# block 1

Figure 1. Clock wiring as the flow saved it (block 1).
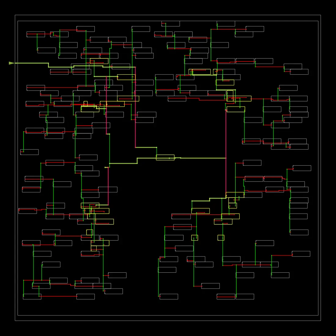
Figure 2. Ports around the boundary (block 1).
(2 px per um) Pins as bars across the die edge, other pins in gray.
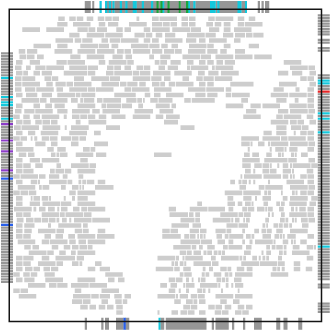
**src/rtl/mem_access_stage.sv**
```systemverilog
// MEM stage: issues sized loads/stores on a req/ack data bus, stalls the pipe while
// an access is outstanding, resolves branches and registers results into MEM/WB.
module mem_access_stage #(
  parameter int ADDR_W = 32,
  parameter int DATA_W = 32
) (
  input  logic              clock,
  input  logic              reset_n,
  input  logic [DATA_W-1:0] ALUResult_in,
  input  logic [DATA_W-1:0] RD2_in,
  input  logic [ADDR_W-1:0] Add2_in,
  input  logic [4:0]        Rd_in,
  input  logic [2:0]        Funct3_in,
  input  logic              zero_in,
  input  logic              RegWrite_in,
  input  logic              MemToReg_in,
  input  logic              MemWrite_in,
  input  logic              MemRead_in,
  input  logic              Branch_in,
  output logic              mem_req,
  output logic              mem_we,
  output logic [ADDR_W-1:0] mem_addr,
  output logic [DATA_W-1:0] mem_wdata,
  output logic [3:0]        mem_be,
  input  logic [DATA_W-1:0] mem_rdata,
  input  logic              mem_ack,
  output logic              Stall_out,
  output logic              PCSrc_out,
  output logic [ADDR_W-1:0] BranchTarget_out,
  output logic [DATA_W-1:0] ReadData_out,
  output logic [DATA_W-1:0] ALUResult_out,
  output logic [4:0]        Rd_out,
  output logic              RegWrite_out,
  output logic              MemToReg_out,
  output logic              MisalignFault_out
);

  typedef enum logic {IDLE, BUSY} state_t;

  localparam logic [2:0] F3_B  = 3'b000;
  localparam logic [2:0] F3_H  = 3'b001;
  localparam logic [2:0] F3_W  = 3'b010;
  localparam logic [2:0] F3_BU = 3'b100;
  localparam logic [2:0] F3_HU = 3'b101;

  state_t            state_q, state_d;
  logic              memReq_q, memReq_d;
  logic              memWe_q, memWe_d;
  logic [ADDR_W-1:0] memAddr_q, memAddr_d;
  logic [DATA_W-1:0] memWdata_q, memWdata_d;
  logic [3:0]        memBe_q, memBe_d;
  logic [1:0]        offset_q, offset_d;
  logic [2:0]        funct3_q, funct3_d;
  logic [DATA_W-1:0] readData_q, readData_d;
  logic [DATA_W-1:0] aluResult_q, aluResult_d;
  logic [4:0]        rd_q, rd_d;
  logic              regWrite_q, regWrite_d;
  logic              memToReg_q, memToReg_d;
  logic              fault_q, fault_d;

  logic              memOp, misaligned, issue, fault, ackEdge;
  logic [1:0]        offset;
  logic [3:0]        beNext;
  logic [DATA_W-1:0] wdataNext, loadData;
  logic [7:0]        byteSel;
  logic [15:0]       halfSel;

  assign memOp   = MemRead_in | MemWrite_in;
  assign offset  = ALUResult_in[1:0];
  assign issue   = (state_q == IDLE) && memOp && !misaligned;
  assign fault   = (state_q == IDLE) && memOp && misaligned;
  assign ackEdge = (state_q == BUSY) && mem_ack;

  assign Stall_out        = issue || ((state_q == BUSY) && !mem_ack);
  assign PCSrc_out        = Branch_in & zero_in;
  assign BranchTarget_out = Add2_in;

  // Size decode: alignment check plus lane-placed byte enables and replicated store data.
  always_comb begin
    misaligned = 1'b0;
    beNext     = 4'b1111;
    wdataNext  = RD2_in;
    case (Funct3_in)
      F3_B, F3_BU: begin
        beNext    = 4'b0001 << offset;
        wdataNext = {4{RD2_in[7:0]}};
      end
      F3_H, F3_HU: begin
        misaligned = offset[0];
        beNext     = 4'b0011 << offset;
        wdataNext  = {2{RD2_in[15:0]}};
      end
      F3_W: misaligned = (offset != 2'b00);
      default: ;
    endcase
  end

  assign byteSel = mem_rdata[8*offset_q +: 8];
  assign halfSel = offset_q[1] ? mem_rdata[31:16] : mem_rdata[15:0];

  always_comb begin
    case (funct3_q)
      F3_B:    loadData = {{24{byteSel[7]}}, byteSel};
      F3_BU:   loadData = {24'd0, byteSel};
      F3_H:    loadData = {{16{halfSel[15]}}, halfSel};
      F3_HU:   loadData = {16'd0, halfSel};
      default: loadData = mem_rdata;
    endcase
  end

  // Bus FSM and MEM/WB next state; bus outputs stay frozen for the whole BUSY period.
  always_comb begin
    state_d     = state_q;
    memReq_d    = memReq_q;
    memWe_d     = memWe_q;
    memAddr_d   = memAddr_q;
    memWdata_d  = memWdata_q;
    memBe_d     = memBe_q;
    offset_d    = offset_q;
    funct3_d    = funct3_q;
    readData_d  = readData_q;
    aluResult_d = aluResult_q;
    rd_d        = rd_q;
    regWrite_d  = 1'b0;
    memToReg_d  = 1'b0;
    fault_d     = fault;
    case (state_q)
      IDLE: if (issue) begin
        state_d    = BUSY;
        memReq_d   = 1'b1;
        memWe_d    = MemWrite_in;
        memAddr_d  = {ALUResult_in[ADDR_W-1:2], 2'b00};
        memWdata_d = wdataNext;
        memBe_d    = beNext;
        offset_d   = offset;
        funct3_d   = Funct3_in;
      end
      BUSY: if (mem_ack) begin
        state_d  = IDLE;
        memReq_d = 1'b0;
      end
      default: state_d = IDLE;
    endcase
    if (!Stall_out && !fault) begin
      aluResult_d = ALUResult_in;
      rd_d        = Rd_in;
      regWrite_d  = RegWrite_in;
      memToReg_d  = MemToReg_in;
    end
    if (ackEdge) readData_d = loadData;
  end

  always_ff @(posedge clock or negedge reset_n) begin
    if (!reset_n) begin
      state_q     <= IDLE;
      memReq_q    <= 1'b0;
      memWe_q     <= 1'b0;
      memAddr_q   <= '0;
      memWdata_q  <= '0;
      memBe_q     <= '0;
      offset_q    <= '0;
      funct3_q    <= '0;
      readData_q  <= '0;
      aluResult_q <= '0;
      rd_q        <= '0;
      regWrite_q  <= 1'b0;
      memToReg_q  <= 1'b0;
      fault_q     <= 1'b0;
    end else begin
      state_q     <= state_d;
      memReq_q    <= memReq_d;
      memWe_q     <= memWe_d;
      memAddr_q   <= memAddr_d;
      memWdata_q  <= memWdata_d;
      memBe_q     <= memBe_d;
      offset_q    <= offset_d;
      funct3_q    <= funct3_d;
      readData_q  <= readData_d;
      aluResult_q <= aluResult_d;
      rd_q        <= rd_d;
      regWrite_q  <= regWrite_d;
      memToReg_q  <= memToReg_d;
      fault_q     <= fault_d;
    end
  end

  assign mem_req           = memReq_q;
  assign mem_we            = memWe_q;
  assign mem_addr          = memAddr_q;
  assign mem_wdata         = memWdata_q;
  assign mem_be            = memBe_q;
  assign ReadData_out      = readData_q;
  assign ALUResult_out     = aluResult_q;
  assign Rd_out            = rd_q;
  assign RegWrite_out      = regWrite_q;
  assign MemToReg_out      = memToReg_q;
  assign MisalignFault_out = fault_q;

endmodule

```
**config.mk**
```make
export PLATFORM = sky130hd
export DESIGN_NAME = mem_access_stage
export DESIGN_NICKNAME = d
export VERILOG_FILES = /design/src/rtl/mem_access_stage.sv
export SDC_FILE = /design/constraint.sdc
export NUM_CORES = 1
export LEC_CHECK = 0
export CORE_UTILIZATION = 30
export DETAILED_ROUTE_END_ITERATION = 8
export PLACE_DENSITY = 0.67
export SLEW_MARGIN = 0
export SYNTH_ARGS = -nofsm -noshare
export SYNTH_HDL_FRONTEND = slang
export SYNTH_SLANG_ARGS = --single-unit
```
**constraint.sdc**
```tcl
create_clock -name clock -period 1.69 [get_ports clock]
set_input_delay 0.2535 -clock clock [delete_from_list [all_inputs] [get_ports clock]]
set_output_delay 0.2535 -clock clock [all_outputs]
set_load 0.01 [all_outputs]
```
==> notes.md <==
run results: Post-synth seq share 51.8%, failing checks negative setup slack, Pleak about 0.0048 uW, status finished, violations left, global placement routability congestion between 0.7 and 0.8, Yosys reg bits around 150, Synth top cell by count dfrtp_1, final worst slack -0.204 ns, post-route cell area 11300 um^2, Buffers on Ports 254, layout cell share with drive strength beyond 1 33.4%, Buf/Inv on CP 5, yosys simple share 6.99%, Post-synth ARST share 100%, final setup vio count 111, Tool Warnings 28, Final min period approximately 1.9 ns, initial antenna violation count 0, Final Hold Violation Tally 0, unrepaired setup endpoints after global routing yes, CP Launch Type flop, Reg2Reg Launch Point state_q, Comb pwr share 45.4%, vias in the first global route 5800, switching power between 5000 and 6000 uW, DR iter-0 viols between 150 and 200, Via Count 5356
About Figure 1:
worst-skew pair later-pin latency: 0.42 ns
Final Skew: 0.0103 ns
CTS buffer count: 17
final-layout clock buffer total: 17

About Figure 2:
- Rd_in: green (pins 5; direction input; edge top)
- Funct3_in: blue (pins 3; direction input; edge 2 left, 1 bottom)
- mem_be: purple (pins 4; direction output; edge left)
- mem_addr: cyan (pins 32; direction output; edge 20 top, 6 right, 5 left, 1 bottom)
- MemToReg_out: red (pins 1; direction output; edge right)
- all pins by edge: 94 right, 86 top, 85 left, 56 bottom

[power groups by stage]
stage	sequential, uW	combinational [uW]	clock (uW)
after detailed placement	5670	7090	0
after CTS	5660	7520	3850
after floorplan	6140	2730	0
final	5690	7860	3740
after global placement	5640	7010	0
after global routing	5870	8350	4000
[area by class of cell]
type | count | area share, %
Clock inverter | 15 | 1.29
Sequential cell | 146 | 32.4
Tap cell | 313 | 3.47
Inverter | 6 | 0.199
Clock buffer | 17 | 3.77
Timing Repair Buffer | 328 | 30.6
Multi-Input combinational cell | 336 | 28.3
[layout by cell type (no fill, tap or decap), types with 17 or more instances in the layout]
cell type        netlist  final
clkdlybuf4s50_1        0    252
dfrtp_1              146    142
mux2_4                47     82
mux2_2                83     48
buf_4                 35     42
nand2_1               40     39
a21oi_1               31     22
nor2_1                20     19
o21ai_0               23     19
clkbuf_16              0     17
[timing repair]
item,CTS,global route
pin swaps,3,20
hold buffers,1,0
hold endpoints to repair,31,0
cloned,9,0
setup endpoints to repair,125,136
setup buffers,4,10
gates resized,28,80
[layer usage]
layer	share of wire [%]	vias to the layer above	GRT usage, %
li1	-	2490	-
met1	44	2645	22.9
met2	47	195	28.8
met3	7.2	26	5.71
met4	1.1	0	5.46
met5	0	-	0

# block 2

### config.mk
export PLATFORM = sky130hd
export DESIGN_NAME = vga_char_scanner
export DESIGN_NICKNAME = d
export VERILOG_FILES = /design/src/rtl/vga_char_scanner.sv
export SDC_FILE = /design/constraint.sdc
export NUM_CORES = 1
export LEC_CHECK = 0
export ABC_AREA = 1
export CORE_ASPECT_RATIO = 1.75
export CORE_MARGIN = 2
export CORE_UTILIZATION = 24
export DETAILED_ROUTE_END_ITERATION = 16
export PLACE_DENSITY = 0.47
export SYNTH_ARGS = -nofsm -noshare
export SYNTH_HDL_FRONTEND = slang
export SYNTH_SLANG_ARGS = --single-unit
### constraint.sdc
create_clock -name clk -period 1.43 [get_ports clk]
set_input_delay 0.429 -clock clk [delete_from_list [all_inputs] [get_ports clk]]
set_output_delay 0.429 -clock clk [all_outputs]
set_load 0.1 [all_outputs]
### src/rtl/vga_char_scanner.sv
// vga_char_scanner
//   Raster-scan reader for a character buffer. Generates VGA timing and
//   drives the read coordinates in pixel order. The buffer's read_lit and
//   read_out_of_bounds answers become a registered 12-bit colour. The syncs
//   are registered in the same stage as the colour, so all of them line up.
//   One clk equals one pixel.
//
// Ports
//   clk                 pixel clock
//   rst                 synchronous reset, active low
//   read_hchar   [6:0]  character column sent to the buffer (hcount[9:3])
//   read_vchar   [5:0]  character row sent to the buffer (vcount[8:3])
//   read_hoffset [2:0]  pixel column inside the glyph (hcount[2:0])
//   read_voffset [2:0]  pixel row inside the glyph (vcount[2:0])
//   read_lit            buffer answer: the pixel is lit
//   read_out_of_bounds  buffer answer: the coordinates are outside the buffer
//   vga_rgb      [11:0] {r,g,b} colour, registered
//   vga_hsync           active-low hsync, registered
//   vga_vsync           active-low vsync, registered
//   frame_start         1-cycle pulse while pixel (0,0) is on vga_rgb
module vga_char_scanner #(
  parameter int unsigned p_h_visible = 640,
  parameter int unsigned p_h_front   = 16,
  parameter int unsigned p_h_sync    = 96,
  parameter int unsigned p_h_back    = 48,
  parameter int unsigned p_v_visible = 480,
  parameter int unsigned p_v_front   = 10,
  parameter int unsigned p_v_sync    = 2,
  parameter int unsigned p_v_back    = 33,
  parameter logic [11:0] p_fg_color  = 12'hFFF,
  parameter logic [11:0] p_bg_color  = 12'h000
) (
  input  logic        clk,
  input  logic        rst,
  output logic [6:0]  read_hchar,
  output logic [5:0]  read_vchar,
  output logic [2:0]  read_hoffset,
  output logic [2:0]  read_voffset,
  input  logic        read_lit,
  input  logic        read_out_of_bounds,
  output logic [11:0] vga_rgb,
  output logic        vga_hsync,
  output logic        vga_vsync,
  output logic        frame_start
);

  localparam int unsigned HTot  = p_h_visible + p_h_front + p_h_sync + p_h_back;
  localparam int unsigned VTot  = p_v_visible + p_v_front + p_v_sync + p_v_back;
  localparam int unsigned HCntW = $clog2(HTot);
  localparam int unsigned VCntW = $clog2(VTot);
  // One extra bit, so a window end equal to the total still fits.
  localparam int unsigned HExtW = HCntW + 1;
  localparam int unsigned VExtW = VCntW + 1;

  localparam logic [HCntW-1:0] HLast = HCntW'(HTot - 1);
  localparam logic [VCntW-1:0] VLast = VCntW'(VTot - 1);

  localparam logic [HExtW-1:0] HVis       = HExtW'(p_h_visible);
  localparam logic [HExtW-1:0] HSyncStart = HExtW'(p_h_visible + p_h_front);
  localparam logic [HExtW-1:0] HSyncEnd   = HExtW'(p_h_visible + p_h_front + p_h_sync);
  localparam logic [VExtW-1:0] VVis       = VExtW'(p_v_visible);
  localparam logic [VExtW-1:0] VSyncStart = VExtW'(p_v_visible + p_v_front);
  localparam logic [VExtW-1:0] VSyncEnd   = VExtW'(p_v_visible + p_v_front + p_v_sync);

  // Scan counters
  logic [HCntW-1:0] hcount_q, hcount_d;
  logic [VCntW-1:0] vcount_q, vcount_d;

  // Output stage
  logic [11:0] rgb_q, rgb_d;
  logic        hsync_q, hsync_d;
  logic        vsync_q, vsync_d;
  logic        frame_start_q, frame_start_d;

  // Stage 0 decode
  logic [HExtW-1:0] hcount_ext;
  logic [VExtW-1:0] vcount_ext;
  logic [9:0]       hpos;
  logic [8:0]       vpos;
  logic             visible;
  logic             in_hsync;
  logic             in_vsync;

  always_comb begin
    hcount_d = hcount_q;
    vcount_d = vcount_q;
    if (hcount_q == HLast) begin
      hcount_d = '0;
      if (vcount_q == VLast) begin
        vcount_d = '0;
      end else begin
        vcount_d = vcount_q + 1'b1;
      end
    end else begin
      hcount_d = hcount_q + 1'b1;
    end
  end

  always_comb begin
    hcount_ext = HExtW'(hcount_q);
    vcount_ext = VExtW'(vcount_q);
    // Fixed-width views, so the buffer slices stay valid for any timing parameters.
    hpos       = 10'(hcount_q);
    vpos       = 9'(vcount_q);
    visible    = (hcount_ext < HVis) && (vcount_ext < VVis);
    in_hsync   = (hcount_ext >= HSyncStart) && (hcount_ext < HSyncEnd);
    in_vsync   = (vcount_ext >= VSyncStart) && (vcount_ext < VSyncEnd);
  end

  // The read coordinates are held at zero during blanking. Otherwise the
  // 6-bit row index would alias at vcount >= 512.
  always_comb begin
    read_hchar   = '0;
    read_vchar   = '0;
    read_hoffset = '0;
    read_voffset = '0;
    if (visible) begin
      read_hchar   = hpos[9:3];
      read_vchar   = vpos[8:3];
      read_hoffset = hpos[2:0];
      read_voffset = vpos[2:0];
    end
  end

  // Stage 1 next state. out_of_bounds takes priority over lit.
  always_comb begin
    rgb_d = '0;
    if (visible) begin
      if (read_out_of_bounds) begin
        rgb_d = p_bg_color;
      end else if (read_lit) begin
        rgb_d = p_fg_color;
      end else begin
        rgb_d = p_bg_color;
      end
    end
    hsync_d       = ~in_hsync;
    vsync_d       = ~in_vsync;
    frame_start_d = (hcount_q == '0) && (vcount_q == '0);
  end

  always_ff @(posedge clk) begin
    if (!rst) begin
      hcount_q      <= '0;
      vcount_q      <= '0;
      rgb_q         <= '0;
      hsync_q       <= 1'b1;
      vsync_q       <= 1'b1;
      frame_start_q <= 1'b0;
    end else begin
      hcount_q      <= hcount_d;
      vcount_q      <= vcount_d;
      rgb_q         <= rgb_d;
      hsync_q       <= hsync_d;
      vsync_q       <= vsync_d;
      frame_start_q <= frame_start_d;
    end
  end

  assign vga_rgb     = rgb_q;
  assign vga_hsync   = hsync_q;
  assign vga_vsync   = vsync_q;
  assign frame_start = frame_start_q;

endmodule
==> notes.md <==
run results: max-slew violation count 0, chip area ~6700 um^2, Tcrit/Tclk final 131%, DIE HEIGHT 107 um, fraction of area in registers 17.9%, failing checks negative setup slack, WL met1 between 1 and 1.5 mm, yosys simple share 42.6%, Layout Cells excl Fill 359, Cell Type Count 26, final worst slack -0.446 ns, part of the power in the clock network 30.4%, fillers 577, Routed WL 4.32 mm, status finished, violations left, final setup vio count 20, Tool Warnings 31
## sequential cells by signal, summed over array words and instances, names as in the netlist
| signal | cells |
|---|---|
| vga_rgb | 1 |
| hcount_q | 10 |
| frame_start | 1 |
| vga_vsync | 1 |
| vcount_q | 10 |
| vga_hsync | 1 |
## path summary, 6_finish.rpt
path	slack, ns	to	cells past startpoint
hold reg to reg	0.51	hcount_q[5]	2
setup / recovery	-0.45	read_hchar[0]	5
setup reg to reg	0.08	vcount_q[2]	8
hold / removal	0.51	hcount_q[5]	2
## synth_stat cells, drive strengths merged, types with 2 or more instances
cell type,count,area share (%)
xor2,2,1.2
nor2,57,16
a21oi,8,2.8
nand4,4,1.7
o21ai,3,1.0
buf,15,7.5
nand2,49,14
nand3,16,6.2
ha,4,3.5
inv,29,7.5
nor3,4,1.7
dfxtp,24,33
## metal layers
layer / vias to the layer above / global-route usage [%]
met5: - / 0
met4: 0 / 10.0
met3: 17 / 1.36
met2: 41 / 26.5
met1: 731 / 13.5
li1: 792 / -
## what timing repair did
action | CTS | global route
gates cloned | 1 | 0
pin swaps | 0 | 3
gates resized | 5 | 18
setup endpoints to repair | 31 | 43
hold buffers | 0 | 0
buffers inserted | 3 | 1
Figure 3. Logic cells by family (block 2).
(4 px per um)
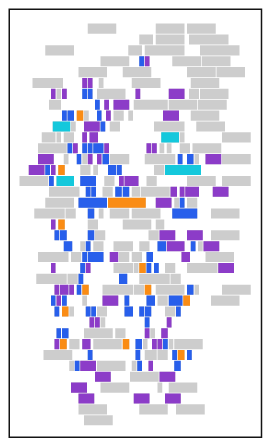
- fa/ha/maj cells: cyan (cells 4)
- nor cells: purple (cells 63)
- aoi and oai cells: orange (cells 12)
- nand cells: blue (cells 70)


# block 3

Figure 4. Logic cells by family (block 3).
(4 px per um)
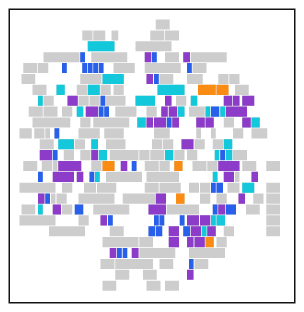
Figure 5. Clock wiring as the flow saved it (block 3).
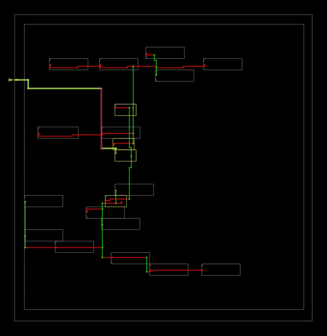
--- src/rtl/shifter_pkg.sv ---
// Shared opcodes and FSM state encoding for the iterative shifter.
// Rotate opcodes are only decoded when SHIFTER_ROTATE_EN is defined.
package shifter_pkg;
  localparam logic [2:0] OP_NOP  = 3'b000;
  localparam logic [2:0] OP_LOAD = 3'b001;
  localparam logic [2:0] OP_LSL  = 3'b010;
  localparam logic [2:0] OP_LSR  = 3'b011;
  localparam logic [2:0] OP_ASR  = 3'b100;
  localparam logic [2:0] OP_ROL  = 3'b101;
  localparam logic [2:0] OP_ROR  = 3'b110;
  localparam logic [2:0] OP_RSV  = 3'b111;

  typedef enum logic {
    ST_IDLE  = 1'b0,
    ST_SHIFT = 1'b1
  } state_t;
endpackage

--- src/rtl/shifter_seq_n_shift_step.sv ---
// Single shift/rotate step of 0..MAX_STEP bits; non-shift opcodes pass data.
// Rotate paths exist only when SHIFTER_ROTATE_EN is defined.
module shift_step
  import shifter_pkg::*;
#(
  parameter int WIDTH    = 8,
  parameter int MAX_STEP = 2
) (
  input  logic [2:0]                     op,
  input  logic [$clog2(MAX_STEP+1)-1:0]  step,
  input  logic [WIDTH-1:0]               data,
  output logic [WIDTH-1:0]               result
);
`ifdef SHIFTER_ROTATE_EN
  logic [2*WIDTH-1:0] dd;
`endif

  always_comb begin
    result = data;
`ifdef SHIFTER_ROTATE_EN
    dd = '0;
`endif
    case (op)
      OP_LSL: result = data << step;
      OP_LSR: result = data >> step;
      OP_ASR: result = $unsigned($signed(data) >>> step);
`ifdef SHIFTER_ROTATE_EN
      // Doubled word turns the rotate into a plain shift plus a window select.
      OP_ROL: begin
        dd     = {data, data} << step;
        result = dd[2*WIDTH-1:WIDTH];
      end
      OP_ROR: begin
        dd     = {data, data} >> step;
        result = dd[WIDTH-1:0];
      end
`endif
      default: result = data;
    endcase
  end
endmodule

--- src/rtl/shifter_seq_n.sv ---
// Registered WIDTH-bit shifter executing shifts MAX_STEP bits per clock
// with a ready/done handshake. Optional rotates: SHIFTER_ROTATE_EN.
module shifter_seq_n
  import shifter_pkg::*;
#(
  parameter int WIDTH    = 8,
  parameter int MAX_STEP = 2
) (
  input  logic                      clk,
  input  logic                      reset_n,
  input  logic                      op_valid,
  input  logic [2:0]                op,
  input  logic [$clog2(WIDTH)-1:0]  shamt,
  input  logic [WIDTH-1:0]          d_in,
  output logic                      ready,
  output logic                      busy,
  output logic                      done,
  output logic [WIDTH-1:0]          d_out
);
  localparam int SHW = $clog2(WIDTH);
  localparam int STW = $clog2(MAX_STEP + 1);
  localparam logic [SHW-1:0] MAX_S = SHW'(MAX_STEP);

  function automatic logic is_shift(input logic [2:0] o);
`ifdef SHIFTER_ROTATE_EN
    return o inside {OP_LSL, OP_LSR, OP_ASR, OP_ROL, OP_ROR};
`else
    return o inside {OP_LSL, OP_LSR, OP_ASR};
`endif
  endfunction

  state_t           state, state_nxt;
  logic [2:0]       op_q, cur_op;
  logic [SHW-1:0]   rem, amt, step_w, rem_nxt;
  logic [STW-1:0]   step;
  logic [WIDTH-1:0] step_out, d_nxt;
  logic             accept, last, done_nxt;

  // State register
  always_ff @(posedge clk or negedge reset_n) begin
    if (!reset_n) state <= ST_IDLE;
    else          state <= state_nxt;
  end

  // Step sizing: non-shift ops see amt = 0, so they complete in one edge.
  always_comb begin
    accept  = (state == ST_IDLE) && op_valid;
    cur_op  = (state == ST_IDLE) ? op : op_q;
    amt     = (state == ST_IDLE) ? (is_shift(op) ? shamt : '0) : rem;
    step_w  = (amt > MAX_S) ? MAX_S : amt;
    step    = step_w[STW-1:0];
    rem_nxt = amt - step_w;
    last    = (rem_nxt == '0);
  end

  // Next-state logic
  always_comb begin
    state_nxt = state;
    case (state)
      ST_IDLE:  if (accept && !last) state_nxt = ST_SHIFT;
      ST_SHIFT: if (last)            state_nxt = ST_IDLE;
      default:                       state_nxt = ST_IDLE;
    endcase
  end

  // Output logic
  always_comb begin
    ready = (state == ST_IDLE);
    busy  = ~ready;
  end

  shift_step #(.WIDTH(WIDTH), .MAX_STEP(MAX_STEP)) u_step (
    .op     (cur_op),
    .step   (step),
    .data   (d_out),
    .result (step_out)
  );

  always_comb begin
    d_nxt = d_out;
    if (state == ST_SHIFT)  d_nxt = step_out;
    else if (accept)        d_nxt = (op == OP_LOAD) ? d_in : step_out;
    done_nxt = (accept || state == ST_SHIFT) && last;
  end

  always_ff @(posedge clk or negedge reset_n) begin
    if (!reset_n) begin
      d_out <= '0;
      done  <= 1'b0;
      rem   <= '0;
      op_q  <= OP_NOP;
    end else begin
      d_out <= d_nxt;
      done  <= done_nxt;
      if (accept || state == ST_SHIFT) rem <= rem_nxt;
      if (accept) op_q <= op;
    end
  end
endmodule
--- config.mk ---
export PLATFORM = sky130hd
export DESIGN_NAME = shifter_seq_n
export DESIGN_NICKNAME = d
export VERILOG_FILES = /design/src/rtl/shifter_pkg.sv /design/src/rtl/shifter_seq_n_shift_step.sv /design/src/rtl/shifter_seq_n.sv
export SDC_FILE = /design/constraint.sdc
export NUM_CORES = 1
export LEC_CHECK = 0
export CORE_AREA = 2 2 69 71
export CTS_CLUSTER_DIAMETER = 80
export CTS_CLUSTER_SIZE = 25
export DETAILED_ROUTE_END_ITERATION = 8
export DIE_AREA = 0 0 71 73
export GPL_ROUTABILITY_DRIVEN = 0
export HOLD_SLACK_MARGIN = 0.15
export SLEW_MARGIN = 0
export SYNTH_ARGS = -nofsm -noshare
export SYNTH_HDL_FRONTEND = slang
export SYNTH_HIERARCHICAL = 1
export SYNTH_SLANG_ARGS = --single-unit
--- constraint.sdc ---
create_clock -name clk -period 2.2 [get_ports clk]
set_input_delay 0.22 -clock clk [delete_from_list [all_inputs] [get_ports clk]]
set_output_delay 0.22 -clock clk [all_outputs]
set_load 0.02 [all_outputs]
==> notes.md <==
run results: crit-path max FO 10, relative slew slack 78.6%, number of detailed-route iterations in the first pass 4, cell type with the largest total area dfrtp_1, yosys simple share 24.1%, first-pass GRT wire length roughly 7.0 mm, final setup vio count 0, ao+oa area frac 22.9%, CTS tree done, Antenna Cells 0, worst slew pin tran 0.313 ns, yosys adder share 0%, vias in the first global route 1512, Final Skew 0.00589 ns, initial antenna violation count 0, max-slew violation count 0, Worst-path clk slew 0.07 ns, Worst Hold Endpoint op_q[0], status finished, final reports clean, Comb pwr share 57.0%, Layout Nets approximately 260, Comb/total area 48.1%, Buffers on Ports 27, Top Consumer combinational cells, power share of the sequential group 29.4%, Signal buf overhead between 20% and 30%, chip area approximately 5200 um^2, top logic cell family in the synthesized netlist simple AND/OR/NAND/NOR gates, Post-synth seq share 26.3%
About Figure 4:
- nor cells: cyan (cells 28)
- aoi and oai cells: purple (cells 46)
- nand cells: blue (cells 36)
- and/or cells: orange (cells 6)

About Figure 5:
clock network power: 264 uW
final-layout clock buffer total: 4

sequential cells by signal, summed over array words and instances, names as in the netlist:
name	cells
op_q	3
busy	1
d_out	8
done	1
rem	3
layer usage:
layer	up-vias	routed length, um	part of all wire (%)	global-route usage, %
li1	792	-	-	-
met1	753	1910	47	23.2
met2	38	2010	49	28.6
met3	6	136	3.3	1.93
met4	0	37	0.91	4.40
met5	-	0	0	0
per-stage QoR:
stage / std cells / worst slack, ns / hold slack [ns] / total power (uW)
6_report: 295 / 0.0126 / 0.232 / 1930
5_1_grt: 295 / -0.110 / 0.266 / 2070
2_1_floorplan: 178 / 0.0199 / -0.0756 / 1150
3_5_place_dp: 287 / -0.536 / 0.460 / 1610
4_1_cts: 292 / -0.00329 / 0.292 / 1890
3_3_place_gp: 287 / -0.493 / 0.455 / 1610
critical path, stage by stage (launching register included):
cell	delay (ns)
dfrtp_2	0.45
nand2b_1	0.11
o2bb2ai_2	0.17
and2_4	0.17
buf_12	0.13
mux2_4	0.31
or2_1	0.21
a32oi_1	0.17
nand3_1	0.10
mux2i_1	0.17
o21ai_1	0.08
repair_timing:
item	in CTS	in global routing
setup buffers	1	3
cloned	0	0
endpoints found under the setup margin	8	8
resized	11	20
pin swaps	1	12

# block 4

Figure 6. Clock wiring as the flow saved it (block 4).
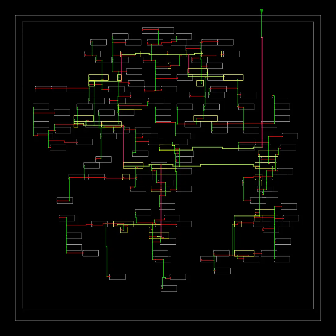
Figure 7. Ports around the boundary (block 4).
(3 px per um) Pins as bars across the die edge, other pins in gray.
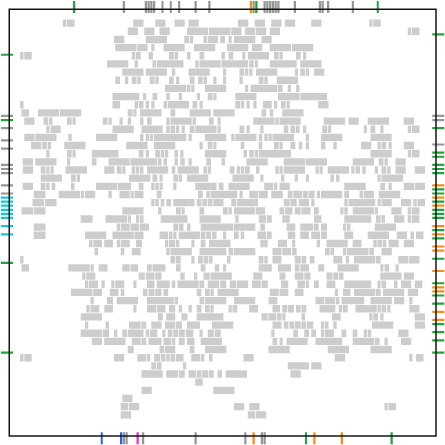
Figure 8. Routed metal, one color a layer (block 4).
(2 px per um) Only two layers are drawn.
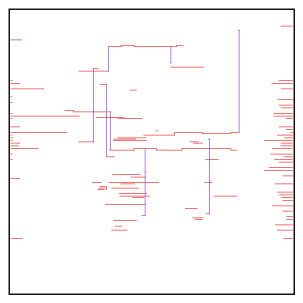
**src/rtl/imem_boot_loader.sv**
```systemverilog
// imem_boot_loader
//   Receives a program image as a byte stream and writes it into instruction
//   memory. The image is a little-endian 32-bit word stream. The loader checks
//   an XOR checksum, then raises `start` to release the core's PC.
//
//   Frame layout: len_lo, len_hi (word count N), 4*N payload bytes, checksum.
//   The checksum is the XOR of the payload bytes only.
//
// Ports
//   clk, reset           : clock and synchronous active-high reset
//   load_req             : one-cycle request to begin a load
//   rx_data/rx_valid     : incoming byte stream
//   rx_ready             : registered; high in LEN0, LEN1, DATA and CHECK
//   imem_we/addr/wdata   : one-cycle word write into instruction memory
//   start                : program valid, core may run
//   busy/done/error      : load status
//   err_code             : 00 none, 01 length overflow, 10 checksum, 11 timeout
//   words_loaded         : words written in the current or last load
//
// Optional feature
//   `define IMEM_BOOT_LOADER_TIMEOUT_EN adds an inter-byte idle counter.
//   The load aborts with err_code 11 after TIMEOUT_CYCLES cycles without
//   an accepted byte.
module imem_boot_loader #(
   parameter int unsigned DEPTH_WORDS    = 256,
   parameter logic [31:0] BASE_ADDR      = 32'h0000_0000,
   parameter int unsigned TIMEOUT_CYCLES = 1024
) (
   input  logic        clk,
   input  logic        reset,
   input  logic        load_req,
   input  logic [7:0]  rx_data,
   input  logic        rx_valid,
   output logic        rx_ready,
   output logic        imem_we,
   output logic [31:0] imem_addr,
   output logic [31:0] imem_wdata,
   output logic        start,
   output logic        busy,
   output logic        done,
   output logic        error,
   output logic [1:0]  err_code,
   output logic [15:0] words_loaded
);

   typedef enum logic [2:0] {
      S_IDLE, S_LEN0, S_LEN1, S_DATA, S_CHECK, S_DONE, S_ERROR
   } state_t;

   state_t      state_reg, state_next;
   logic [15:0] len_reg, len_next;
   logic [23:0] shift_reg, shift_next;     // first three bytes of the word
   logic [1:0]  byte_idx_reg, byte_idx_next;
   logic [7:0]  csum_reg, csum_next;
   logic [15:0] words_reg, words_next;
   logic        rx_ready_reg, rx_ready_next;
   logic        we_reg, we_next;
   logic [31:0] addr_reg, addr_next;
   logic [31:0] wdata_reg, wdata_next;
   logic        start_reg, start_next;
   logic        busy_reg, busy_next;
   logic        done_reg, done_next;
   logic        error_reg, error_next;
   logic [1:0]  err_code_reg, err_code_next;
   logic        accept;
   logic [15:0] len_full;

`ifdef IMEM_BOOT_LOADER_TIMEOUT_EN
   logic [31:0] idle_cnt_reg, idle_cnt_next;
`endif

   assign accept   = rx_valid && rx_ready_reg;
   assign len_full = {rx_data, len_reg[7:0]};

   always_comb begin
      state_next    = state_reg;
      len_next      = len_reg;
      shift_next    = shift_reg;
      byte_idx_next = byte_idx_reg;
      csum_next     = csum_reg;
      words_next    = words_reg;
      we_next       = 1'b0;
      addr_next     = addr_reg;
      wdata_next    = wdata_reg;
      err_code_next = err_code_reg;
`ifdef IMEM_BOOT_LOADER_TIMEOUT_EN
      idle_cnt_next = idle_cnt_reg;
`endif

      if (load_req && (state_reg == S_IDLE || state_reg == S_DONE ||
                       state_reg == S_ERROR)) begin
         state_next    = S_LEN0;
         len_next      = '0;
         byte_idx_next = '0;
         csum_next     = '0;
         words_next    = '0;
         err_code_next = 2'b00;
`ifdef IMEM_BOOT_LOADER_TIMEOUT_EN
         idle_cnt_next = '0;
`endif
      end else begin
         case (state_reg)
            S_LEN0: if (accept) begin
               len_next   = {8'h00, rx_data};
               state_next = S_LEN1;
            end
            S_LEN1: if (accept) begin
               len_next = len_full;
               if ({16'd0, len_full} > DEPTH_WORDS) begin
                  state_next    = S_ERROR;
                  err_code_next = 2'b01;
               end else if (len_full == 16'd0) begin
                  state_next = S_CHECK;
               end else begin
                  state_next = S_DATA;
               end
            end
            S_DATA: if (accept) begin
               csum_next     = csum_reg ^ rx_data;
               byte_idx_next = byte_idx_reg + 2'd1;
               if (byte_idx_reg == 2'd3) begin
                  // The write happens in the next cycle. Moving to CHECK on
                  // the same edge lets the checksum byte be taken during the
                  // write cycle, so the stream never stalls.
                  we_next    = 1'b1;
                  wdata_next = {rx_data, shift_reg};
                  addr_next  = BASE_ADDR + {14'd0, words_reg, 2'b00};
                  if ({16'd0, words_reg} < DEPTH_WORDS)
                     words_next = words_reg + 16'd1;
                  if (words_reg + 16'd1 == len_reg)
                     state_next = S_CHECK;
               end else begin
                  shift_next = {rx_data, shift_reg[23:8]};
               end
            end
            S_CHECK: if (accept) begin
               if (rx_data == csum_reg) begin
                  state_next = S_DONE;
               end else begin
                  state_next    = S_ERROR;
                  err_code_next = 2'b10;
               end
            end
            default: ;
         endcase

`ifdef IMEM_BOOT_LOADER_TIMEOUT_EN
         if (state_reg == S_LEN0 || state_reg == S_LEN1 ||
             state_reg == S_DATA || state_reg == S_CHECK) begin
            if (accept) begin
               idle_cnt_next = '0;
            end else if (idle_cnt_reg >= TIMEOUT_CYCLES - 1) begin
               state_next    = S_ERROR;
               err_code_next = 2'b11;
            end else begin
               idle_cnt_next = idle_cnt_reg + 32'd1;
            end
         end
`endif
      end

      // Status outputs are registered decodes of the next state.
      busy_next     = (state_next == S_LEN0) || (state_next == S_LEN1) ||
                      (state_next == S_DATA) || (state_next == S_CHECK);
      rx_ready_next = busy_next;
      done_next     = (state_next == S_DONE);
      start_next    = (state_next == S_DONE);
      error_next    = (state_next == S_ERROR);
   end

   always_ff @(posedge clk) begin
      if (reset) begin
         state_reg    <= S_IDLE;
         len_reg      <= '0;
         shift_reg    <= '0;
         byte_idx_reg <= '0;
         csum_reg     <= '0;
         words_reg    <= '0;
         rx_ready_reg <= 1'b0;
         we_reg       <= 1'b0;
         addr_reg     <= '0;
         wdata_reg    <= '0;
         start_reg    <= 1'b0;
         busy_reg     <= 1'b0;
         done_reg     <= 1'b0;
         error_reg    <= 1'b0;
         err_code_reg <= 2'b00;
`ifdef IMEM_BOOT_LOADER_TIMEOUT_EN
         idle_cnt_reg <= '0;
`endif
      end else begin
         state_reg    <= state_next;
         len_reg      <= len_next;
         shift_reg    <= shift_next;
         byte_idx_reg <= byte_idx_next;
         csum_reg     <= csum_next;
         words_reg    <= words_next;
         rx_ready_reg <= rx_ready_next;
         we_reg       <= we_next;
         addr_reg     <= addr_next;
         wdata_reg    <= wdata_next;
         start_reg    <= start_next;
         busy_reg     <= busy_next;
         done_reg     <= done_next;
         error_reg    <= error_next;
         err_code_reg <= err_code_next;
`ifdef IMEM_BOOT_LOADER_TIMEOUT_EN
         idle_cnt_reg <= idle_cnt_next;
`endif
      end
   end

   assign rx_ready     = rx_ready_reg;
   assign imem_we      = we_reg;
   assign imem_addr    = addr_reg;
   assign imem_wdata   = wdata_reg;
   assign start        = start_reg;
   assign busy         = busy_reg;
   assign done         = done_reg;
   assign error        = error_reg;
   assign err_code     = err_code_reg;
   assign words_loaded = words_reg;

endmodule

```
**config.mk**
```make
export PLATFORM = sky130hd
export DESIGN_NAME = imem_boot_loader
export DESIGN_NICKNAME = d
export VERILOG_FILES = /design/src/rtl/imem_boot_loader.sv
export SDC_FILE = /design/constraint.sdc
export NUM_CORES = 1
export LEC_CHECK = 0
export CORE_MARGIN = 3
export CORE_UTILIZATION = 30
export DETAILED_ROUTE_END_ITERATION = 8
export GPL_TIMING_DRIVEN = 0
export PLACE_DENSITY = 0.57
export RECOVER_POWER = 50
export SLEW_MARGIN = 0
export SYNTH_ARGS = -nofsm -noshare
export SYNTH_HDL_FRONTEND = slang
export SYNTH_SLANG_ARGS = --single-unit
```
**constraint.sdc**
```tcl
create_clock -name clk -period 2.5 [get_ports clk]
set_input_delay 0.5 -clock clk [delete_from_list [all_inputs] [get_ports clk]]
set_output_delay 0.5 -clock clk [all_outputs]
set_load 0.005 [all_outputs]
```
==> notes.md <==
run results: most frequent cells in the layout 178 x nand2_1, 122 x dfxtp_1, 96 x a21oi_1, Max Clk Rate 422 MHz, Post-synth ARST share 0%, met1 GRT Util 21.4%, PostCTS Resize Cnt 0, Reg2Reg Launch Point state_reg[1], max_cap viols 0, Switching Share 23.5%, CTS tree done, layout cell share with drive strength beyond 1 11.5%, Antenna Cells 0, Critical-path top delay cell clkbuf_1, top logic cell family in the synthesized netlist simple AND/OR/NAND/NOR gates, synth top area cells dfxtp_1 45%, nand2_1 12%, a21oi_1 8.7%, Seq power 1990 uW, Netlist Area Pre-Place between 5000 and 6000 um^2, final setup vio count 0, Commonest Layout Cell nand2_1, fraction of area in registers roughly a third, Inverters 13, crit path capture words_loaded[5], status finished, final reports clean, CP Cell Sequence dlymetal6s2s_1 > inv_2 > o21ai_0 > a21o_1 > clkbuf_1 > clkbuf_1 > nor2_1, Avg Cell Area, Syn 7.97 um^2
## Picture notes: Figure 6
Final Skew: 0.00818 ns
clk sinks: 123
CTS buffer count: 17

## Picture notes: Figure 7
- imem_addr: green (pins 32; direction output; edge 23 right, 4 left, 3 top, 2 bottom)
- rx_ready: magenta (pins 1; direction output; edge bottom)
- err_code: blue (pins 2; direction output; edge bottom)
- words_loaded: orange (pins 16; direction output; edge 12 right, 3 bottom, 1 top)
- rx_data: cyan (pins 8; direction input; edge left)
- all pins by edge: 38 right, 26 top, 21 left, 15 bottom

## Picture notes: Figure 8
- M4: purple (wire length 234 um)
- M3: red (wire length 902 um)

## synth_stat cells (4+ instances only)
cell and number:
nand4_1 5, buf_2 6, inv_1 12, buf_1 4, or3_1 6, a21oi_1 96
nor3_1 13, dfxtp_1 123, buf_4 20, nand2_1 178, xor2_1 25, nor3_2 4
nand3_1 26, buf_6 8, nor2_1 35, nor4_1 12, clkbuf_1 29, xnor2_1 17
o21ai_0 11, nor3b_1 4
## critical path: cells and delay by family, from the launching register on
kind                   cells  cell delay, ns
AOI/OAI and AO/OA          2            0.30
buffers and inverters      4            1.40
DFF                        1            0.41
and+or+nand+nor            1            0.11
## cell families (layout without fill, tap and decap cells)
family	Yosys count	in the layout
simple gates	308	308
compound gates	132	132
flops	123	123
buf+inv	82	188
xor+xnor	42	42
mux	4	4
fa+ha+maj	2	2
other cells	1	16
## per-layer routing
metal | up-vias | share of wire (%)
li1 | 2519 | -
met1 | 2227 | 49
met4 | 0 | 1.6
met5 | - | 0
met3 | 18 | 6.0
met2 | 148 | 43
## stage by stage
stage / total power, uW / setup slack, ns
floorplan: 2230 / 0.476
global placement: 2330 / -0.400
detailed placement: 2330 / -0.418
CTS: 4820 / 0.0233
global route: 4940 / 0.0154
finish: 4770 / 0.132

# block 5

$ cat config.mk
export PLATFORM = sky130hd
export DESIGN_NAME = l3l4cs_axis_csum_sink
export DESIGN_NICKNAME = d
export VERILOG_FILES = /design/src/rtl/l3l4cs_axis_csum_sink.sv
export SDC_FILE = /design/constraint.sdc
export NUM_CORES = 1
export LEC_CHECK = 0
export CORE_MARGIN = 5
export CORE_UTILIZATION = 58
export CTS_CLUSTER_DIAMETER = 60
export DETAILED_ROUTE_END_ITERATION = 6
export PLACE_DENSITY = 0.92
export SLEW_MARGIN = 5
export SYNTH_ARGS = -nofsm -noshare
export SYNTH_HDL_FRONTEND = slang
export SYNTH_SLANG_ARGS = --single-unit
$ cat constraint.sdc
create_clock -name clk -period 20.5 [get_ports clk]
set_input_delay 4.1 -clock clk [delete_from_list [all_inputs] [get_ports clk]]
set_output_delay 4.1 -clock clk [all_outputs]
set_load 0.05 [all_outputs]
$ cat src/rtl/l3l4cs_axis_csum_sink.sv
// l3l4cs_axis_csum_sink
// Downstream AXI-stream slave that computes the 16-bit Internet
// (ones-complement) checksum over the valid bytes of each packet and
// hands one result per packet to the L3/L4 compare logic.
//
// Optional build macro: L3L4CS_CSUM_PIPE_EN
//   defined   -> a register stage sits between beat_sum and the accumulator
//                (result latency 2 cycles after the last-beat handshake)
//   undefined -> result latency 1 cycle after the last-beat handshake
//
// Handshake semantics (both ports): a transfer happens on a rising clk edge
// where valid && ready are both high. A producer holds valid and its payload
// stable until that transfer; the result port holds res_valid and all res_*
// payload stable until res_ready is seen. s_tready may depend on s_tvalid
// and s_tlast (a last beat is held back while the result register is busy).

module l3l4cs_axis_csum_sink #(
  parameter int DWIDTH = 76,
  parameter int UWIDTH = 1,
  parameter int BYTES  = 8
) (
  input  logic              clk,
  input  logic              reset,
  input  logic              s_tvalid,
  input  logic              s_tlast,
  input  logic [UWIDTH-1:0] s_tuser,
  input  logic [DWIDTH-1:0] s_tdata,
  output logic              s_tready,
  output logic              s_tuser_slv,
  output logic              res_valid,
  input  logic              res_ready,
  output logic [15:0]       res_csum,
  output logic [15:0]       res_len,
  output logic [UWIDTH-1:0] res_user,
  output logic              res_err,
  output logic              dbg_state
);

  localparam int WORDS = BYTES / 2;
  localparam int SW    = 16 + $clog2(WORDS);
  localparam int PW    = $clog2(BYTES + 1);

  typedef enum logic {
    ST_ACCUM = 1'b0,
    ST_HOLD  = 1'b1
  } state_t;

  state_t state_q, state_next;

  // Split the stream word into data lanes and keep bits.
  logic [8*BYTES-1:0] data_l;
  logic [BYTES-1:0]   keep;
  logic [BYTES-1:0]   keep_inc;
  assign data_l   = s_tdata[8*BYTES-1:0];
  assign keep     = s_tdata[9*BYTES-1:8*BYTES];
  assign keep_inc = keep + BYTES'(1);

  // Bits above the keep field carry nothing for this block.
  generate
    if (DWIDTH > 9*BYTES) begin : g_spare
      logic unused_spare;
      assign unused_spare = &{1'b0, s_tdata[DWIDTH-1:9*BYTES]};
    end
  endgenerate

  // Ones-complement add of a beat sum into a 16-bit accumulator.
  function automatic logic [15:0] add_fold(input logic [15:0] a,
                                           input logic [SW-1:0] b);
    logic [31:0] t;
    logic [16:0] f1;
    logic [15:0] f2;
    t  = 32'(a) + 32'(b);
    f1 = 17'(t[15:0]) + 17'(t[31:16]);
    f2 = f1[15:0] + 16'(f1[16]);
    return f2;
  endfunction

  // Per-packet state at the accept stage.
  logic [15:0]       acc_q;
  logic [15:0]       len_q;
  logic              err_q;
  logic [UWIDTH-1:0] user_q;
  logic              first_q;

  // Beat-level combinational values.
  logic [8*BYTES-1:0] masked;
  logic [SW-1:0]      beat_sum;
  logic [PW-1:0]      pop;
  logic               keep_full;
  logic               keep_contig;
  logic               beat_err;
  logic [16:0]        len_sum;
  logic [15:0]        len_next;
  logic               err_next;
  logic [UWIDTH-1:0]  user_cur;
  logic               beat_fire;
  logic               stall;

  // Mask disabled lanes, pair lanes into words and count kept bytes.
  always_comb begin
    masked   = '0;
    beat_sum = '0;
    pop      = '0;
    for (int k = 0; k < BYTES; k++) begin
      masked[8*k +: 8] = keep[k] ? data_l[8*k +: 8] : 8'h00;
      pop              = pop + PW'(keep[k]);
    end
    for (int j = 0; j < WORDS; j++) begin
      beat_sum = beat_sum + SW'({masked[16*j +: 8], masked[16*j+8 +: 8]});
    end
  end

  // Keep rules, saturating length and first-beat user selection.
  always_comb begin
    keep_full   = &keep;
    keep_contig = (keep != '0) && ((keep & keep_inc) == '0);
    beat_err    = s_tlast ? !keep_contig : !keep_full;
    len_sum     = {1'b0, len_q} + 17'(pop);
    len_next    = len_sum[16] ? 16'hFFFF : len_sum[15:0];
    err_next    = err_q | beat_err;
    user_cur    = first_q ? s_tuser : user_q;
  end

  // Accumulator feed: either straight from this beat or from the pipe stage.
  logic              acc_in_valid;
  logic              acc_in_last;
  logic [SW-1:0]     acc_in_sum;
  logic [15:0]       load_len;
  logic              load_err;
  logic [UWIDTH-1:0] load_user;
  logic              inflight;
  logic [15:0]       acc_add;

`ifdef L3L4CS_CSUM_PIPE_EN
  logic              p_valid;
  logic              p_last;
  logic [SW-1:0]     p_sum;
  logic [15:0]       p_len;
  logic              p_err;
  logic [UWIDTH-1:0] p_user;

  // Timing stage: carries the beat sum plus the finished packet metadata.
  always_ff @(posedge clk) begin
    if (reset) begin
      p_valid <= 1'b0;
      p_last  <= 1'b0;
      p_sum   <= '0;
      p_len   <= '0;
      p_err   <= 1'b0;
      p_user  <= '0;
    end else begin
      p_valid <= beat_fire;
      if (beat_fire) begin
        p_last <= s_tlast;
        p_sum  <= beat_sum;
        p_len  <= len_next;
        p_err  <= err_next;
        p_user <= user_cur;
      end
    end
  end

  assign acc_in_valid = p_valid;
  assign acc_in_last  = p_last;
  assign acc_in_sum   = p_sum;
  assign load_len     = p_len;
  assign load_err     = p_err;
  assign load_user    = p_user;
  assign inflight     = p_valid && p_last;
`else
  assign acc_in_valid = beat_fire;
  assign acc_in_last  = s_tlast;
  assign acc_in_sum   = beat_sum;
  assign load_len     = len_next;
  assign load_err     = err_next;
  assign load_user    = user_cur;
  assign inflight     = 1'b0;
`endif

  assign acc_add = add_fold(acc_q, acc_in_sum);

  // A last beat waits while a result would have nowhere to land.
  assign stall     = s_tvalid && s_tlast && ((res_valid && !res_ready) || inflight);
  assign beat_fire = s_tvalid && s_tready;

  // FSM next state and ready: hold a stalled last beat, otherwise accept.
  always_comb begin
    state_next = ST_ACCUM;
    s_tready   = 1'b0;
    if (!reset) begin
      s_tready   = !stall;
      state_next = stall ? ST_HOLD : ST_ACCUM;
    end
  end

  // FSM state register.
  always_ff @(posedge clk) begin
    if (reset) state_q <= ST_ACCUM;
    else       state_q <= state_next;
  end

  assign dbg_state = state_q;

  // Length, error and user tracking; cleared when the last beat is taken.
  always_ff @(posedge clk) begin
    if (reset) begin
      len_q   <= '0;
      err_q   <= 1'b0;
      user_q  <= '0;
      first_q <= 1'b1;
    end else if (beat_fire) begin
      if (s_tlast) begin
        len_q   <= '0;
        err_q   <= 1'b0;
        first_q <= 1'b1;
      end else begin
        len_q   <= len_next;
        err_q   <= err_next;
        user_q  <= user_cur;
        first_q <= 1'b0;
      end
    end
  end

  // Ones-complement accumulator; restarts at zero after the last beat.
  always_ff @(posedge clk) begin
    if (reset) begin
      acc_q <= '0;
    end else if (acc_in_valid) begin
      acc_q <= acc_in_last ? 16'h0000 : acc_add;
    end
  end

  // Single-entry result register; a load in a draining cycle replaces it.
  always_ff @(posedge clk) begin
    if (reset) begin
      res_valid <= 1'b0;
      res_csum  <= '0;
      res_len   <= '0;
      res_user  <= '0;
      res_err   <= 1'b0;
    end else if (acc_in_valid && acc_in_last) begin
      res_valid <= 1'b1;
      res_csum  <= ~acc_add;
      res_len   <= load_len;
      res_user  <= load_user;
      res_err   <= load_err;
    end else if (res_ready) begin
      res_valid <= 1'b0;
    end
  end

  assign s_tuser_slv = res_valid;

endmodule

Figure 9. Routed metal, one color a layer (block 5).
(2 px per um) Only two layers are drawn.
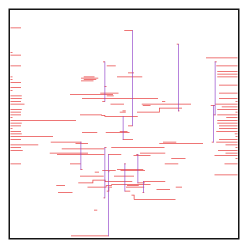
- M3: red (wire length 1070 um)
- M4: purple (wire length 270 um)

==> notes.md <==
run results: max-slew violation count 0, reg2reg path depth 33, Max Clk Rate ~77 MHz, pre-CTS setup slack around 7.2 ns, Post-synth seq share 22.7%, post-route cell area 7730 um^2, core box area 10700 um^2, top logic cell family in the synthesized netlist adder cells, reg2reg setup slack between 10 and 15 ns, CTS tree done, final-layout clock buffer total 11, Yosys chip area around 6300 um^2, crit-path max FO 13, Signal buffers around 120, yosys adder share around a quarter, first-pass GRT wire length between 20 and 30 mm, Flop area 1420 um^2, Top class by area multi-input combinational cells, dpl cells 993, XOR-XNOR Cells, Area Fraction 6.22%, final setup vio count 0, Required @ worst endpoint 20.72 ns, Via Count 5694, Net Count, Synth slightly above 900, status finished, final reports clean
Figure 10. Logic cells by family (block 5).
(3 px per um)
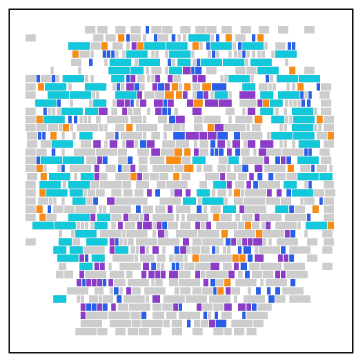
- fa/ha/maj cells: cyan (cells 87)
- nand cells: blue (cells 119; where spread over the die)
- aoi and oai cells: purple (cells 126)
- and/or cells: orange (cells 49)

-- routing by layer --
layer,track usage [%],vias to the layer above,share of wire [%],routed length (um)
met5,0,-,0,0
met4,6.65,0,1.7,269
met3,4.77,25,6.9,1070
met2,42.5,210,49,7650
met1,31.3,2714,42,6620
li1,-,2745,-,-
-- cells in the mapped netlist, types with 22 or more instances --
master	count	area (um^2)
a21oi_1	35	175
and2_1	25	156
clkbuf_1	30	113
dfxtp_1	71	1420
fa_1	53	1060
ha_1	33	413
inv_1	119	447
nand2_1	67	251
nand3_1	39	195
nor2_1	53	199
o21ai_0	38	190
xnor2_1	22	193
-- sequential cells by signal (all words and copies together) (netlist names), 16 cells and up --
name and count:
acc_q 16, res_len 16, res_csum 16, len_q 16
-- critical path, delay by kind of cell --
kind | cells | cell delay [ns]
simple gates | 10 | 2.67
fa+ha+maj | 8 | 2.86
compound gates | 9 | 1.85
xor+xnor | 2 | 0.46
buf+inv | 5 | 1.24
-- power by group --
group / total [uW] / switching [uW] / internal, uW
registers: 171 / 12.6 / 158
clock network: 127 / 54.6 / 71.9
logic: 599 / 368 / 231

# block 6

Figure 11. Logic cells by family (block 6).
(3 px per um)
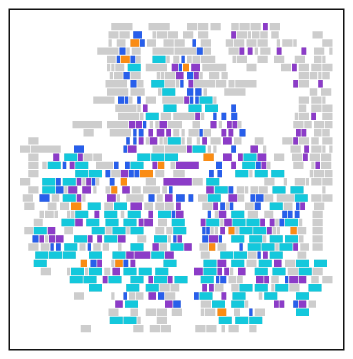
Figure 12. Ports around the boundary (block 6).
(3 px per um) Pins as bars across the die edge, other pins in gray.
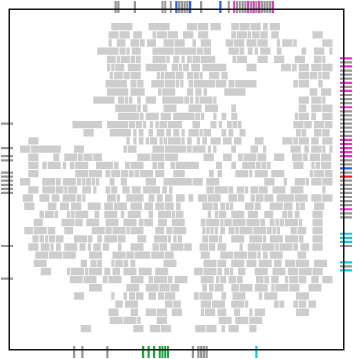
## src/rtl/pipe_tile.sv

```systemverilog
// rtl/pipe_tile.sv - rotatable pipe tile with N/E/S/W connection mask and flow-fill animation
// PIPE_TILE_CROSS_EN adds the cross shape (state 7) to the rotation cycle.
module pipe_tile #(
  parameter int PIPE_W   = 4,
  parameter int ARM_LEN  = 6,
  parameter int FILL_DIV = 100
) (
  input  logic        clk_1khz,
  input  logic        reset_n,
  input  logic [6:0]  tile_dx,
  input  logic [5:0]  tile_dy,
  input  logic [6:0]  x,
  input  logic [5:0]  y,
  input  logic [6:0]  selector_x,
  input  logic [5:0]  selector_y,
  input  logic        pb_next,
  input  logic        pb_prev,
  input  logic        lock,
  input  logic        flow_start,
  input  logic [1:0]  flow_dir,
  input  logic        flow_clear,
  input  logic [15:0] colour,
  input  logic [15:0] fill_colour,
  output logic [15:0] tile_data,
  output logic [2:0]  state,
  output logic [3:0]  conn_mask,
  output logic        fill_done,
  output logic        leak
);

`ifdef PIPE_TILE_CROSS_EN
  localparam logic [2:0] LAST_SHAPE = 3'd7;
`else
  localparam logic [2:0] LAST_SHAPE = 3'd6;
`endif

  localparam int DIV_W = (FILL_DIV > 1) ? $clog2(FILL_DIV) : 1;
  localparam logic [DIV_W-1:0] DIV_MAX = DIV_W'(FILL_DIV - 1);
  localparam logic signed [7:0] PW = 8'(PIPE_W);
  localparam logic signed [7:0] AL = 8'(ARM_LEN);

  typedef enum logic [1:0] {IDLE, FILLING, FULL} fill_st_e;

  fill_st_e         fsm_q, fsm_d;
  logic [2:0]       state_q, state_d;
  logic [1:0]       level_q, level_d;
  logic [DIV_W-1:0] div_q, div_d;
  logic             leak_q, leak_d;
  logic [1:0]       entry_q, entry_d;
  logic             pb_next_prev_q, pb_next_prev_d;
  logic             pb_prev_prev_q, pb_prev_prev_d;

  function automatic logic in_rng(input logic signed [7:0] v,
                                  input logic signed [7:0] lo,
                                  input logic signed [7:0] hi);
    return (v >= lo) && (v <= hi);
  endfunction

  // Everything is widened to 8-bit signed so arms left/above the screen clip instead of wrapping.
  logic signed [7:0] px, py, dx, dy, sx, sy;
  assign px = signed'({1'b0, x});
  assign py = signed'({2'b00, y});
  assign dx = signed'({1'b0, tile_dx});
  assign dy = signed'({2'b00, tile_dy});
  assign sx = signed'({1'b0, selector_x});
  assign sy = signed'({2'b00, selector_y});

  logic core_x, core_y, in_core;
  logic [3:0] arm_hit;
  logic hit;

  always_comb begin
    core_x     = in_rng(px, dx, dx + PW - 8'sd1);
    core_y     = in_rng(py, dy, dy + PW - 8'sd1);
    in_core    = core_x && core_y;
    arm_hit[3] = core_x && in_rng(py, dy - AL, dy - 8'sd1);
    arm_hit[2] = core_y && in_rng(px, dx + PW, dx + PW + AL - 8'sd1);
    arm_hit[1] = core_x && in_rng(py, dy + PW, dy + PW + AL - 8'sd1);
    arm_hit[0] = core_y && in_rng(px, dx - AL, dx - 8'sd1);
    hit        = in_rng(sx, dx - AL, dx + PW + AL - 8'sd1) &&
                 in_rng(sy, dy - AL, dy + PW + AL - 8'sd1);
  end

  logic [3:0] mask;
  always_comb begin
    case (state_q)
      3'd1:    mask = 4'b1010;
      3'd2:    mask = 4'b0101;
      3'd3:    mask = 4'b1100;
      3'd4:    mask = 4'b1001;
      3'd5:    mask = 4'b0011;
      3'd6:    mask = 4'b0110;
`ifdef PIPE_TILE_CROSS_EN
      3'd7:    mask = 4'b1111;
`endif
      default: mask = 4'b0000;
    endcase
  end

  logic [3:0] entry_bit, start_bit, fill_arms;
  logic in_shape, in_fill;

  always_comb begin
    entry_bit = 4'b1000 >> entry_q;
    start_bit = 4'b1000 >> flow_dir;
    fill_arms = ((level_q >= 2'd1) ? entry_bit : 4'b0000) |
                ((level_q == 2'd3) ? (mask & ~entry_bit) : 4'b0000);
    in_shape  = (in_core && (mask != 4'b0000)) || (|(arm_hit & mask));
    in_fill   = (in_core && (level_q >= 2'd2) && (mask != 4'b0000)) ||
                (|(arm_hit & mask & fill_arms));
    if (in_fill)       tile_data = fill_colour;
    else if (in_shape) tile_data = colour;
    else               tile_data = 16'h0000;
  end

  logic next_rise, prev_rise, rot_en;

  always_comb begin
    next_rise      = pb_next && !pb_next_prev_q;
    prev_rise      = pb_prev && !pb_prev_prev_q;
    rot_en         = hit && !lock && (fsm_q == IDLE);
    state_d        = state_q;
    fsm_d          = fsm_q;
    level_d        = level_q;
    div_d          = div_q;
    leak_d         = 1'b0;
    entry_d        = entry_q;
    pb_next_prev_d = pb_next;
    pb_prev_prev_d = pb_prev;

    if (rot_en && next_rise && !prev_rise)
      state_d = (state_q >= LAST_SHAPE) ? 3'd0 : state_q + 3'd1;
    else if (rot_en && prev_rise && !next_rise)
      state_d = (state_q == 3'd0 || state_q > LAST_SHAPE) ? LAST_SHAPE : state_q - 3'd1;

    if (flow_clear) begin
      fsm_d   = IDLE;
      level_d = 2'd0;
      div_d   = '0;
    end else begin
      case (fsm_q)
        IDLE: if (flow_start) begin
          if (|(mask & start_bit)) begin
            fsm_d   = FILLING;
            level_d = 2'd0;
            div_d   = '0;
            entry_d = flow_dir;
          end else begin
            leak_d  = 1'b1;
          end
        end
        FILLING: begin
          if (div_q == DIV_MAX) begin
            div_d   = '0;
            level_d = level_q + 2'd1;
            if (level_q == 2'd2) fsm_d = FULL;
          end else begin
            div_d   = div_q + 1'b1;
          end
        end
        FULL:    fsm_d = FULL;
        default: fsm_d = IDLE;
      endcase
    end
  end

  always_ff @(posedge clk_1khz) begin
    if (!reset_n) begin
      state_q        <= 3'd0;
      fsm_q          <= IDLE;
      level_q        <= 2'd0;
      div_q          <= '0;
      leak_q         <= 1'b0;
      entry_q        <= 2'd0;
      pb_next_prev_q <= 1'b1;
      pb_prev_prev_q <= 1'b1;
    end else begin
      state_q        <= state_d;
      fsm_q          <= fsm_d;
      level_q        <= level_d;
      div_q          <= div_d;
      leak_q         <= leak_d;
      entry_q        <= entry_d;
      pb_next_prev_q <= pb_next_prev_d;
      pb_prev_prev_q <= pb_prev_prev_d;
    end
  end

  assign state     = state_q;
  assign conn_mask = mask;
  assign fill_done = (fsm_q == FULL);
  assign leak      = leak_q;

endmodule

```

## config.mk

```make
export PLATFORM = sky130hd
export DESIGN_NAME = pipe_tile
export DESIGN_NICKNAME = d
export VERILOG_FILES = /design/src/rtl/pipe_tile.sv
export SDC_FILE = /design/constraint.sdc
export NUM_CORES = 1
export LEC_CHECK = 0
export CORE_AREA = 3 3 108 110
export DETAILED_ROUTE_END_ITERATION = 10
export DIE_AREA = 0 0 111 113
export GPL_ROUTABILITY_DRIVEN = 0
export PLACE_DENSITY = 0.76
export SLEW_MARGIN = 20
export SYNTH_ARGS = -nofsm -noshare
export SYNTH_HDL_FRONTEND = slang
export SYNTH_SLANG_ARGS = --single-unit
```

## constraint.sdc

```tcl
create_clock -name clk_1khz -period 6.95 [get_ports clk_1khz]
set_input_delay 0.695 -clock clk_1khz [delete_from_list [all_inputs] [get_ports clk_1khz]]
set_output_delay 0.695 -clock clk_1khz [all_outputs]
set_load 0.05 [all_outputs]
```

==> notes.md <==
run results: status finished, final reports clean, Routed WL approximately 13 mm, final setup vio count 0, met3 usage ~2.5%, Syn Inst Count 589, Cell Type Count 74, part of the power in the clock network 15.6%, DIE HEIGHT 113 um, most frequent cells in the layout 124 x ha_1, 88 x clkdlybuf4s50_1, 55 x inv_1, delay of the slowest critical-path stage 0.80 ns, first-pass GRT wire length 21.7 mm, Yosys Warn Count 0, setup TNS 0 ns, reg2reg path depth 11, power share of the sequential group 21.1%, Post-DRT Antenna Nets 0, largest net degree at the start of global routing 17, max_cap viols 0, Avg WL per Cell about 16 um, Vias per Instance 5.63, CTS tree done, cell type with the largest total area ha_1, Netlist Area Pre-Place around 4800 um^2, Top Consumer combinational cells, # IOs 105, Hold Crit Class flop to flop, Clock Root Buffer clkbuf_8, FP Core Util 44.4%
Notes on Figure 11 above:
- aoi and oai cells: purple (cells 122)
- and/or cells: orange (cells 15)
- fa/ha/maj cells: cyan (cells 124)
- nand cells: blue (cells 88)

Notes on Figure 12 above:
- lock: red (pins 1; direction input; edge right)
- conn_mask: blue (pins 4; direction output; edge 3 top, 1 right)
- y: cyan (pins 6; direction input; edge 5 right, 1 bottom)
- selector_x: green (pins 7; direction input; edge bottom)
- colour: magenta (pins 16; direction input; edge 11 right, 5 top)
- all pins by edge: 47 right, 30 top, 16 bottom, 12 left

==> flip-flops by register name, indices dropped and copies added, names as in the netlist <==
name            count
div_q               7
entry_q             2
fsm_q               2
leak                1
level_q             2
pb_next_prev_q      1
pb_prev_prev_q      1
state               3
==> how the worst max path moves through the flow <==
stage,end,cells past startpoint,from
floorplan,tile_data[10],18,tile_dy[2]
global placement,tile_data[10],18,tile_dy[2]
detailed placement,tile_data[12],17,tile_dy[2]
CTS,tile_data[12],17,tile_dy[2]
global route,tile_data[13],17,tile_dy[2]
finish,tile_data[12],17,tile_dy[2]
==> cell families after synthesis <==
logic type               synth area share (%)
XOR/XNOR                                 9.29
flip-flops                               7.93
AND/OR/NAND/NOR                          18.4
multiplexers                             4.85
buffers and inverters                    6.42
adder cells (fa/ha/maj)                  32.4
AND-OR/OR-AND                            20.8
==> final cells by class <==
cell class,count,area [um^2],area share [%]
Sequential cell,19,380,6.41
Inverter,57,215,3.63
Clock buffer,3,41.3,0.696
Timing Repair Buffer,105,1010,17.0
Multi-Input combinational cell,500,4110,69.2
Clock inverter,1,7.51,0.126
Tap cell,140,175,2.95

# block 7

Figure 13. Routed metal, one color a layer (block 7).
(4 px per um) Only two layers are drawn.
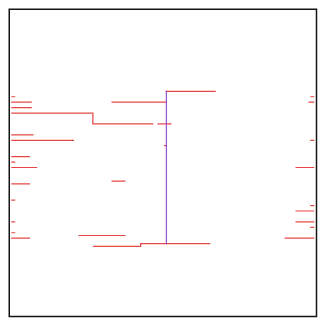
Figure 14. Clock wiring as the flow saved it (block 7).
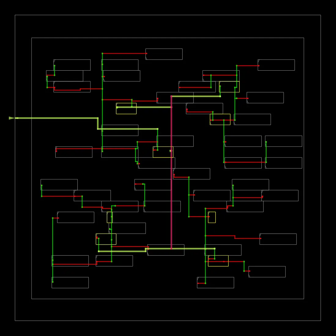
--- config.mk ---
export PLATFORM = sky130hd
export DESIGN_NAME = serial_subtractor
export DESIGN_NICKNAME = d
export VERILOG_FILES = /design/src/rtl/serial_subtractor_pkg.sv /design/src/rtl/serial_subtractor_fa.sv /design/src/rtl/serial_subtractor.sv
export SDC_FILE = /design/constraint.sdc
export NUM_CORES = 1
export LEC_CHECK = 0
export CAP_MARGIN = 10
export CELL_PAD_IN_SITES_DETAIL_PLACEMENT = 1
export CELL_PAD_IN_SITES_GLOBAL_PLACEMENT = 1
export CORE_MARGIN = 4
export CORE_UTILIZATION = 40
export DETAILED_ROUTE_END_ITERATION = 12
export GPL_ROUTABILITY_DRIVEN = 0
export PLACE_DENSITY = 0.8
export SLEW_MARGIN = 30
export SYNTH_ARGS = -nofsm -noshare
export SYNTH_HDL_FRONTEND = slang
export SYNTH_SLANG_ARGS = --single-unit
--- constraint.sdc ---
create_clock -name clk -period 4.3 [get_ports clk]
set_clock_uncertainty 0.15 [all_clocks]
set_input_delay 0.86 -clock clk [delete_from_list [all_inputs] [get_ports clk]]
set_output_delay 0.86 -clock clk [all_outputs]
set_load 0.01 [all_outputs]
--- src/rtl/serial_subtractor_pkg.sv ---
// Shared definitions for the bit-serial subtractor: FSM encoding and the
// carry preset that turns a + ~b into a - b.
package serial_subtractor_pkg;

  typedef enum logic [1:0] {
    ST_IDLE  = 2'd0,
    ST_SHIFT = 2'd1,
    ST_DONE  = 2'd2
  } state_e;

  localparam logic CARRY_INIT_SUB = 1'b1;

endpackage

--- src/rtl/serial_subtractor_fa.sv ---
// One-bit full-adder cell; the serial datapath reuses this single cell for every bit.
module serial_subtractor_fa (
  input  logic a_i,
  input  logic b_i,
  input  logic ci_i,
  output logic s_o,
  output logic co_o
);

  assign s_o  = a_i ^ b_i ^ ci_i;
  assign co_o = (a_i & b_i) | (a_i & ci_i) | (b_i & ci_i);

endmodule

--- src/rtl/serial_subtractor.sv ---
// Bit-serial two's-complement subtractor: diff = a - b, LSB first, one bit per
// clock through one full-adder cell and a carry flop, valid/ready on both sides.
module serial_subtractor
  import serial_subtractor_pkg::*;
#(
  parameter int WIDTH = 8
) (
  input  logic             clk,
  input  logic             rst,
  input  logic             in_valid,
  output logic             in_ready,
  input  logic [WIDTH-1:0] a,
  input  logic [WIDTH-1:0] b,
  output logic             out_valid,
  input  logic             out_ready,
  output logic [WIDTH-1:0] diff,
  output logic             borrow,
  output logic             ovf,
  output logic             busy
);

  localparam int CW = $clog2(WIDTH) + 1;

  state_e           state_q, state_d;
  logic [WIDTH-1:0] a_sh_q, a_sh_d;
  logic [WIDTH-1:0] b_sh_q, b_sh_d;
  logic [WIDTH-1:0] res_q, res_d;
  logic [WIDTH-1:0] diff_q, diff_d;
  logic [CW-1:0]    cnt_q, cnt_d;
  logic             carry_q, carry_d;
  logic             a_msb_q, a_msb_d;
  logic             b_msb_q, b_msb_d;
  logic             borrow_q, borrow_d;
  logic             ovf_q, ovf_d;

  logic             fa_s, fa_co;
  logic [WIDTH-1:0] res_shift;
  logic             last_bit;

  // Subtrahend bit is inverted into the cell; carry flop supplies the +1 on bit 0.
  serial_subtractor_fa u_fa (
    .a_i  (a_sh_q[0]),
    .b_i  (~b_sh_q[0]),
    .ci_i (carry_q),
    .s_o  (fa_s),
    .co_o (fa_co)
  );

  generate
    if (WIDTH == 1) begin : g_res_w1
      assign res_shift = fa_s;
    end else begin : g_res_wn
      assign res_shift = {fa_s, res_q[WIDTH-1:1]};
    end
  endgenerate

  assign last_bit = (cnt_q == CW'(WIDTH - 1));

  always_comb begin
    state_d  = state_q;
    a_sh_d   = a_sh_q;
    b_sh_d   = b_sh_q;
    res_d    = res_q;
    cnt_d    = cnt_q;
    carry_d  = carry_q;
    a_msb_d  = a_msb_q;
    b_msb_d  = b_msb_q;
    diff_d   = diff_q;
    borrow_d = borrow_q;
    ovf_d    = ovf_q;
    case (state_q)
      ST_IDLE: begin
        if (in_valid) begin
          a_sh_d  = a;
          b_sh_d  = b;
          res_d   = '0;
          cnt_d   = '0;
          carry_d = CARRY_INIT_SUB;
          a_msb_d = a[WIDTH-1];
          b_msb_d = b[WIDTH-1];
          state_d = ST_SHIFT;
        end
      end
      ST_SHIFT: begin
        a_sh_d  = a_sh_q >> 1;
        b_sh_d  = b_sh_q >> 1;
        res_d   = res_shift;
        carry_d = fa_co;
        cnt_d   = cnt_q + 1'b1;
        if (last_bit) begin
          state_d  = ST_DONE;
          diff_d   = res_shift;
          borrow_d = ~fa_co;
          // Overflow only when operand signs differ and the result sign leaves a's sign.
          ovf_d    = (a_msb_q != b_msb_q) && (fa_s != a_msb_q);
        end
      end
      ST_DONE: begin
        if (out_ready) state_d = ST_IDLE;
      end
      default: state_d = ST_IDLE;
    endcase
  end

  always_ff @(posedge clk or posedge rst) begin
    if (rst) begin
      state_q  <= ST_IDLE;
      a_sh_q   <= '0;
      b_sh_q   <= '0;
      res_q    <= '0;
      cnt_q    <= '0;
      carry_q  <= 1'b0;
      a_msb_q  <= 1'b0;
      b_msb_q  <= 1'b0;
      diff_q   <= '0;
      borrow_q <= 1'b0;
      ovf_q    <= 1'b0;
    end else begin
      state_q  <= state_d;
      a_sh_q   <= a_sh_d;
      b_sh_q   <= b_sh_d;
      res_q    <= res_d;
      cnt_q    <= cnt_d;
      carry_q  <= carry_d;
      a_msb_q  <= a_msb_d;
      b_msb_q  <= b_msb_d;
      diff_q   <= diff_d;
      borrow_q <= borrow_d;
      ovf_q    <= ovf_d;
    end
  end

  assign in_ready  = (state_q == ST_IDLE);
  assign out_valid = (state_q == ST_DONE);
  assign busy      = (state_q == ST_SHIFT);
  assign diff      = diff_q;
  assign borrow    = borrow_q;
  assign ovf       = ovf_q;

endmodule
==> notes.md <==
run results: status finished, final reports clean, met3 usage 5.32%, part of the power in the clock network 15.1%, core box area 4440 um^2, Layout Cells excl Fill approximately 250, Cell Rows 24, vias in the first global route roughly 1500, CP Cell Sequence nand2b_1 > buf_4 > inv_2 > clkdlybuf4s50_1, Die X around 76 um, top routing layer used met4, DRC Markers 0, crit path launch state_q[1], fin util just over 50%, post-route cell area roughly 2300 um^2, data arrival time of the critical path 2.19 ns, setup TNS 0 ns, Seq power 720 uW, WL met1 1.78 mm, Reg2Reg Launch Point state_q[1], Post-DRT Antenna Nets 0, Yosys chip area roughly 1900 um^2, Via Count 1333, Placed Instance Area 2200 um^2, CTS tree done, fillers 492, worst slew pin tran 0.741 ns
## Picture notes: Figure 13
- M4: purple (wire length 38.1 um)
- M3: red (wire length 189 um)

## Picture notes: Figure 14
clk sinks: 42
clock network power: 263 uW
final-layout clock buffer total: 7
flop count: 42

[cell type report]
cell class,count,area (um^2),share of cell area (%)
clock buffers,7,86.3,3.77
clock inverters,1,5.00,0.218
inverters,6,22.5,0.983
multi-input cells,108,726,31.7
flip-flops and latches,42,1050,45.9
well taps,52,65.1,2.84
repair buffers,34,335,14.6
[cells by family (layout without fill, tap and decap cells)]
logic type	Yosys count	in the layout	share of synthesized area [%]
buffers and inverters	16	48	5.48
AND-OR/OR-AND	27	27	11.3
AND/OR/NAND/NOR	68	68	17.3
adder cells (fa/ha/maj)	2	2	1.74
flip-flops	42	42	56.1
multiplexers	11	11	8.08
[final timing paths]
path,slack [ns],cells past startpoint,to
setup / recovery,1.10,4,busy
hold / removal,0.35,2,res_q[5]
setup reg to reg,2.10,4,diff[6]
hold reg to reg,0.35,2,res_q[5]
max in group asynchronous,2.78,3,diff[0]
min in group asynchronous,0.86,3,diff[6]
[flip-flops by register name (all words and copies together), names as in the netlist]
register,cells
diff,8
cnt_q,4
b_sh_q,8
a_sh_q,8
ovf,1
carry_q,1
a_msb_q,1
b_msb_q,1
borrow,1
state_q,2
res_q,7

# block 8

Figure 15. Ports around the boundary (block 8).
(6 px per um) Pins as bars across the die edge, other pins in gray.
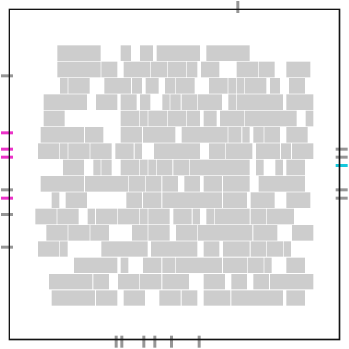
<file path="src/rtl/counter_seq_ctrl_pkg.sv">
// Shared types for the interval sequencer: controller state
// encoding and the one-shot/periodic mode constants.
package counter_seq_ctrl_pkg;

    typedef enum logic [1:0] {
        S_IDLE = 2'd0,
        S_ARM  = 2'd1,
        S_RUN  = 2'd2,
        S_DONE = 2'd3
    } state_e;

    localparam logic MODE_ONE_SHOT = 1'b0;
    localparam logic MODE_PERIODIC = 1'b1;

endpackage

</file>
<file path="src/rtl/counter_seq_ctrl_cnt4_core.sv">
// Up-counter datapath with synchronous clear/enable and a
// terminal-count compare against the controller's latched terminal.
module cnt4_core #(
    parameter int WIDTH = 4
) (
    input  logic             clk,
    input  logic             rst,
    input  logic             clr,
    input  logic             en,
    input  logic [WIDTH-1:0] term,
    output logic [WIDTH-1:0] q,
    output logic             tc
);

    logic [WIDTH-1:0] cnt_q;
    logic [WIDTH-1:0] cnt_d;

    always_comb begin
        cnt_d = cnt_q;
        if (clr) begin
            cnt_d = '0;
        end else if (en) begin
            cnt_d = cnt_q + {{(WIDTH-1){1'b0}}, 1'b1};
        end
    end

    always_ff @(posedge clk) begin
        if (rst) begin
            cnt_q <= '0;
        end else begin
            cnt_q <= cnt_d;
        end
    end

    assign q  = cnt_q;
    assign tc = (cnt_q == term);

endmodule

</file>
<file path="src/rtl/counter_seq_ctrl.sv">
// Interval sequencer: latches period/reps/mode on start and paces
// the counter core, emitting tick per period and done on completion.
module counter_seq_ctrl
    import counter_seq_ctrl_pkg::*;
#(
    parameter int WIDTH = 4
) (
    input  logic             clk,
    input  logic             rst,
    input  logic             start,
    input  logic             stop,
    input  logic             mode,
    input  logic [WIDTH-1:0] period,
    input  logic [WIDTH-1:0] reps,
    output logic [WIDTH-1:0] q,
    output logic             tick,
    output logic             busy,
    output logic             done
);

    state_e           state_q, state_d;
    logic             mode_q, mode_d;
    logic [WIDTH-1:0] period_q, period_d;
    logic [WIDTH-1:0] reps_q, reps_d;
    logic [WIDTH-1:0] tcnt_q, tcnt_d;
    logic [WIDTH-1:0] tcnt_inc;
    logic [WIDTH-1:0] term;
    logic             cnt_clr;
    logic             cnt_en;
    logic             tc;
    logic             last_tick;

    // Period 0 wraps to an all-ones terminal, i.e. a full 2^WIDTH interval.
    assign term     = period_q - {{(WIDTH-1){1'b0}}, 1'b1};
    assign tcnt_inc = tcnt_q + {{(WIDTH-1){1'b0}}, 1'b1};

    assign last_tick = (mode_q == MODE_ONE_SHOT)
                     || ((reps_q != '0) && (tcnt_inc == reps_q));

    always_comb begin
        state_d  = state_q;
        mode_d   = mode_q;
        period_d = period_q;
        reps_d   = reps_q;
        tcnt_d   = tcnt_q;
        cnt_clr  = 1'b0;
        cnt_en   = 1'b0;
        unique case (state_q)
            S_IDLE: begin
                if (start && !stop) begin
                    mode_d   = mode;
                    period_d = period;
                    reps_d   = reps;
                    cnt_clr  = 1'b1;
                    state_d  = S_ARM;
                end
            end
            S_ARM: begin
                cnt_clr = 1'b1;
                tcnt_d  = '0;
                state_d = stop ? S_IDLE : S_RUN;
            end
            S_RUN: begin
                cnt_en = 1'b1;
                if (tc) begin
                    cnt_clr = 1'b1;
                    tcnt_d  = tcnt_inc;
                end
                if (stop) begin
                    state_d = S_IDLE;
                end else if (tc && last_tick) begin
                    state_d = S_DONE;
                end
            end
            S_DONE: begin
                state_d = S_IDLE;
            end
            default: begin
                state_d = S_IDLE;
            end
        endcase
    end

    always_ff @(posedge clk) begin
        if (rst) begin
            state_q  <= S_IDLE;
            mode_q   <= 1'b0;
            period_q <= '0;
            reps_q   <= '0;
            tcnt_q   <= '0;
        end else begin
            state_q  <= state_d;
            mode_q   <= mode_d;
            period_q <= period_d;
            reps_q   <= reps_d;
            tcnt_q   <= tcnt_d;
        end
    end

    cnt4_core #(
        .WIDTH(WIDTH)
    ) u_core (
        .clk (clk),
        .rst (rst),
        .clr (cnt_clr),
        .en  (cnt_en),
        .term(term),
        .q   (q),
        .tc  (tc)
    );

    assign tick = (state_q == S_RUN) && tc;
    assign busy = (state_q == S_ARM) || (state_q == S_RUN);
    assign done = (state_q == S_DONE);

endmodule

</file>
<file path="config.mk">
export PLATFORM = sky130hd
export DESIGN_NAME = counter_seq_ctrl
export DESIGN_NICKNAME = d
export VERILOG_FILES = /design/src/rtl/counter_seq_ctrl_pkg.sv /design/src/rtl/counter_seq_ctrl_cnt4_core.sv /design/src/rtl/counter_seq_ctrl.sv
export SDC_FILE = /design/constraint.sdc
export NUM_CORES = 1
export LEC_CHECK = 0
export CAP_MARGIN = 20
export CORE_MARGIN = 4
export CORE_UTILIZATION = 51
export DETAILED_ROUTE_END_ITERATION = 16
export GPL_TIMING_DRIVEN = 1
export PLACE_DENSITY = 0.78
export SLEW_MARGIN = 20
export SYNTH_ARGS = -nofsm -noshare
export SYNTH_HDL_FRONTEND = slang
export SYNTH_SLANG_ARGS = --single-unit
export TNS_END_PERCENT = 10
</file>
<file path="constraint.sdc">
create_clock -name clk -period 2 [get_ports clk]
set_clock_uncertainty 0.05 [all_clocks]
set_input_delay 0.5 -clock clk [delete_from_list [all_inputs] [get_ports clk]]
set_output_delay 0.5 -clock clk [all_outputs]
set_load 0.005 [all_outputs]
</file>
==> notes.md <==
run results: unrepaired setup endpoints after global routing yes, Via Count 1017, Worst-path clk slew 0.12 ns, status finished, violations left, Comb pwr share between 20% and 30%, failing checks negative setup slack, clock network power just over 200 uW, met3 usage roughly 3.3%, final setup vio count 6, CTS hold repair buffers 0, chip area 3000 um^2, worst slew pin tran 0.442 ns, layout cell share with drive strength beyond 1 a little under a third, Crit Reg-Reg Endpoint tcnt_q[3], cell type with the largest total area dfxtp_1, Post-synth ARST share 0%, Routed WL ~2.9 mm, final worst slack -0.184 ns
## Picture notes: Figure 15
- reps: magenta (pins 4; direction input; edge left)
- busy: cyan (pins 1; direction output; edge right)

## logic make-up after synthesis
logic type                 count (synthesis)  share of synthesized area [%]
adders and majority gates                  8                           8.96
xor gates and xnor gates                  14                           13.0
buffers and inverters                     15                           5.26
DFF                                       19                           34.0
and+or+nand+nor                           35                           17.2
AOI/OAI and AO/OA                         16                           10.8
muxes                                     12                           10.8
## worst max-delay path, stage by stage, from the launching register on
cell	delay (ns)
dfxtp_2	0.36
inv_2	0.05
ha_4	0.25
xnor2_4	0.15
nor3_4	0.21
and3_4	0.22
buf_6	0.09
## through the flow
stage	setup slack [ns]	total power [uW]	hold slack (ns)	util (%)	TNS [ns]
floorplan	0.147	516	0.413	-	0
global placement	-0.232	585	0.449	71.0	-0.396
detailed placement	-0.280	593	0.455	71.0	-0.521
CTS	-0.290	803	0.458	76.5	-1.18
global route	-0.242	862	0.497	80.1	-1.06
finish	-0.184	824	0.462	80.1	-0.525
## registers in the layout, summed over array words and instances, names as in the netlist
name      count
period_q      4
reps_q        4
tcnt_q        4
u_core.q      4
state_q       2
mode_q        1
## what timing repair did
item                                    4_1_cts  5_1_grt
pin swaps                                     8        8
endpoints found under the setup margin        3        9
resized                                      25       13
setup buffers                                 5        1

# block 9

Figure 16. Logic cells by family (block 9).
(2 px per um)
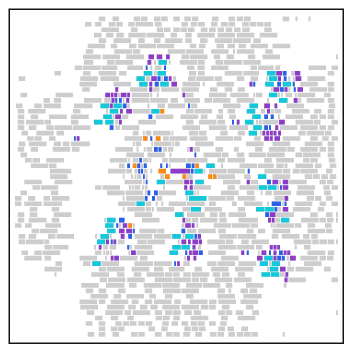
Figure 17. Ports around the boundary (block 9).
(2 px per um) Pins as bars across the die edge, other pins in gray.
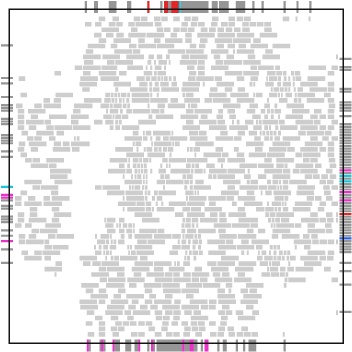
Figure 18. Clock wiring as the flow saved it (block 9).
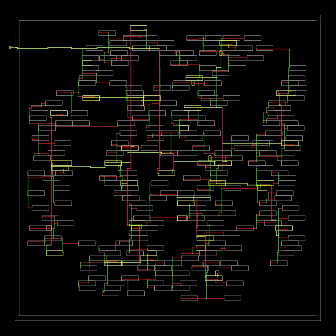
===== src/rtl/reg_scan_display.sv =====
// reg_scan_display: scanned seven-segment driver for a 32-digit panel
// (4 banks x 8 digits). It shows eight 16-bit registers as hex, two registers
// per bank. Banks are scanned round-robin, with a dwell of DIV cycles per bank
// and an optional blanking gap of BLANK cycles between banks.
//
// Ports:
//   clk            system clock
//   rst            asynchronous, active-high reset
//   reg_0..reg_7   register values; sampled once per frame, in LOAD only
//   disp_1..disp_8 segment buses {a,b,c,d,e,f,g,dp}, a = bit 7, active-high
//   sl_out         one-hot bank select, bank 0 = 4'b1000, active-high
//
// Optional feature: define SCAN_LZB_EN for per-register leading-zero blanking.
// The low digit of each register is always shown.
module reg_scan_display #(
    parameter int unsigned DIV   = 100000,
    parameter int unsigned BLANK = 16
) (
    input  logic        clk,
    input  logic        rst,
    input  logic [15:0] reg_0,
    input  logic [15:0] reg_1,
    input  logic [15:0] reg_2,
    input  logic [15:0] reg_3,
    input  logic [15:0] reg_4,
    input  logic [15:0] reg_5,
    input  logic [15:0] reg_6,
    input  logic [15:0] reg_7,
    output logic [7:0]  disp_1,
    output logic [7:0]  disp_2,
    output logic [7:0]  disp_3,
    output logic [7:0]  disp_4,
    output logic [7:0]  disp_5,
    output logic [7:0]  disp_6,
    output logic [7:0]  disp_7,
    output logic [7:0]  disp_8,
    output logic [3:0]  sl_out
);

    localparam int unsigned MAX_DB  = (DIV > BLANK) ? DIV : BLANK;
    localparam int unsigned CNT_MAX = (MAX_DB > 32'd2) ? MAX_DB : 32'd2;
    localparam int unsigned CW      = $clog2(CNT_MAX);

    localparam logic [CW-1:0] DIV_LAST   = CW'(DIV - 32'd1);
    localparam logic [CW-1:0] BLANK_LAST = CW'((BLANK == 32'd0) ? 32'd0 : BLANK - 32'd1);

    localparam logic [1:0] ST_LOAD = 2'd0;
    localparam logic [1:0] ST_SHOW = 2'd1;
    localparam logic [1:0] ST_GAP  = 2'd2;

    logic [1:0]       state_q, state_d;
    logic [CW-1:0]    cnt_q,   cnt_d;
    logic [1:0]       bank_q,  bank_d;
    logic [7:0][15:0] snap_q,  snap_d;
    logic [3:0]       sl_q,    sl_d;
    logic [63:0]      disp_q,  disp_d;
    logic [7:0][15:0] regs_c;

    assign regs_c = {reg_7, reg_6, reg_5, reg_4, reg_3, reg_2, reg_1, reg_0};

    // Hex nibble to segment pattern {a..g,dp}; dp always off.
    function automatic logic [7:0] seg7(input logic [3:0] n);
        logic [7:0] s;
        case (n)
            4'h0: s = 8'hFC;
            4'h1: s = 8'h60;
            4'h2: s = 8'hDA;
            4'h3: s = 8'hF2;
            4'h4: s = 8'h66;
            4'h5: s = 8'hB6;
            4'h6: s = 8'hBE;
            4'h7: s = 8'hE0;
            4'h8: s = 8'hFE;
            4'h9: s = 8'hF6;
            4'hA: s = 8'hEE;
            4'hB: s = 8'h3E;
            4'hC: s = 8'h1A;
            4'hD: s = 8'h7A;
            4'hE: s = 8'h9E;
            default: s = 8'h8E;
        endcase
        return s;
    endfunction

    // Four digit patterns of one register, most significant nibble first.
    function automatic logic [31:0] reg_digits(input logic [15:0] v);
        logic [31:0] d;
        d = {seg7(v[15:12]), seg7(v[11:8]), seg7(v[7:4]), seg7(v[3:0])};
`ifdef SCAN_LZB_EN
        // Blank a run of leading zero nibbles; digit [3:0] is never blanked.
        if (v[15:4] == 12'h000) begin
            d[31:8] = 24'h000000;
        end else if (v[15:8] == 8'h00) begin
            d[31:16] = 16'h0000;
        end else if (v[15:12] == 4'h0) begin
            d[31:24] = 8'h00;
        end
`endif
        return d;
    endfunction

    // Next-state, dwell counter, snapshot and registered-output decode.
    always_comb begin
        state_d = state_q;
        cnt_d   = cnt_q + CW'(1);
        bank_d  = bank_q;
        snap_d  = snap_q;
        sl_d    = 4'b0000;
        disp_d  = 64'h0;

        case (state_q)
            ST_LOAD: begin
                snap_d  = regs_c;
                state_d = ST_SHOW;
                bank_d  = 2'd0;
                cnt_d   = '0;
            end
            ST_SHOW: begin
                if (cnt_q == DIV_LAST) begin
                    cnt_d = '0;
                    if (BLANK != 32'd0) begin
                        state_d = ST_GAP;
                    end else if (bank_q == 2'd3) begin
                        state_d = ST_LOAD;
                    end else begin
                        bank_d = 2'(bank_q + 2'd1);
                    end
                end
            end
            ST_GAP: begin
                if (cnt_q == BLANK_LAST) begin
                    cnt_d = '0;
                    if (bank_q == 2'd3) begin
                        state_d = ST_LOAD;
                    end else begin
                        state_d = ST_SHOW;
                        bank_d  = 2'(bank_q + 2'd1);
                    end
                end
            end
            default: begin
                state_d = ST_LOAD;
                cnt_d   = '0;
            end
        endcase

        // Outputs follow the state being executed, so they lag it by one edge.
        if (state_q == ST_SHOW) begin
            sl_d   = 4'b1000 >> bank_q;
            disp_d = {reg_digits(snap_q[{bank_q, 1'b0}]),
                      reg_digits(snap_q[{bank_q, 1'b1}])};
        end
    end

    // State and output registers.
    always_ff @(posedge clk or posedge rst) begin
        if (rst) begin
            state_q <= ST_LOAD;
            cnt_q   <= '0;
            bank_q  <= 2'd0;
            snap_q  <= '0;
            sl_q    <= 4'b0000;
            disp_q  <= 64'h0;
        end else begin
            state_q <= state_d;
            cnt_q   <= cnt_d;
            bank_q  <= bank_d;
            snap_q  <= snap_d;
            sl_q    <= sl_d;
            disp_q  <= disp_d;
        end
    end

    assign sl_out = sl_q;
    assign disp_1 = disp_q[63:56];
    assign disp_2 = disp_q[55:48];
    assign disp_3 = disp_q[47:40];
    assign disp_4 = disp_q[39:32];
    assign disp_5 = disp_q[31:24];
    assign disp_6 = disp_q[23:16];
    assign disp_7 = disp_q[15:8];
    assign disp_8 = disp_q[7:0];

endmodule


===== config.mk =====
export PLATFORM = sky130hd
export DESIGN_NAME = reg_scan_display
export DESIGN_NICKNAME = d
export VERILOG_FILES = /design/src/rtl/reg_scan_display.sv
export SDC_FILE = /design/constraint.sdc
export NUM_CORES = 1
export LEC_CHECK = 0
export CAP_MARGIN = 15
export CORE_MARGIN = 2
export CORE_UTILIZATION = 40
export DETAILED_ROUTE_END_ITERATION = 8
export HOLD_SLACK_MARGIN = 0.08
export PLACE_DENSITY = 0.68
export SLEW_MARGIN = 30
export SYNTH_ARGS = -nofsm -noshare
export SYNTH_HDL_FRONTEND = slang
export SYNTH_SLANG_ARGS = --single-unit

===== constraint.sdc =====
create_clock -name clk -period 6.6 [get_ports clk]
set_input_delay 0.66 -clock clk [delete_from_list [all_inputs] [get_ports clk]]
set_output_delay 0.66 -clock clk [all_outputs]
set_load 0.005 [all_outputs]

==> notes.md <==
run results: Layout Nets 1194, largest net degree at the start of global routing 84, critical path endpoint category flop, Pleak 0.00555 uW, pre-CTS setup slack 3.57 ns, max-slew violation count 0, Top Consumer sequential cells, top logic cell family in the synthesized netlist multiplexers, fillers 2277, yosys adder share 6.77%, Reg2Reg Launch Point bank_q[0], number of detailed-route iterations in the first pass 4, chip area 27600 um^2, crit path capture disp_q[36], clk sinks 209, switching power 676 uW, Avg WL per Cell 17.4 um, dpl cells 1315, CTS hold repair buffers 0, status finished, final reports clean, Comb/total area 36.5%, reg2reg path depth 8, Seq power 1390 uW, vias in the first global route 7142, Final min period 3.00 ns, CP Class flop to flop, CP Launch Type flop, Netlist Area Pre-Place 10500 um^2, ao+oa area frac under 10%, Crit Reg-Reg Endpoint disp_q[36]
Notes on Figure 16 above:
- and/or cells: orange (cells 11; where middle)
- aoi and oai cells: purple (cells 100)
- nand cells: blue (cells 68)
- fa/ha/maj cells: cyan (cells 57)

Notes on Figure 17 above:
- sl_out: cyan (pins 4; direction output; edge 2 right, 1 left, 1 top)
- rst: blue (pins 1; direction input; edge right)
- disp_8: red (pins 8; direction output; edge 7 top, 1 right)
- reg_2: magenta (pins 16; direction input; edge 10 bottom, 3 right, 3 left)
- all pins by edge: 62 right, 53 top, 53 bottom, 30 left

Notes on Figure 18 above:
CTS buffer count: 24
Final Skew: 0.00940 ns
flop count: 209
final-layout clock buffer total: 39
worst-skew pair later-pin latency: 0.51 ns

cell usage after synthesis, types with 17 or more instances:
| library cell | number | share of area [%] |
|---|---|---|
| mux2i_1 | 30 | 2.9 |
| clkbuf_1 | 22 | 0.78 |
| nand2_1 | 29 | 1.0 |
| nor2_1 | 45 | 1.6 |
| inv_1 | 36 | 1.3 |
| nor3_1 | 17 | 0.81 |
| o21ai_0 | 29 | 1.4 |
| a311oi_1 | 19 | 1.6 |
| a21oi_1 | 22 | 1.0 |
| nand2b_1 | 17 | 1.0 |
| ha_1 | 57 | 6.8 |
| mux2_2 | 143 | 15 |
| nand3_1 | 17 | 0.81 |
| dfrtp_1 | 209 | 50 |
flip-flops by register name (all words and copies together), names as in the netlist:
name	count
snap_q	128
disp_q	56
cnt_q	17
sl_out	4
bank_q	2
state_q	2
per-layer routing:
layer	GRT usage (%)	vias to the layer above	share of wire, %
met1	22.3	3456	44
met4	4.95	0	2.7
met3	3.31	39	5.4
met2	28.6	203	48
li1	-	3346	-
met5	0	-	0

# block 10

$ cat config.mk
export PLATFORM = sky130hd
export DESIGN_NAME = id_ex_operand_stage_flat
export DESIGN_NICKNAME = d
export VERILOG_FILES = /design/src/rtl/id_ex_operand_stage_pkg.sv /design/src/rtl/id_ex_operand_stage_if.sv /design/src/rtl/id_ex_operand_stage_fwd_select.sv /design/src/rtl/id_ex_operand_stage.sv /design/src/flat_wrapper.sv
export SDC_FILE = /design/constraint.sdc
export NUM_CORES = 1
export LEC_CHECK = 0
export CORE_MARGIN = 3
export CORE_UTILIZATION = 42
export CTS_BUF_LIST = sky130_fd_sc_hd__clkbuf_4 sky130_fd_sc_hd__clkbuf_8
export DETAILED_ROUTE_END_ITERATION = 12
export PLACE_DENSITY = 0.88
export RECOVER_POWER = 50
export SYNTH_ARGS = -nofsm -noshare
export SYNTH_HDL_FRONTEND = slang
export SYNTH_SLANG_ARGS = --single-unit
$ cat constraint.sdc
create_clock -name clk -period 3.25 [get_ports clk]
set_clock_uncertainty 0.15 [all_clocks]
set_input_delay 0.8125 -clock clk [delete_from_list [all_inputs] [get_ports clk]]
set_output_delay 0.8125 -clock clk [all_outputs]
set_load 0.02 [all_outputs]
$ cat src/rtl/id_ex_operand_stage_pkg.sv
// Shared pipeline constants and types for the ID/EX operand stage.
package id_ex_operand_stage_pkg;

    localparam int unsigned REG_IDX_W = 5;
    localparam int unsigned DATA_W    = 32;
    localparam int unsigned IMM_W     = 21;
    localparam int unsigned SEL_W     = 3;

    // Operand-handler select codes carried through the stage untouched.
    typedef enum logic [SEL_W-1:0] {
        SEL_RB_PASS  = 3'd0,
        SEL_IMM11    = 3'd1,
        SEL_IMM14    = 3'd2,
        SEL_IMM21_L  = 3'd3,
        SEL_SHR_LOG  = 3'd4,
        SEL_SHR_ARI  = 3'd5,
        SEL_SHL      = 3'd6,
        SEL_ZERO     = 3'd7
    } sel_t;

    // One operand bundle as held by the stage.
    typedef struct packed {
        logic [DATA_W-1:0]    ra;
        logic [DATA_W-1:0]    rb;
        logic [REG_IDX_W-1:0] ra_idx;
        logic [REG_IDX_W-1:0] rb_idx;
        logic [IMM_W-1:0]     imm;
        sel_t                 sel;
    } bundle_t;

endpackage

$ cat src/rtl/id_ex_operand_stage_if.sv
// Decode-side bundle, producer forwarding buses and execute-side handshake.
interface id_ex_operand_stage_if;
    import id_ex_operand_stage_pkg::*;

    logic                 in_valid;
    logic                 in_ready;
    logic [DATA_W-1:0]    in_ra;
    logic [DATA_W-1:0]    in_rb;
    logic [REG_IDX_W-1:0] in_ra_idx;
    logic [REG_IDX_W-1:0] in_rb_idx;
    logic [IMM_W-1:0]     in_i;
    logic [SEL_W-1:0]     in_s;

    logic                 ex_we;
    logic [REG_IDX_W-1:0] ex_rd;
    logic [DATA_W-1:0]    ex_data;
    logic                 ex_is_load;
    logic                 wb_we;
    logic [REG_IDX_W-1:0] wb_rd;
    logic [DATA_W-1:0]    wb_data;
    logic                 flush;

    logic                 out_valid;
    logic                 out_ready;
    logic [DATA_W-1:0]    RA;
    logic [DATA_W-1:0]    RB;
    logic [IMM_W-1:0]     I;
    logic [SEL_W-1:0]     S;

    modport master (
        output in_valid, in_ra, in_rb, in_ra_idx, in_rb_idx, in_i, in_s,
        output ex_we, ex_rd, ex_data, ex_is_load, wb_we, wb_rd, wb_data, flush,
        output out_ready,
        input  in_ready, out_valid, RA, RB, I, S
    );

    modport slave (
        input  in_valid, in_ra, in_rb, in_ra_idx, in_rb_idx, in_i, in_s,
        input  ex_we, ex_rd, ex_data, ex_is_load, wb_we, wb_rd, wb_data, flush,
        input  out_ready,
        output in_ready, out_valid, RA, RB, I, S
    );

endinterface

$ cat src/rtl/id_ex_operand_stage_fwd_select.sv
// Per-operand bypass select: EX (non-load) beats WB beats register file;
// register 0 never forwards. A load match in EX flags the operand pending.
module fwd_select
    import id_ex_operand_stage_pkg::*;
#(
    parameter bit FWD_EN = 1'b1
) (
    input  logic [REG_IDX_W-1:0] idx,
    input  logic [DATA_W-1:0]    rf_data,
    input  logic                 ex_we,
    input  logic [REG_IDX_W-1:0] ex_rd,
    input  logic [DATA_W-1:0]    ex_data,
    input  logic                 ex_is_load,
    input  logic                 wb_we,
    input  logic [REG_IDX_W-1:0] wb_rd,
    input  logic [DATA_W-1:0]    wb_data,
    output logic [DATA_W-1:0]    fwd_data,
    output logic                 fwd_hit,
    output logic                 load_hit
);

    // Priority compare against the two producers.
    always_comb begin
        fwd_data = rf_data;
        fwd_hit  = 1'b0;
        load_hit = 1'b0;
        if (FWD_EN && (idx != '0)) begin
            if (ex_we && (ex_rd == idx)) begin
                if (ex_is_load) begin
                    load_hit = 1'b1;
                end else begin
                    fwd_data = ex_data;
                    fwd_hit  = 1'b1;
                end
            end
            if (!fwd_hit && wb_we && (wb_rd == idx)) begin
                fwd_data = wb_data;
                fwd_hit  = 1'b1;
            end
        end
    end

endmodule

$ cat src/rtl/id_ex_operand_stage.sv
// One-entry ID/EX operand register with operand bypass and load-use hold.
module id_ex_operand_stage
    import id_ex_operand_stage_pkg::*;
#(
    parameter bit FWD_EN = 1'b1
) (
    input  logic                    clk,
    input  logic                    reset,
    id_ex_operand_stage_if.slave    bus
);

    bundle_t              held;
    logic                 full;
    logic                 pend_a;
    logic                 pend_b;

    logic                 capture;
    logic                 release_now;
    logic                 refresh;
    logic                 use_incoming;
    logic [REG_IDX_W-1:0] a_idx;
    logic [REG_IDX_W-1:0] b_idx;
    logic [DATA_W-1:0]    a_src;
    logic [DATA_W-1:0]    b_src;
    logic [DATA_W-1:0]    a_fwd;
    logic [DATA_W-1:0]    b_fwd;
    logic                 a_hit;
    logic                 b_hit;
    logic                 a_load;
    logic                 b_load;

    assign bus.out_valid = full && !pend_a && !pend_b;
    assign bus.in_ready  = !full || (bus.out_valid && bus.out_ready);
    assign bus.RA        = held.ra;
    assign bus.RB        = held.rb;
    assign bus.I         = held.imm;
    assign bus.S         = held.sel;

    assign capture      = bus.in_valid && bus.in_ready && !bus.flush;
    assign release_now  = bus.out_valid && bus.out_ready;
    // A held bundle is refreshed only while it is stalled on a pending
    // operand, so a presented (valid) bundle never changes under the consumer.
    assign refresh      = full && !bus.out_valid;
    assign use_incoming = !full || release_now;

    // The same compare logic serves capture (incoming operands) and refresh
    // (stored operands); only the index/data source differs.
    always_comb begin
        a_idx = use_incoming ? bus.in_ra_idx : held.ra_idx;
        b_idx = use_incoming ? bus.in_rb_idx : held.rb_idx;
        a_src = use_incoming ? bus.in_ra     : held.ra;
        b_src = use_incoming ? bus.in_rb     : held.rb;
    end

    fwd_select #(.FWD_EN(FWD_EN)) u_fwd_a (
        .idx        (a_idx),
        .rf_data    (a_src),
        .ex_we      (bus.ex_we),
        .ex_rd      (bus.ex_rd),
        .ex_data    (bus.ex_data),
        .ex_is_load (bus.ex_is_load),
        .wb_we      (bus.wb_we),
        .wb_rd      (bus.wb_rd),
        .wb_data    (bus.wb_data),
        .fwd_data   (a_fwd),
        .fwd_hit    (a_hit),
        .load_hit   (a_load)
    );

    fwd_select #(.FWD_EN(FWD_EN)) u_fwd_b (
        .idx        (b_idx),
        .rf_data    (b_src),
        .ex_we      (bus.ex_we),
        .ex_rd      (bus.ex_rd),
        .ex_data    (bus.ex_data),
        .ex_is_load (bus.ex_is_load),
        .wb_we      (bus.wb_we),
        .wb_rd      (bus.wb_rd),
        .wb_data    (bus.wb_data),
        .fwd_data   (b_fwd),
        .fwd_hit    (b_hit),
        .load_hit   (b_load)
    );

    // Occupancy, pending flags and held operands: reset > flush > capture > release > refresh.
    always_ff @(posedge clk) begin
        if (reset) begin
            full   <= 1'b0;
            pend_a <= 1'b0;
            pend_b <= 1'b0;
            held   <= '0;
        end else if (bus.flush) begin
            full   <= 1'b0;
            pend_a <= 1'b0;
            pend_b <= 1'b0;
        end else if (capture) begin
            full        <= 1'b1;
            held.ra     <= a_fwd;
            held.rb     <= b_fwd;
            held.ra_idx <= bus.in_ra_idx;
            held.rb_idx <= bus.in_rb_idx;
            held.imm    <= bus.in_i;
            held.sel    <= sel_t'(bus.in_s);
            pend_a      <= a_load;
            pend_b      <= b_load;
        end else if (release_now) begin
            full   <= 1'b0;
            pend_a <= 1'b0;
            pend_b <= 1'b0;
        end else if (refresh) begin
            held.ra <= a_fwd;
            held.rb <= b_fwd;
            if (a_load) begin
                pend_a <= 1'b1;
            end else if (a_hit) begin
                pend_a <= 1'b0;
            end
            if (b_load) begin
                pend_b <= 1'b1;
            end else if (b_hit) begin
                pend_b <= 1'b0;
            end
        end
    end

endmodule

$ cat src/flat_wrapper.sv
// flat-port wrapper written by rule: the top's interface ports become plain ports
module id_ex_operand_stage_flat import id_ex_operand_stage_pkg::*;
#(
    parameter bit FWD_EN = 1'b1
)
  (clk, reset, bus_in_valid, bus_in_ra, bus_in_rb, bus_in_ra_idx, bus_in_rb_idx, bus_in_i, bus_in_s, bus_ex_we, bus_ex_rd, bus_ex_data, bus_ex_is_load, bus_wb_we, bus_wb_rd, bus_wb_data, bus_flush, bus_out_ready, bus_in_ready, bus_out_valid, bus_RA, bus_RB, bus_I, bus_S);
  id_ex_operand_stage_if bus_i ();
  input  logic clk;
  input  logic reset;
  input wire logic [$bits(bus_i.in_valid)-1:0] bus_in_valid;
  input wire logic [$bits(bus_i.in_ra)-1:0] bus_in_ra;
  input wire logic [$bits(bus_i.in_rb)-1:0] bus_in_rb;
  input wire logic [$bits(bus_i.in_ra_idx)-1:0] bus_in_ra_idx;
  input wire logic [$bits(bus_i.in_rb_idx)-1:0] bus_in_rb_idx;
  input wire logic [$bits(bus_i.in_i)-1:0] bus_in_i;
  input wire logic [$bits(bus_i.in_s)-1:0] bus_in_s;
  input wire logic [$bits(bus_i.ex_we)-1:0] bus_ex_we;
  input wire logic [$bits(bus_i.ex_rd)-1:0] bus_ex_rd;
  input wire logic [$bits(bus_i.ex_data)-1:0] bus_ex_data;
  input wire logic [$bits(bus_i.ex_is_load)-1:0] bus_ex_is_load;
  input wire logic [$bits(bus_i.wb_we)-1:0] bus_wb_we;
  input wire logic [$bits(bus_i.wb_rd)-1:0] bus_wb_rd;
  input wire logic [$bits(bus_i.wb_data)-1:0] bus_wb_data;
  input wire logic [$bits(bus_i.flush)-1:0] bus_flush;
  input wire logic [$bits(bus_i.out_ready)-1:0] bus_out_ready;
  output wire logic [$bits(bus_i.in_ready)-1:0] bus_in_ready;
  output wire logic [$bits(bus_i.out_valid)-1:0] bus_out_valid;
  output wire logic [$bits(bus_i.RA)-1:0] bus_RA;
  output wire logic [$bits(bus_i.RB)-1:0] bus_RB;
  output wire logic [$bits(bus_i.I)-1:0] bus_I;
  output wire logic [$bits(bus_i.S)-1:0] bus_S;
  assign bus_i.in_valid = bus_in_valid;
  assign bus_i.in_ra = bus_in_ra;
  assign bus_i.in_rb = bus_in_rb;
  assign bus_i.in_ra_idx = bus_in_ra_idx;
  assign bus_i.in_rb_idx = bus_in_rb_idx;
  assign bus_i.in_i = bus_in_i;
  assign bus_i.in_s = bus_in_s;
  assign bus_i.ex_we = bus_ex_we;
  assign bus_i.ex_rd = bus_ex_rd;
  assign bus_i.ex_data = bus_ex_data;
  assign bus_i.ex_is_load = bus_ex_is_load;
  assign bus_i.wb_we = bus_wb_we;
  assign bus_i.wb_rd = bus_wb_rd;
  assign bus_i.wb_data = bus_wb_data;
  assign bus_i.flush = bus_flush;
  assign bus_i.out_ready = bus_out_ready;
  assign bus_in_ready = bus_i.in_ready;
  assign bus_out_valid = bus_i.out_valid;
  assign bus_RA = bus_i.RA;
  assign bus_RB = bus_i.RB;
  assign bus_I = bus_i.I;
  assign bus_S = bus_i.S;
  id_ex_operand_stage #(.FWD_EN(FWD_EN)) u_core (.clk(clk), .reset(reset), .bus(bus_i));
endmodule
Figure 19. Ports around the boundary (block 10).
(3 px per um) Pins as bars across the die edge, other pins in gray.
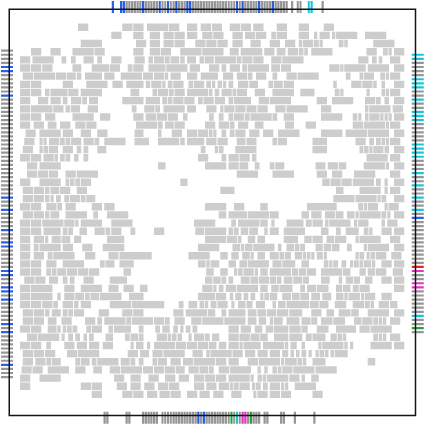
- bus_I: cyan (pins 21; direction output; edge 18 right, 2 top, 1 bottom)
- bus_RB: blue (pins 32; direction output; edge 16 left, 13 top, 2 bottom, 1 right)
- bus_ex_we: red (pins 1; direction input; edge right)
- bus_wb_rd: magenta (pins 5; direction input; edge 3 right, 2 bottom)
- bus_in_s: green (pins 3; direction input; edge 2 bottom, 1 right)
- all pins by edge: 81 left, 69 right, 68 top, 52 bottom

Figure 20. Routed metal, one color a layer (block 10).
(2 px per um) Only two layers are drawn.
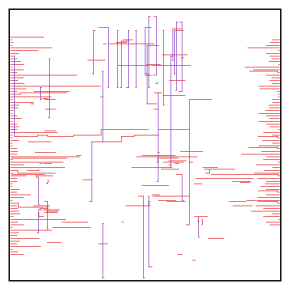
- M4: purple (wire length 889 um)
- M3: red (wire length 2010 um)

-- timing repair --
action                                  CTS  global route
buffers inserted                          0             1
pin swaps                                 0             3
resized                                   1            18
hold buffers                              0             0
endpoints found under the setup margin    1            45
-- logic make-up (layout without fill, tap and decap cells) --
group / count (synthesis) / after routing / synth area share, %
AOI/OAI and AO/OA: 199 / 199 / 19.7
xor gates and xnor gates: 18 / 18 / 2.26
buffers and inverters: 170 / 367 / 14.9
DFF: 101 / 101 / 29.0
muxes: 122 / 122 / 17.5
and+or+nand+nor: 235 / 235 / 16.7
-- synth_stat cells, drive strengths merged, types with 3 or more instances --
cell type and instances:
mux2i 122, a21o 3, o32ai 61, dfxtp 101
nand4bb 9, o21ai 66, buf 115, o211ai 11
xnor2 6, a21oi 40, clkbuf 48, xor2 12
nand2 117, inv 7, nand2b 11, o211a 3
nor2 10, nand3 6, and3 3, nor3 67
-- worst reg2reg max path, stage by stage (launching register included) --
cell and delay, ns:
dfxtp_1 0.65, nor3b_4 0.13, buf_6 0.17, o211ai_2 0.27
xor2_1 0.25, nor3_1 0.10, buf_4 0.15, and2_4 0.15
o211a_2 0.27, buf_12 0.18, o32ai_1 0.31
==> notes.md <==
run results: hold depth 2, Tcrit/Tclk final 98.5%, Signal buffers between 300 and 400, first-pass GRT wire length 37.0 mm, worst-skew pair later-pin latency 0.38 ns, final worst slack 0.0478 ns, global placement routability congestion 0.939, Critical-path top delay cell clkdlybuf4s50_1, status finished, final reports clean, Pleak 0.00356 uW, Tool Warnings 27, Layout Area Growth over Synthesis 44.1%, Layout Nets between 1000 and 1500, setup TNS 0 ns, switching power 1010 uW, met1 GRT Util 31.7%, fraction of area in registers roughly 20%, most frequent cells in the layout 267 x clkdlybuf4s50_1, 122 x mux2i_1, 116 x nand2_1, Final min period ~3.2 ns, yosys cell count 845, post-route cell area 10100 um^2, Final Hold Violation Tally 0, Post-synth seq share roughly 29%

# block 11

Figure 21. Clock network drawn from the DEF (block 11).
(4 px per um)
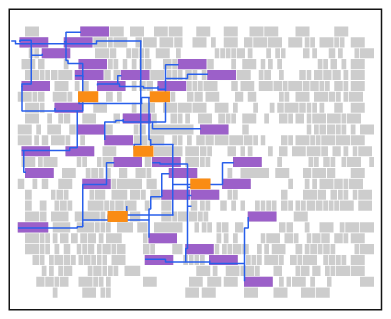
Figure 22. Logic cells by family (block 11).
(4 px per um)
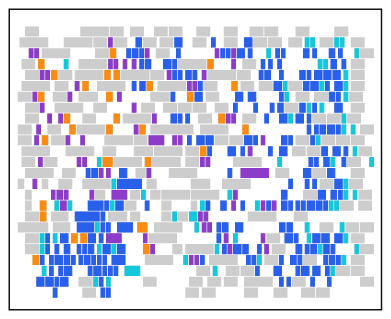
--- src/rtl/alu_share_arbiter.sv ---
// alu_share_arbiter: round-robin sharing of one combinational ALU among NREQ requesters.
module alu_share_arbiter #(
   parameter int WIDTH = 8,
   parameter int OPW = 4,
   parameter int NREQ = 4,
   localparam int IDW = $clog2(NREQ)
) (
   input  logic                  clk,
   input  logic                  rst,
   input  logic [NREQ-1:0]       req_valid,
   output logic [NREQ-1:0]       req_ready,
   input  logic [NREQ*WIDTH-1:0] req_a,
   input  logic [NREQ*WIDTH-1:0] req_b,
   input  logic [NREQ*OPW-1:0]   req_op,
   output logic [WIDTH-1:0]      alu_a,
   output logic [WIDTH-1:0]      alu_b,
   output logic [OPW-1:0]        alu_sel,
   input  logic [WIDTH-1:0]      alu_result,
   output logic                  rsp_valid,
   input  logic                  rsp_ready,
   output logic [IDW-1:0]        rsp_id,
   output logic [WIDTH-1:0]      rsp_data,
   output logic                  busy
);
   localparam logic [1:0] IDLE = 2'd0, EXEC = 2'd1, RESP = 2'd2;
   logic [1:0] state_q, state_d;
   logic [IDW-1:0] rr_q, rr_d, id_q, id_d, g;
   logic [WIDTH-1:0] a_q, a_d, b_q, b_d, data_q, data_d;
   logic [OPW-1:0] sel_q, sel_d;
   logic vld_q, vld_d, any_v;

   function automatic logic [IDW-1:0] wrap(input logic [IDW-1:0] base, input int k);
      int j;
      j = int'(base) + k;
      return IDW'(j >= NREQ ? j - NREQ : j);
   endfunction

   // first valid requester at or after rr_q, cyclically
   always_comb begin
      g = '0;
      any_v = 1'b0;
      for (int k = 0; k < NREQ; k++) begin
         if (!any_v && req_valid[wrap(rr_q, k)]) begin
            g = wrap(rr_q, k);
            any_v = 1'b1;
         end
      end
   end

   always_comb begin
      state_d = state_q;
      rr_d = rr_q;
      id_d = id_q;
      a_d = a_q;
      b_d = b_q;
      sel_d = sel_q;
      data_d = data_q;
      vld_d = vld_q;
      if (state_q == IDLE && any_v) begin
         a_d = req_a[g*WIDTH +: WIDTH];
         b_d = req_b[g*WIDTH +: WIDTH];
         sel_d = req_op[g*OPW +: OPW];
         id_d = g;
         rr_d = (g == IDW'(NREQ - 1)) ? '0 : g + 1'b1;
         state_d = EXEC;
      end
      if (state_q == EXEC) begin
         data_d = alu_result;
         vld_d = 1'b1;
         state_d = RESP;
      end
      if (state_q == RESP && rsp_ready) begin
         vld_d = 1'b0;
         state_d = IDLE;
      end
   end

   always_ff @(posedge clk) begin
      if (rst) begin
         state_q <= IDLE;
         rr_q <= '0;
         id_q <= '0;
         a_q <= '0;
         b_q <= '0;
         sel_q <= '0;
         data_q <= '0;
         vld_q <= 1'b0;
      end else begin
         state_q <= state_d;
         rr_q <= rr_d;
         id_q <= id_d;
         a_q <= a_d;
         b_q <= b_d;
         sel_q <= sel_d;
         data_q <= data_d;
         vld_q <= vld_d;
      end
   end

   assign req_ready = (state_q == IDLE && any_v && !rst) ? NREQ'(1) << g : '0;
   assign alu_a = a_q;
   assign alu_b = b_q;
   assign alu_sel = sel_q;
   assign rsp_valid = vld_q;
   assign rsp_id = id_q;
   assign rsp_data = data_q;
   assign busy = state_q != IDLE;
endmodule

--- config.mk ---
export PLATFORM = sky130hd
export DESIGN_NAME = alu_share_arbiter
export DESIGN_NICKNAME = d
export VERILOG_FILES = /design/src/rtl/alu_share_arbiter.sv
export SDC_FILE = /design/constraint.sdc
export NUM_CORES = 1
export LEC_CHECK = 0
export ABC_AREA = 1
export CORE_ASPECT_RATIO = 0.8
export CORE_MARGIN = 1.5
export CORE_UTILIZATION = 41
export CTS_BUF_LIST = sky130_fd_sc_hd__clkbuf_8 sky130_fd_sc_hd__clkbuf_16
export DETAILED_ROUTE_END_ITERATION = 8
export PLACE_DENSITY_LB_ADDON = 0.15
export SLEW_MARGIN = 40
export SYNTH_ARGS = -nofsm -noshare
export SYNTH_HDL_FRONTEND = slang
export SYNTH_SLANG_ARGS = --single-unit
--- constraint.sdc ---
create_clock -name clk -period 2.4 [get_ports clk]
set_input_delay 0.24 -clock clk [delete_from_list [all_inputs] [get_ports clk]]
set_output_delay 0.24 -clock clk [all_outputs]
set_load 0.02 [all_outputs]
==> notes.md <==
run results: Post-DP HPWL 6.02 mm, critical path endpoint category output pin, yosys cell count 436, GR peak layer met2, post-route cell area a little over 4000 um^2, GRT Util Overall 23.6%, status finished, final reports clean, reg2reg path depth 16, Final Skew 0.00389 ns, H-Tree Depth 2, Critical-path top delay cell dfxtp_1, max-slew violation count 0, Comb pwr share 74.4%, P_comb 4290 uW, Final Total Pwr 5760 uW, Reg2Reg Launch Point rr_q[0], XOR-XNOR Cells, Area Fraction 0%, DIE HEIGHT 74.7 um, PostCTS Resize Cnt 5, top logic cell family in the synthesized netlist simple AND/OR/NAND/NOR gates, max_cap viols 0, Antenna Cells 0, CP Launch Type flop, Post-synth ARST share 0%, Layout Cells excl Fill 642, Peak supply drop 0.955 mV, Hold Crit Class flop to flop, cell type with the largest total area dfxtp_1
Notes on Figure 21 above:
- clock wires: blue (length 509 um)
- flip-flops: purple (count 35)
- clock-net drivers: orange (count 5)
- routed clock nets: 6

Notes on Figure 22 above:
- nand cells: blue (cells 207; where spread over the die)
- aoi and oai cells: orange (cells 30)
- inv cells: cyan (cells 66; where spread over the die)
- nor cells: purple (cells 71)

==> cell type report <==
class                      count  area (um^2)  area share [%]
clock buffer                   5         68.8            1.69
clock inverter                 3         43.8            1.08
inverter                      66          258            6.34
multi-input combinational    310         1490            36.7
sequential                    35          702            17.3
tap                           81          101            2.49
timing repair buffer         142         1400            34.4
==> per-stage QoR <==
| step | hold slack [ns] | utilization, % | setup slack, ns |
|---|---|---|---|
| after global routing | 0.531 | 66.9 | 0.00392 |
| after global placement | 0.476 | 65.4 | -0.157 |
| after detailed placement | 0.483 | 65.4 | -0.226 |
| final | 0.497 | 66.9 | 0.155 |
| after CTS | 0.499 | 67.2 | 0.00974 |
| after floorplan | 0.375 | - | 0.318 |
==> how the worst max path moves through the flow <==
| stage | startpoint | end | slack (ns) | depth (start not counted) |
|---|---|---|---|---|
| global route | rr_q[0] | req_ready[3] | 0.004 | 15 |
| detailed placement | req_valid[2] | req_ready[3] | -0.23 | 15 |
| finish | rr_q[0] | req_ready[3] | 0.15 | 15 |
| CTS | rr_q[0] | req_ready[3] | 0.01 | 15 |
| floorplan | rr_q[0] | req_ready[0] | 0.32 | 13 |
| global placement | req_valid[2] | req_ready[3] | -0.16 | 15 |

# block 12

Figure 23. Clock wiring as the flow saved it (block 12).
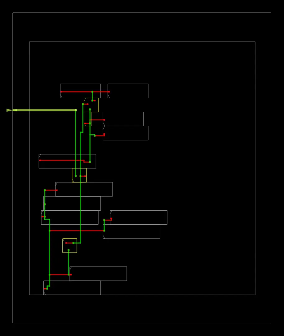
Figure 24. Ports around the boundary (block 12).
(6 px per um) Pins as bars across the die edge, other pins in gray.
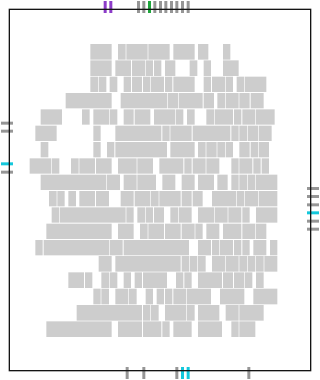
==> src/rtl/cond_unit_pipe.sv <==
// Conditional-execution unit: per-context NZCV flag registers plus a short pipe tracking
// in-flight flag updates, stalling dependent instructions or forwarding the arriving flags.
module cond_unit_pipe #(
  parameter int unsigned NCTX     = 2,
  parameter int unsigned FLAG_LAT = 1,
  parameter int unsigned FWD      = 1,
  localparam int unsigned CW      = (NCTX > 1) ? $clog2(NCTX) : 1
) (
  input  logic          CLK,
  input  logic          RESET,
  input  logic          Valid,
  input  logic [CW-1:0] Ctx,
  input  logic          PCS,
  input  logic          RegW,
  input  logic          MemW,
  input  logic          NoWrite,
  input  logic [1:0]    FlagW,
  input  logic [3:0]    Cond,
  input  logic [3:0]    ALUFlags,
  input  logic          Flush,
  output logic          PCSrc,
  output logic          RegWrite,
  output logic          MemWrite,
  output logic          CondEx,
  output logic          Stall,
  output logic [3:0]    Flags
);

  localparam int unsigned Oldest = FLAG_LAT - 1;

  typedef struct packed {
    logic          valid;
    logic [CW-1:0] ctx;
    logic [1:0]    flagw;
  } slot_t;

  // Bit 1 = NZ group, bit 0 = CV group.
  function automatic logic [1:0] needed_groups(input logic [3:0] cond);
    logic [1:0] groups;
    unique case (cond)
      4'b0000, 4'b0001, 4'b0100, 4'b0101: groups = 2'b10;
      4'b0010, 4'b0011, 4'b0110, 4'b0111: groups = 2'b01;
      4'b1110, 4'b1111:                   groups = 2'b00;
      default:                            groups = 2'b11;
    endcase
    return groups;
  endfunction

  function automatic logic cond_holds(input logic [3:0] cond, input logic [3:0] nzcv);
    logic n, z, c, v, res;
    {n, z, c, v} = nzcv;
    unique case (cond)
      4'b0000: res = z;
      4'b0001: res = !z;
      4'b0010: res = c;
      4'b0011: res = !c;
      4'b0100: res = n;
      4'b0101: res = !n;
      4'b0110: res = v;
      4'b0111: res = !v;
      4'b1000: res = c && !z;
      4'b1001: res = !c || z;
      4'b1010: res = (n == v);
      4'b1011: res = (n != v);
      4'b1100: res = !z && (n == v);
      4'b1101: res = z || (n != v);
      default: res = 1'b1;
    endcase
    return res;
  endfunction

  slot_t         slot_q [FLAG_LAT];
  logic [3:0]    flags_q [NCTX];

  slot_t         oldest;
  slot_t         push_slot;
  logic [CW-1:0] ctx_eff;
  logic [3:0]    committed;
  logic [3:0]    effective;
  logic [1:0]    need;
  logic          fwd_hit;
  logic          hazard;
  logic          cond_ok;
  logic          accept;

  // Out-of-range contexts alias onto context 0.
  always_comb begin
    ctx_eff = Ctx;
    if (32'(Ctx) >= NCTX) ctx_eff = '0;
  end

  assign oldest    = slot_q[Oldest];
  assign committed = flags_q[ctx_eff];

  // The oldest slot's flags arrive on ALUFlags this cycle; bypass them per group.
  always_comb begin
    fwd_hit   = (FWD != 0) && oldest.valid && (oldest.ctx == ctx_eff) && !Flush;
    effective = committed;
    if (fwd_hit) begin
      if (oldest.flagw[1]) effective[3:2] = ALUFlags[3:2];
      if (oldest.flagw[0]) effective[1:0] = ALUFlags[1:0];
    end
  end

  always_comb begin
    need   = needed_groups(Cond);
    hazard = 1'b0;
    for (int i = 0; i < int'(FLAG_LAT); i++) begin
      if (slot_q[i].valid && (slot_q[i].ctx == ctx_eff) && ((slot_q[i].flagw & need) != 2'b00)
          && !((FWD != 0) && (i == int'(Oldest)))) begin
        hazard = 1'b1;
      end
    end
    hazard = hazard && Valid && !RESET;
  end

  assign cond_ok  = cond_holds(Cond, effective);
  assign accept   = Valid && !hazard && !RESET;

  assign Stall    = hazard;
  assign CondEx   = cond_ok && !RESET;
  assign PCSrc    = accept && PCS && cond_ok;
  assign RegWrite = accept && RegW && cond_ok && !NoWrite;
  assign MemWrite = accept && MemW && cond_ok;
  assign Flags    = committed;

  // Only instructions that actually execute and write flags reserve a slot.
  always_comb begin
    push_slot.valid = accept && cond_ok && (FlagW != 2'b00);
    push_slot.ctx   = ctx_eff;
    push_slot.flagw = FlagW;
  end

  always_ff @(posedge CLK) begin
    if (RESET) begin
      for (int c = 0; c < int'(NCTX); c++) flags_q[c] <= 4'h0;
      for (int i = 0; i < int'(FLAG_LAT); i++) slot_q[i] <= '0;
    end else begin
      if (oldest.valid && !Flush) begin
        if (oldest.flagw[1]) flags_q[oldest.ctx][3:2] <= ALUFlags[3:2];
        if (oldest.flagw[0]) flags_q[oldest.ctx][1:0] <= ALUFlags[1:0];
      end
      for (int i = 1; i < int'(FLAG_LAT); i++) slot_q[i] <= Flush ? '0 : slot_q[i-1];
      slot_q[0] <= push_slot;
    end
  end

endmodule

==> config.mk <==
export PLATFORM = sky130hd
export DESIGN_NAME = cond_unit_pipe
export DESIGN_NICKNAME = d
export VERILOG_FILES = /design/src/rtl/cond_unit_pipe.sv
export SDC_FILE = /design/constraint.sdc
export NUM_CORES = 1
export LEC_CHECK = 0
export ABC_AREA = 1
export CAP_MARGIN = 5
export CORE_AREA = 3 3 47 57
export CTS_CLUSTER_SIZE = 8
export DETAILED_ROUTE_END_ITERATION = 12
export DIE_AREA = 0 0 50 60
export GPL_TIMING_DRIVEN = 0
export PLACE_DENSITY = 0.84
export SKIP_LAST_GASP = 1
export SLEW_MARGIN = 20
export SYNTH_ARGS = -nofsm -noshare
export SYNTH_HDL_FRONTEND = slang
export SYNTH_SLANG_ARGS = --single-unit
==> constraint.sdc <==
create_clock -name CLK -period 2.3 [get_ports CLK]
set_input_delay 0.46 -clock CLK [delete_from_list [all_inputs] [get_ports CLK]]
set_output_delay 0.46 -clock CLK [all_outputs]
set_load 0.005 [all_outputs]
==> notes.md <==
run results: largest registers flags_q (8), slot_q (4), Inverters 24, CTS tree done, Netlist Area Pre-Place between 900 and 1000 um^2, DR iter-0 viols 46, Post-synth ARST share 0%, Tcrit/Tclk final 104%, delay of the slowest critical-path stage 0.13 ns, final setup vio count 4, # IOs 28, status finished, violations left, Max clock buf depth 2, global placement routability congestion 0.805, Worst Hold Endpoint slot_q[0][2], met3 usage 2.74%, Min-Delay Startpoint Ctx, Post-DRT Antenna Nets 0, critical path endpoint category output pin, final worst slack -0.0955 ns, failing checks negative setup slack, number of flip-flops in the largest register 8
## Picture notes: Figure 23
worst-skew pair later-pin latency: 0.26 ns
flop count: 12
clk sinks: 12

## Picture notes: Figure 24
- PCSrc: green (pins 1; direction output; edge top)
- Flags: cyan (pins 4; direction output; edge 2 bottom, 1 left, 1 right)
- FlagW: purple (pins 2; direction input; edge top)

-- worst max path at each step --
| stage | start | endpoint | slack [ns] | depth (start not counted) |
|---|---|---|---|---|
| 5_1_grt | Cond[3] | MemWrite | -0.21 | 13 |
| 3_3_place_gp | Ctx | RegWrite | -0.86 | 16 |
| 3_5_place_dp | Ctx | PCSrc | -0.91 | 16 |
| 4_1_cts | slot_q[0][3] | PCSrc | -0.07 | 15 |
| 6_report | Ctx | MemWrite | -0.1 | 17 |
| 2_1_floorplan | Flush | MemWrite | 0.32 | 13 |
-- logic make-up after synthesis --
group / count (synthesis) / share of synthesized area [%]
and+or+nand+nor: 117 / 52.9
buffers and inverters: 26 / 10.5
DFF: 12 / 32.1
AOI/OAI and AO/OA: 6 / 4.14
other: 1 / 0.376
-- per-stage QoR --
stage                     hold WS, ns  power [uW]  cell area, um^2  TNS, ns
after global routing            0.536         598             1500   -0.771
after global placement          0.692         396             1300    -3.57
after floorplan                 0.531         329              998        0
after CTS                       0.585         543             1400   -0.232
final                           0.544         561             1500   -0.347
after detailed placement        0.695         400             1300    -3.78


==> screenshots <==
Ports around the boundary.
panel A
(4 px per um) Pins as bars across the die edge, other pins in gray.
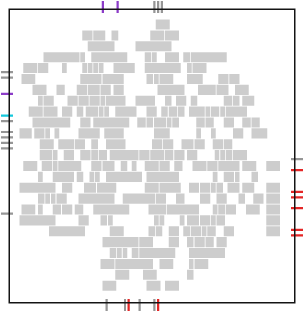
panel B
(4 px per um) Pins as bars across the die edge, other pins in gray.
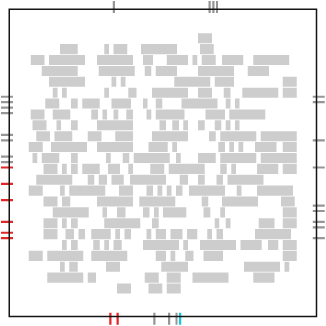
panel C
(4 px per um) Pins as bars across the die edge, other pins in gray.
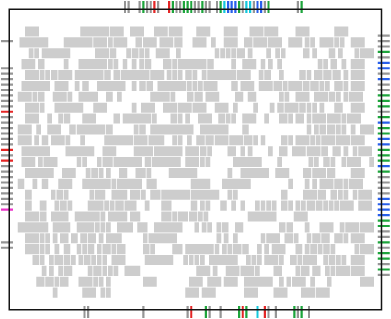
panel D
(4 px per um) Pins as bars across the die edge, other pins in gray.
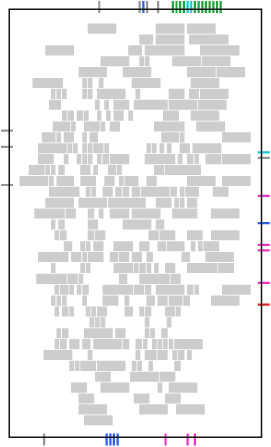
panel E
(3 px per um) Pins as bars across the die edge, other pins in gray.
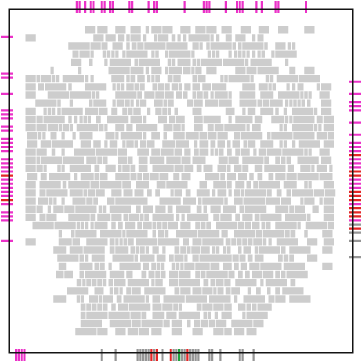
Of these, largest die: panel E
block 3: panel A
block 5: panel E
block 11: panel C
block 7: panel B
block 2: panel D

Key to panel E:
- res_ready: green (pins 1; direction input; edge bottom)
- res_csum: red (pins 16; direction output; edge 10 right, 4 bottom, 2 left)
- s_tdata: magenta (pins 76; direction input; edge 27 top, 27 left, 18 right, 4 bottom)
- all pins by edge: 32 bottom, 32 right, 29 left, 27 top


==> screenshots <==
The metal 4 layer.
(a)
(3 px per um)
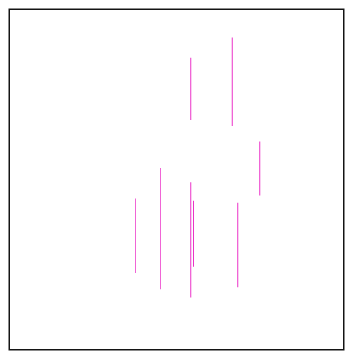
(b)
(3 px per um)
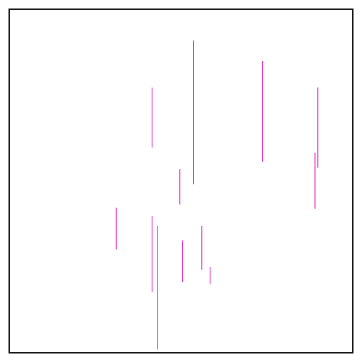
(c)
(2 px per um)
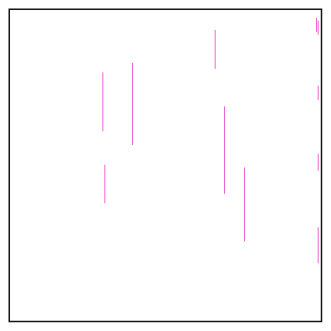
(d)
(3 px per um)
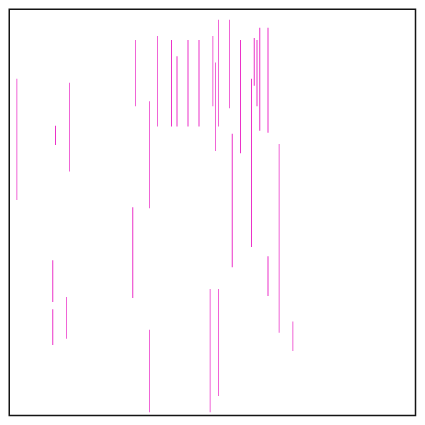
(e)
(4 px per um)
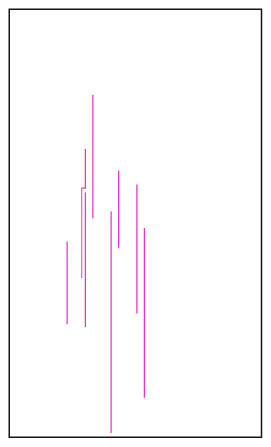
(f)
(2 px per um)
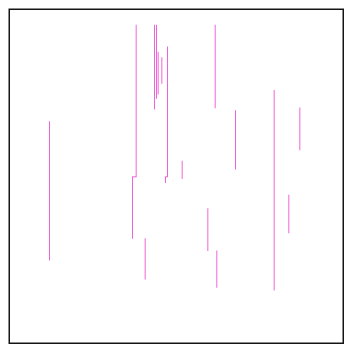
- smallest die: (e)
| picture | from |
|---|---|
| (a) | block 6 |
| (b) | block 5 |
| (e) | block 2 |
| (d) | block 10 |
| (c) | block 1 |
| (f) | block 9 |

Key to (a):
- longest straight run: 40.1 um
- nets with wire on the layer: 8

Power figures rest on the tool's default switching activity, not on a simulated workload.
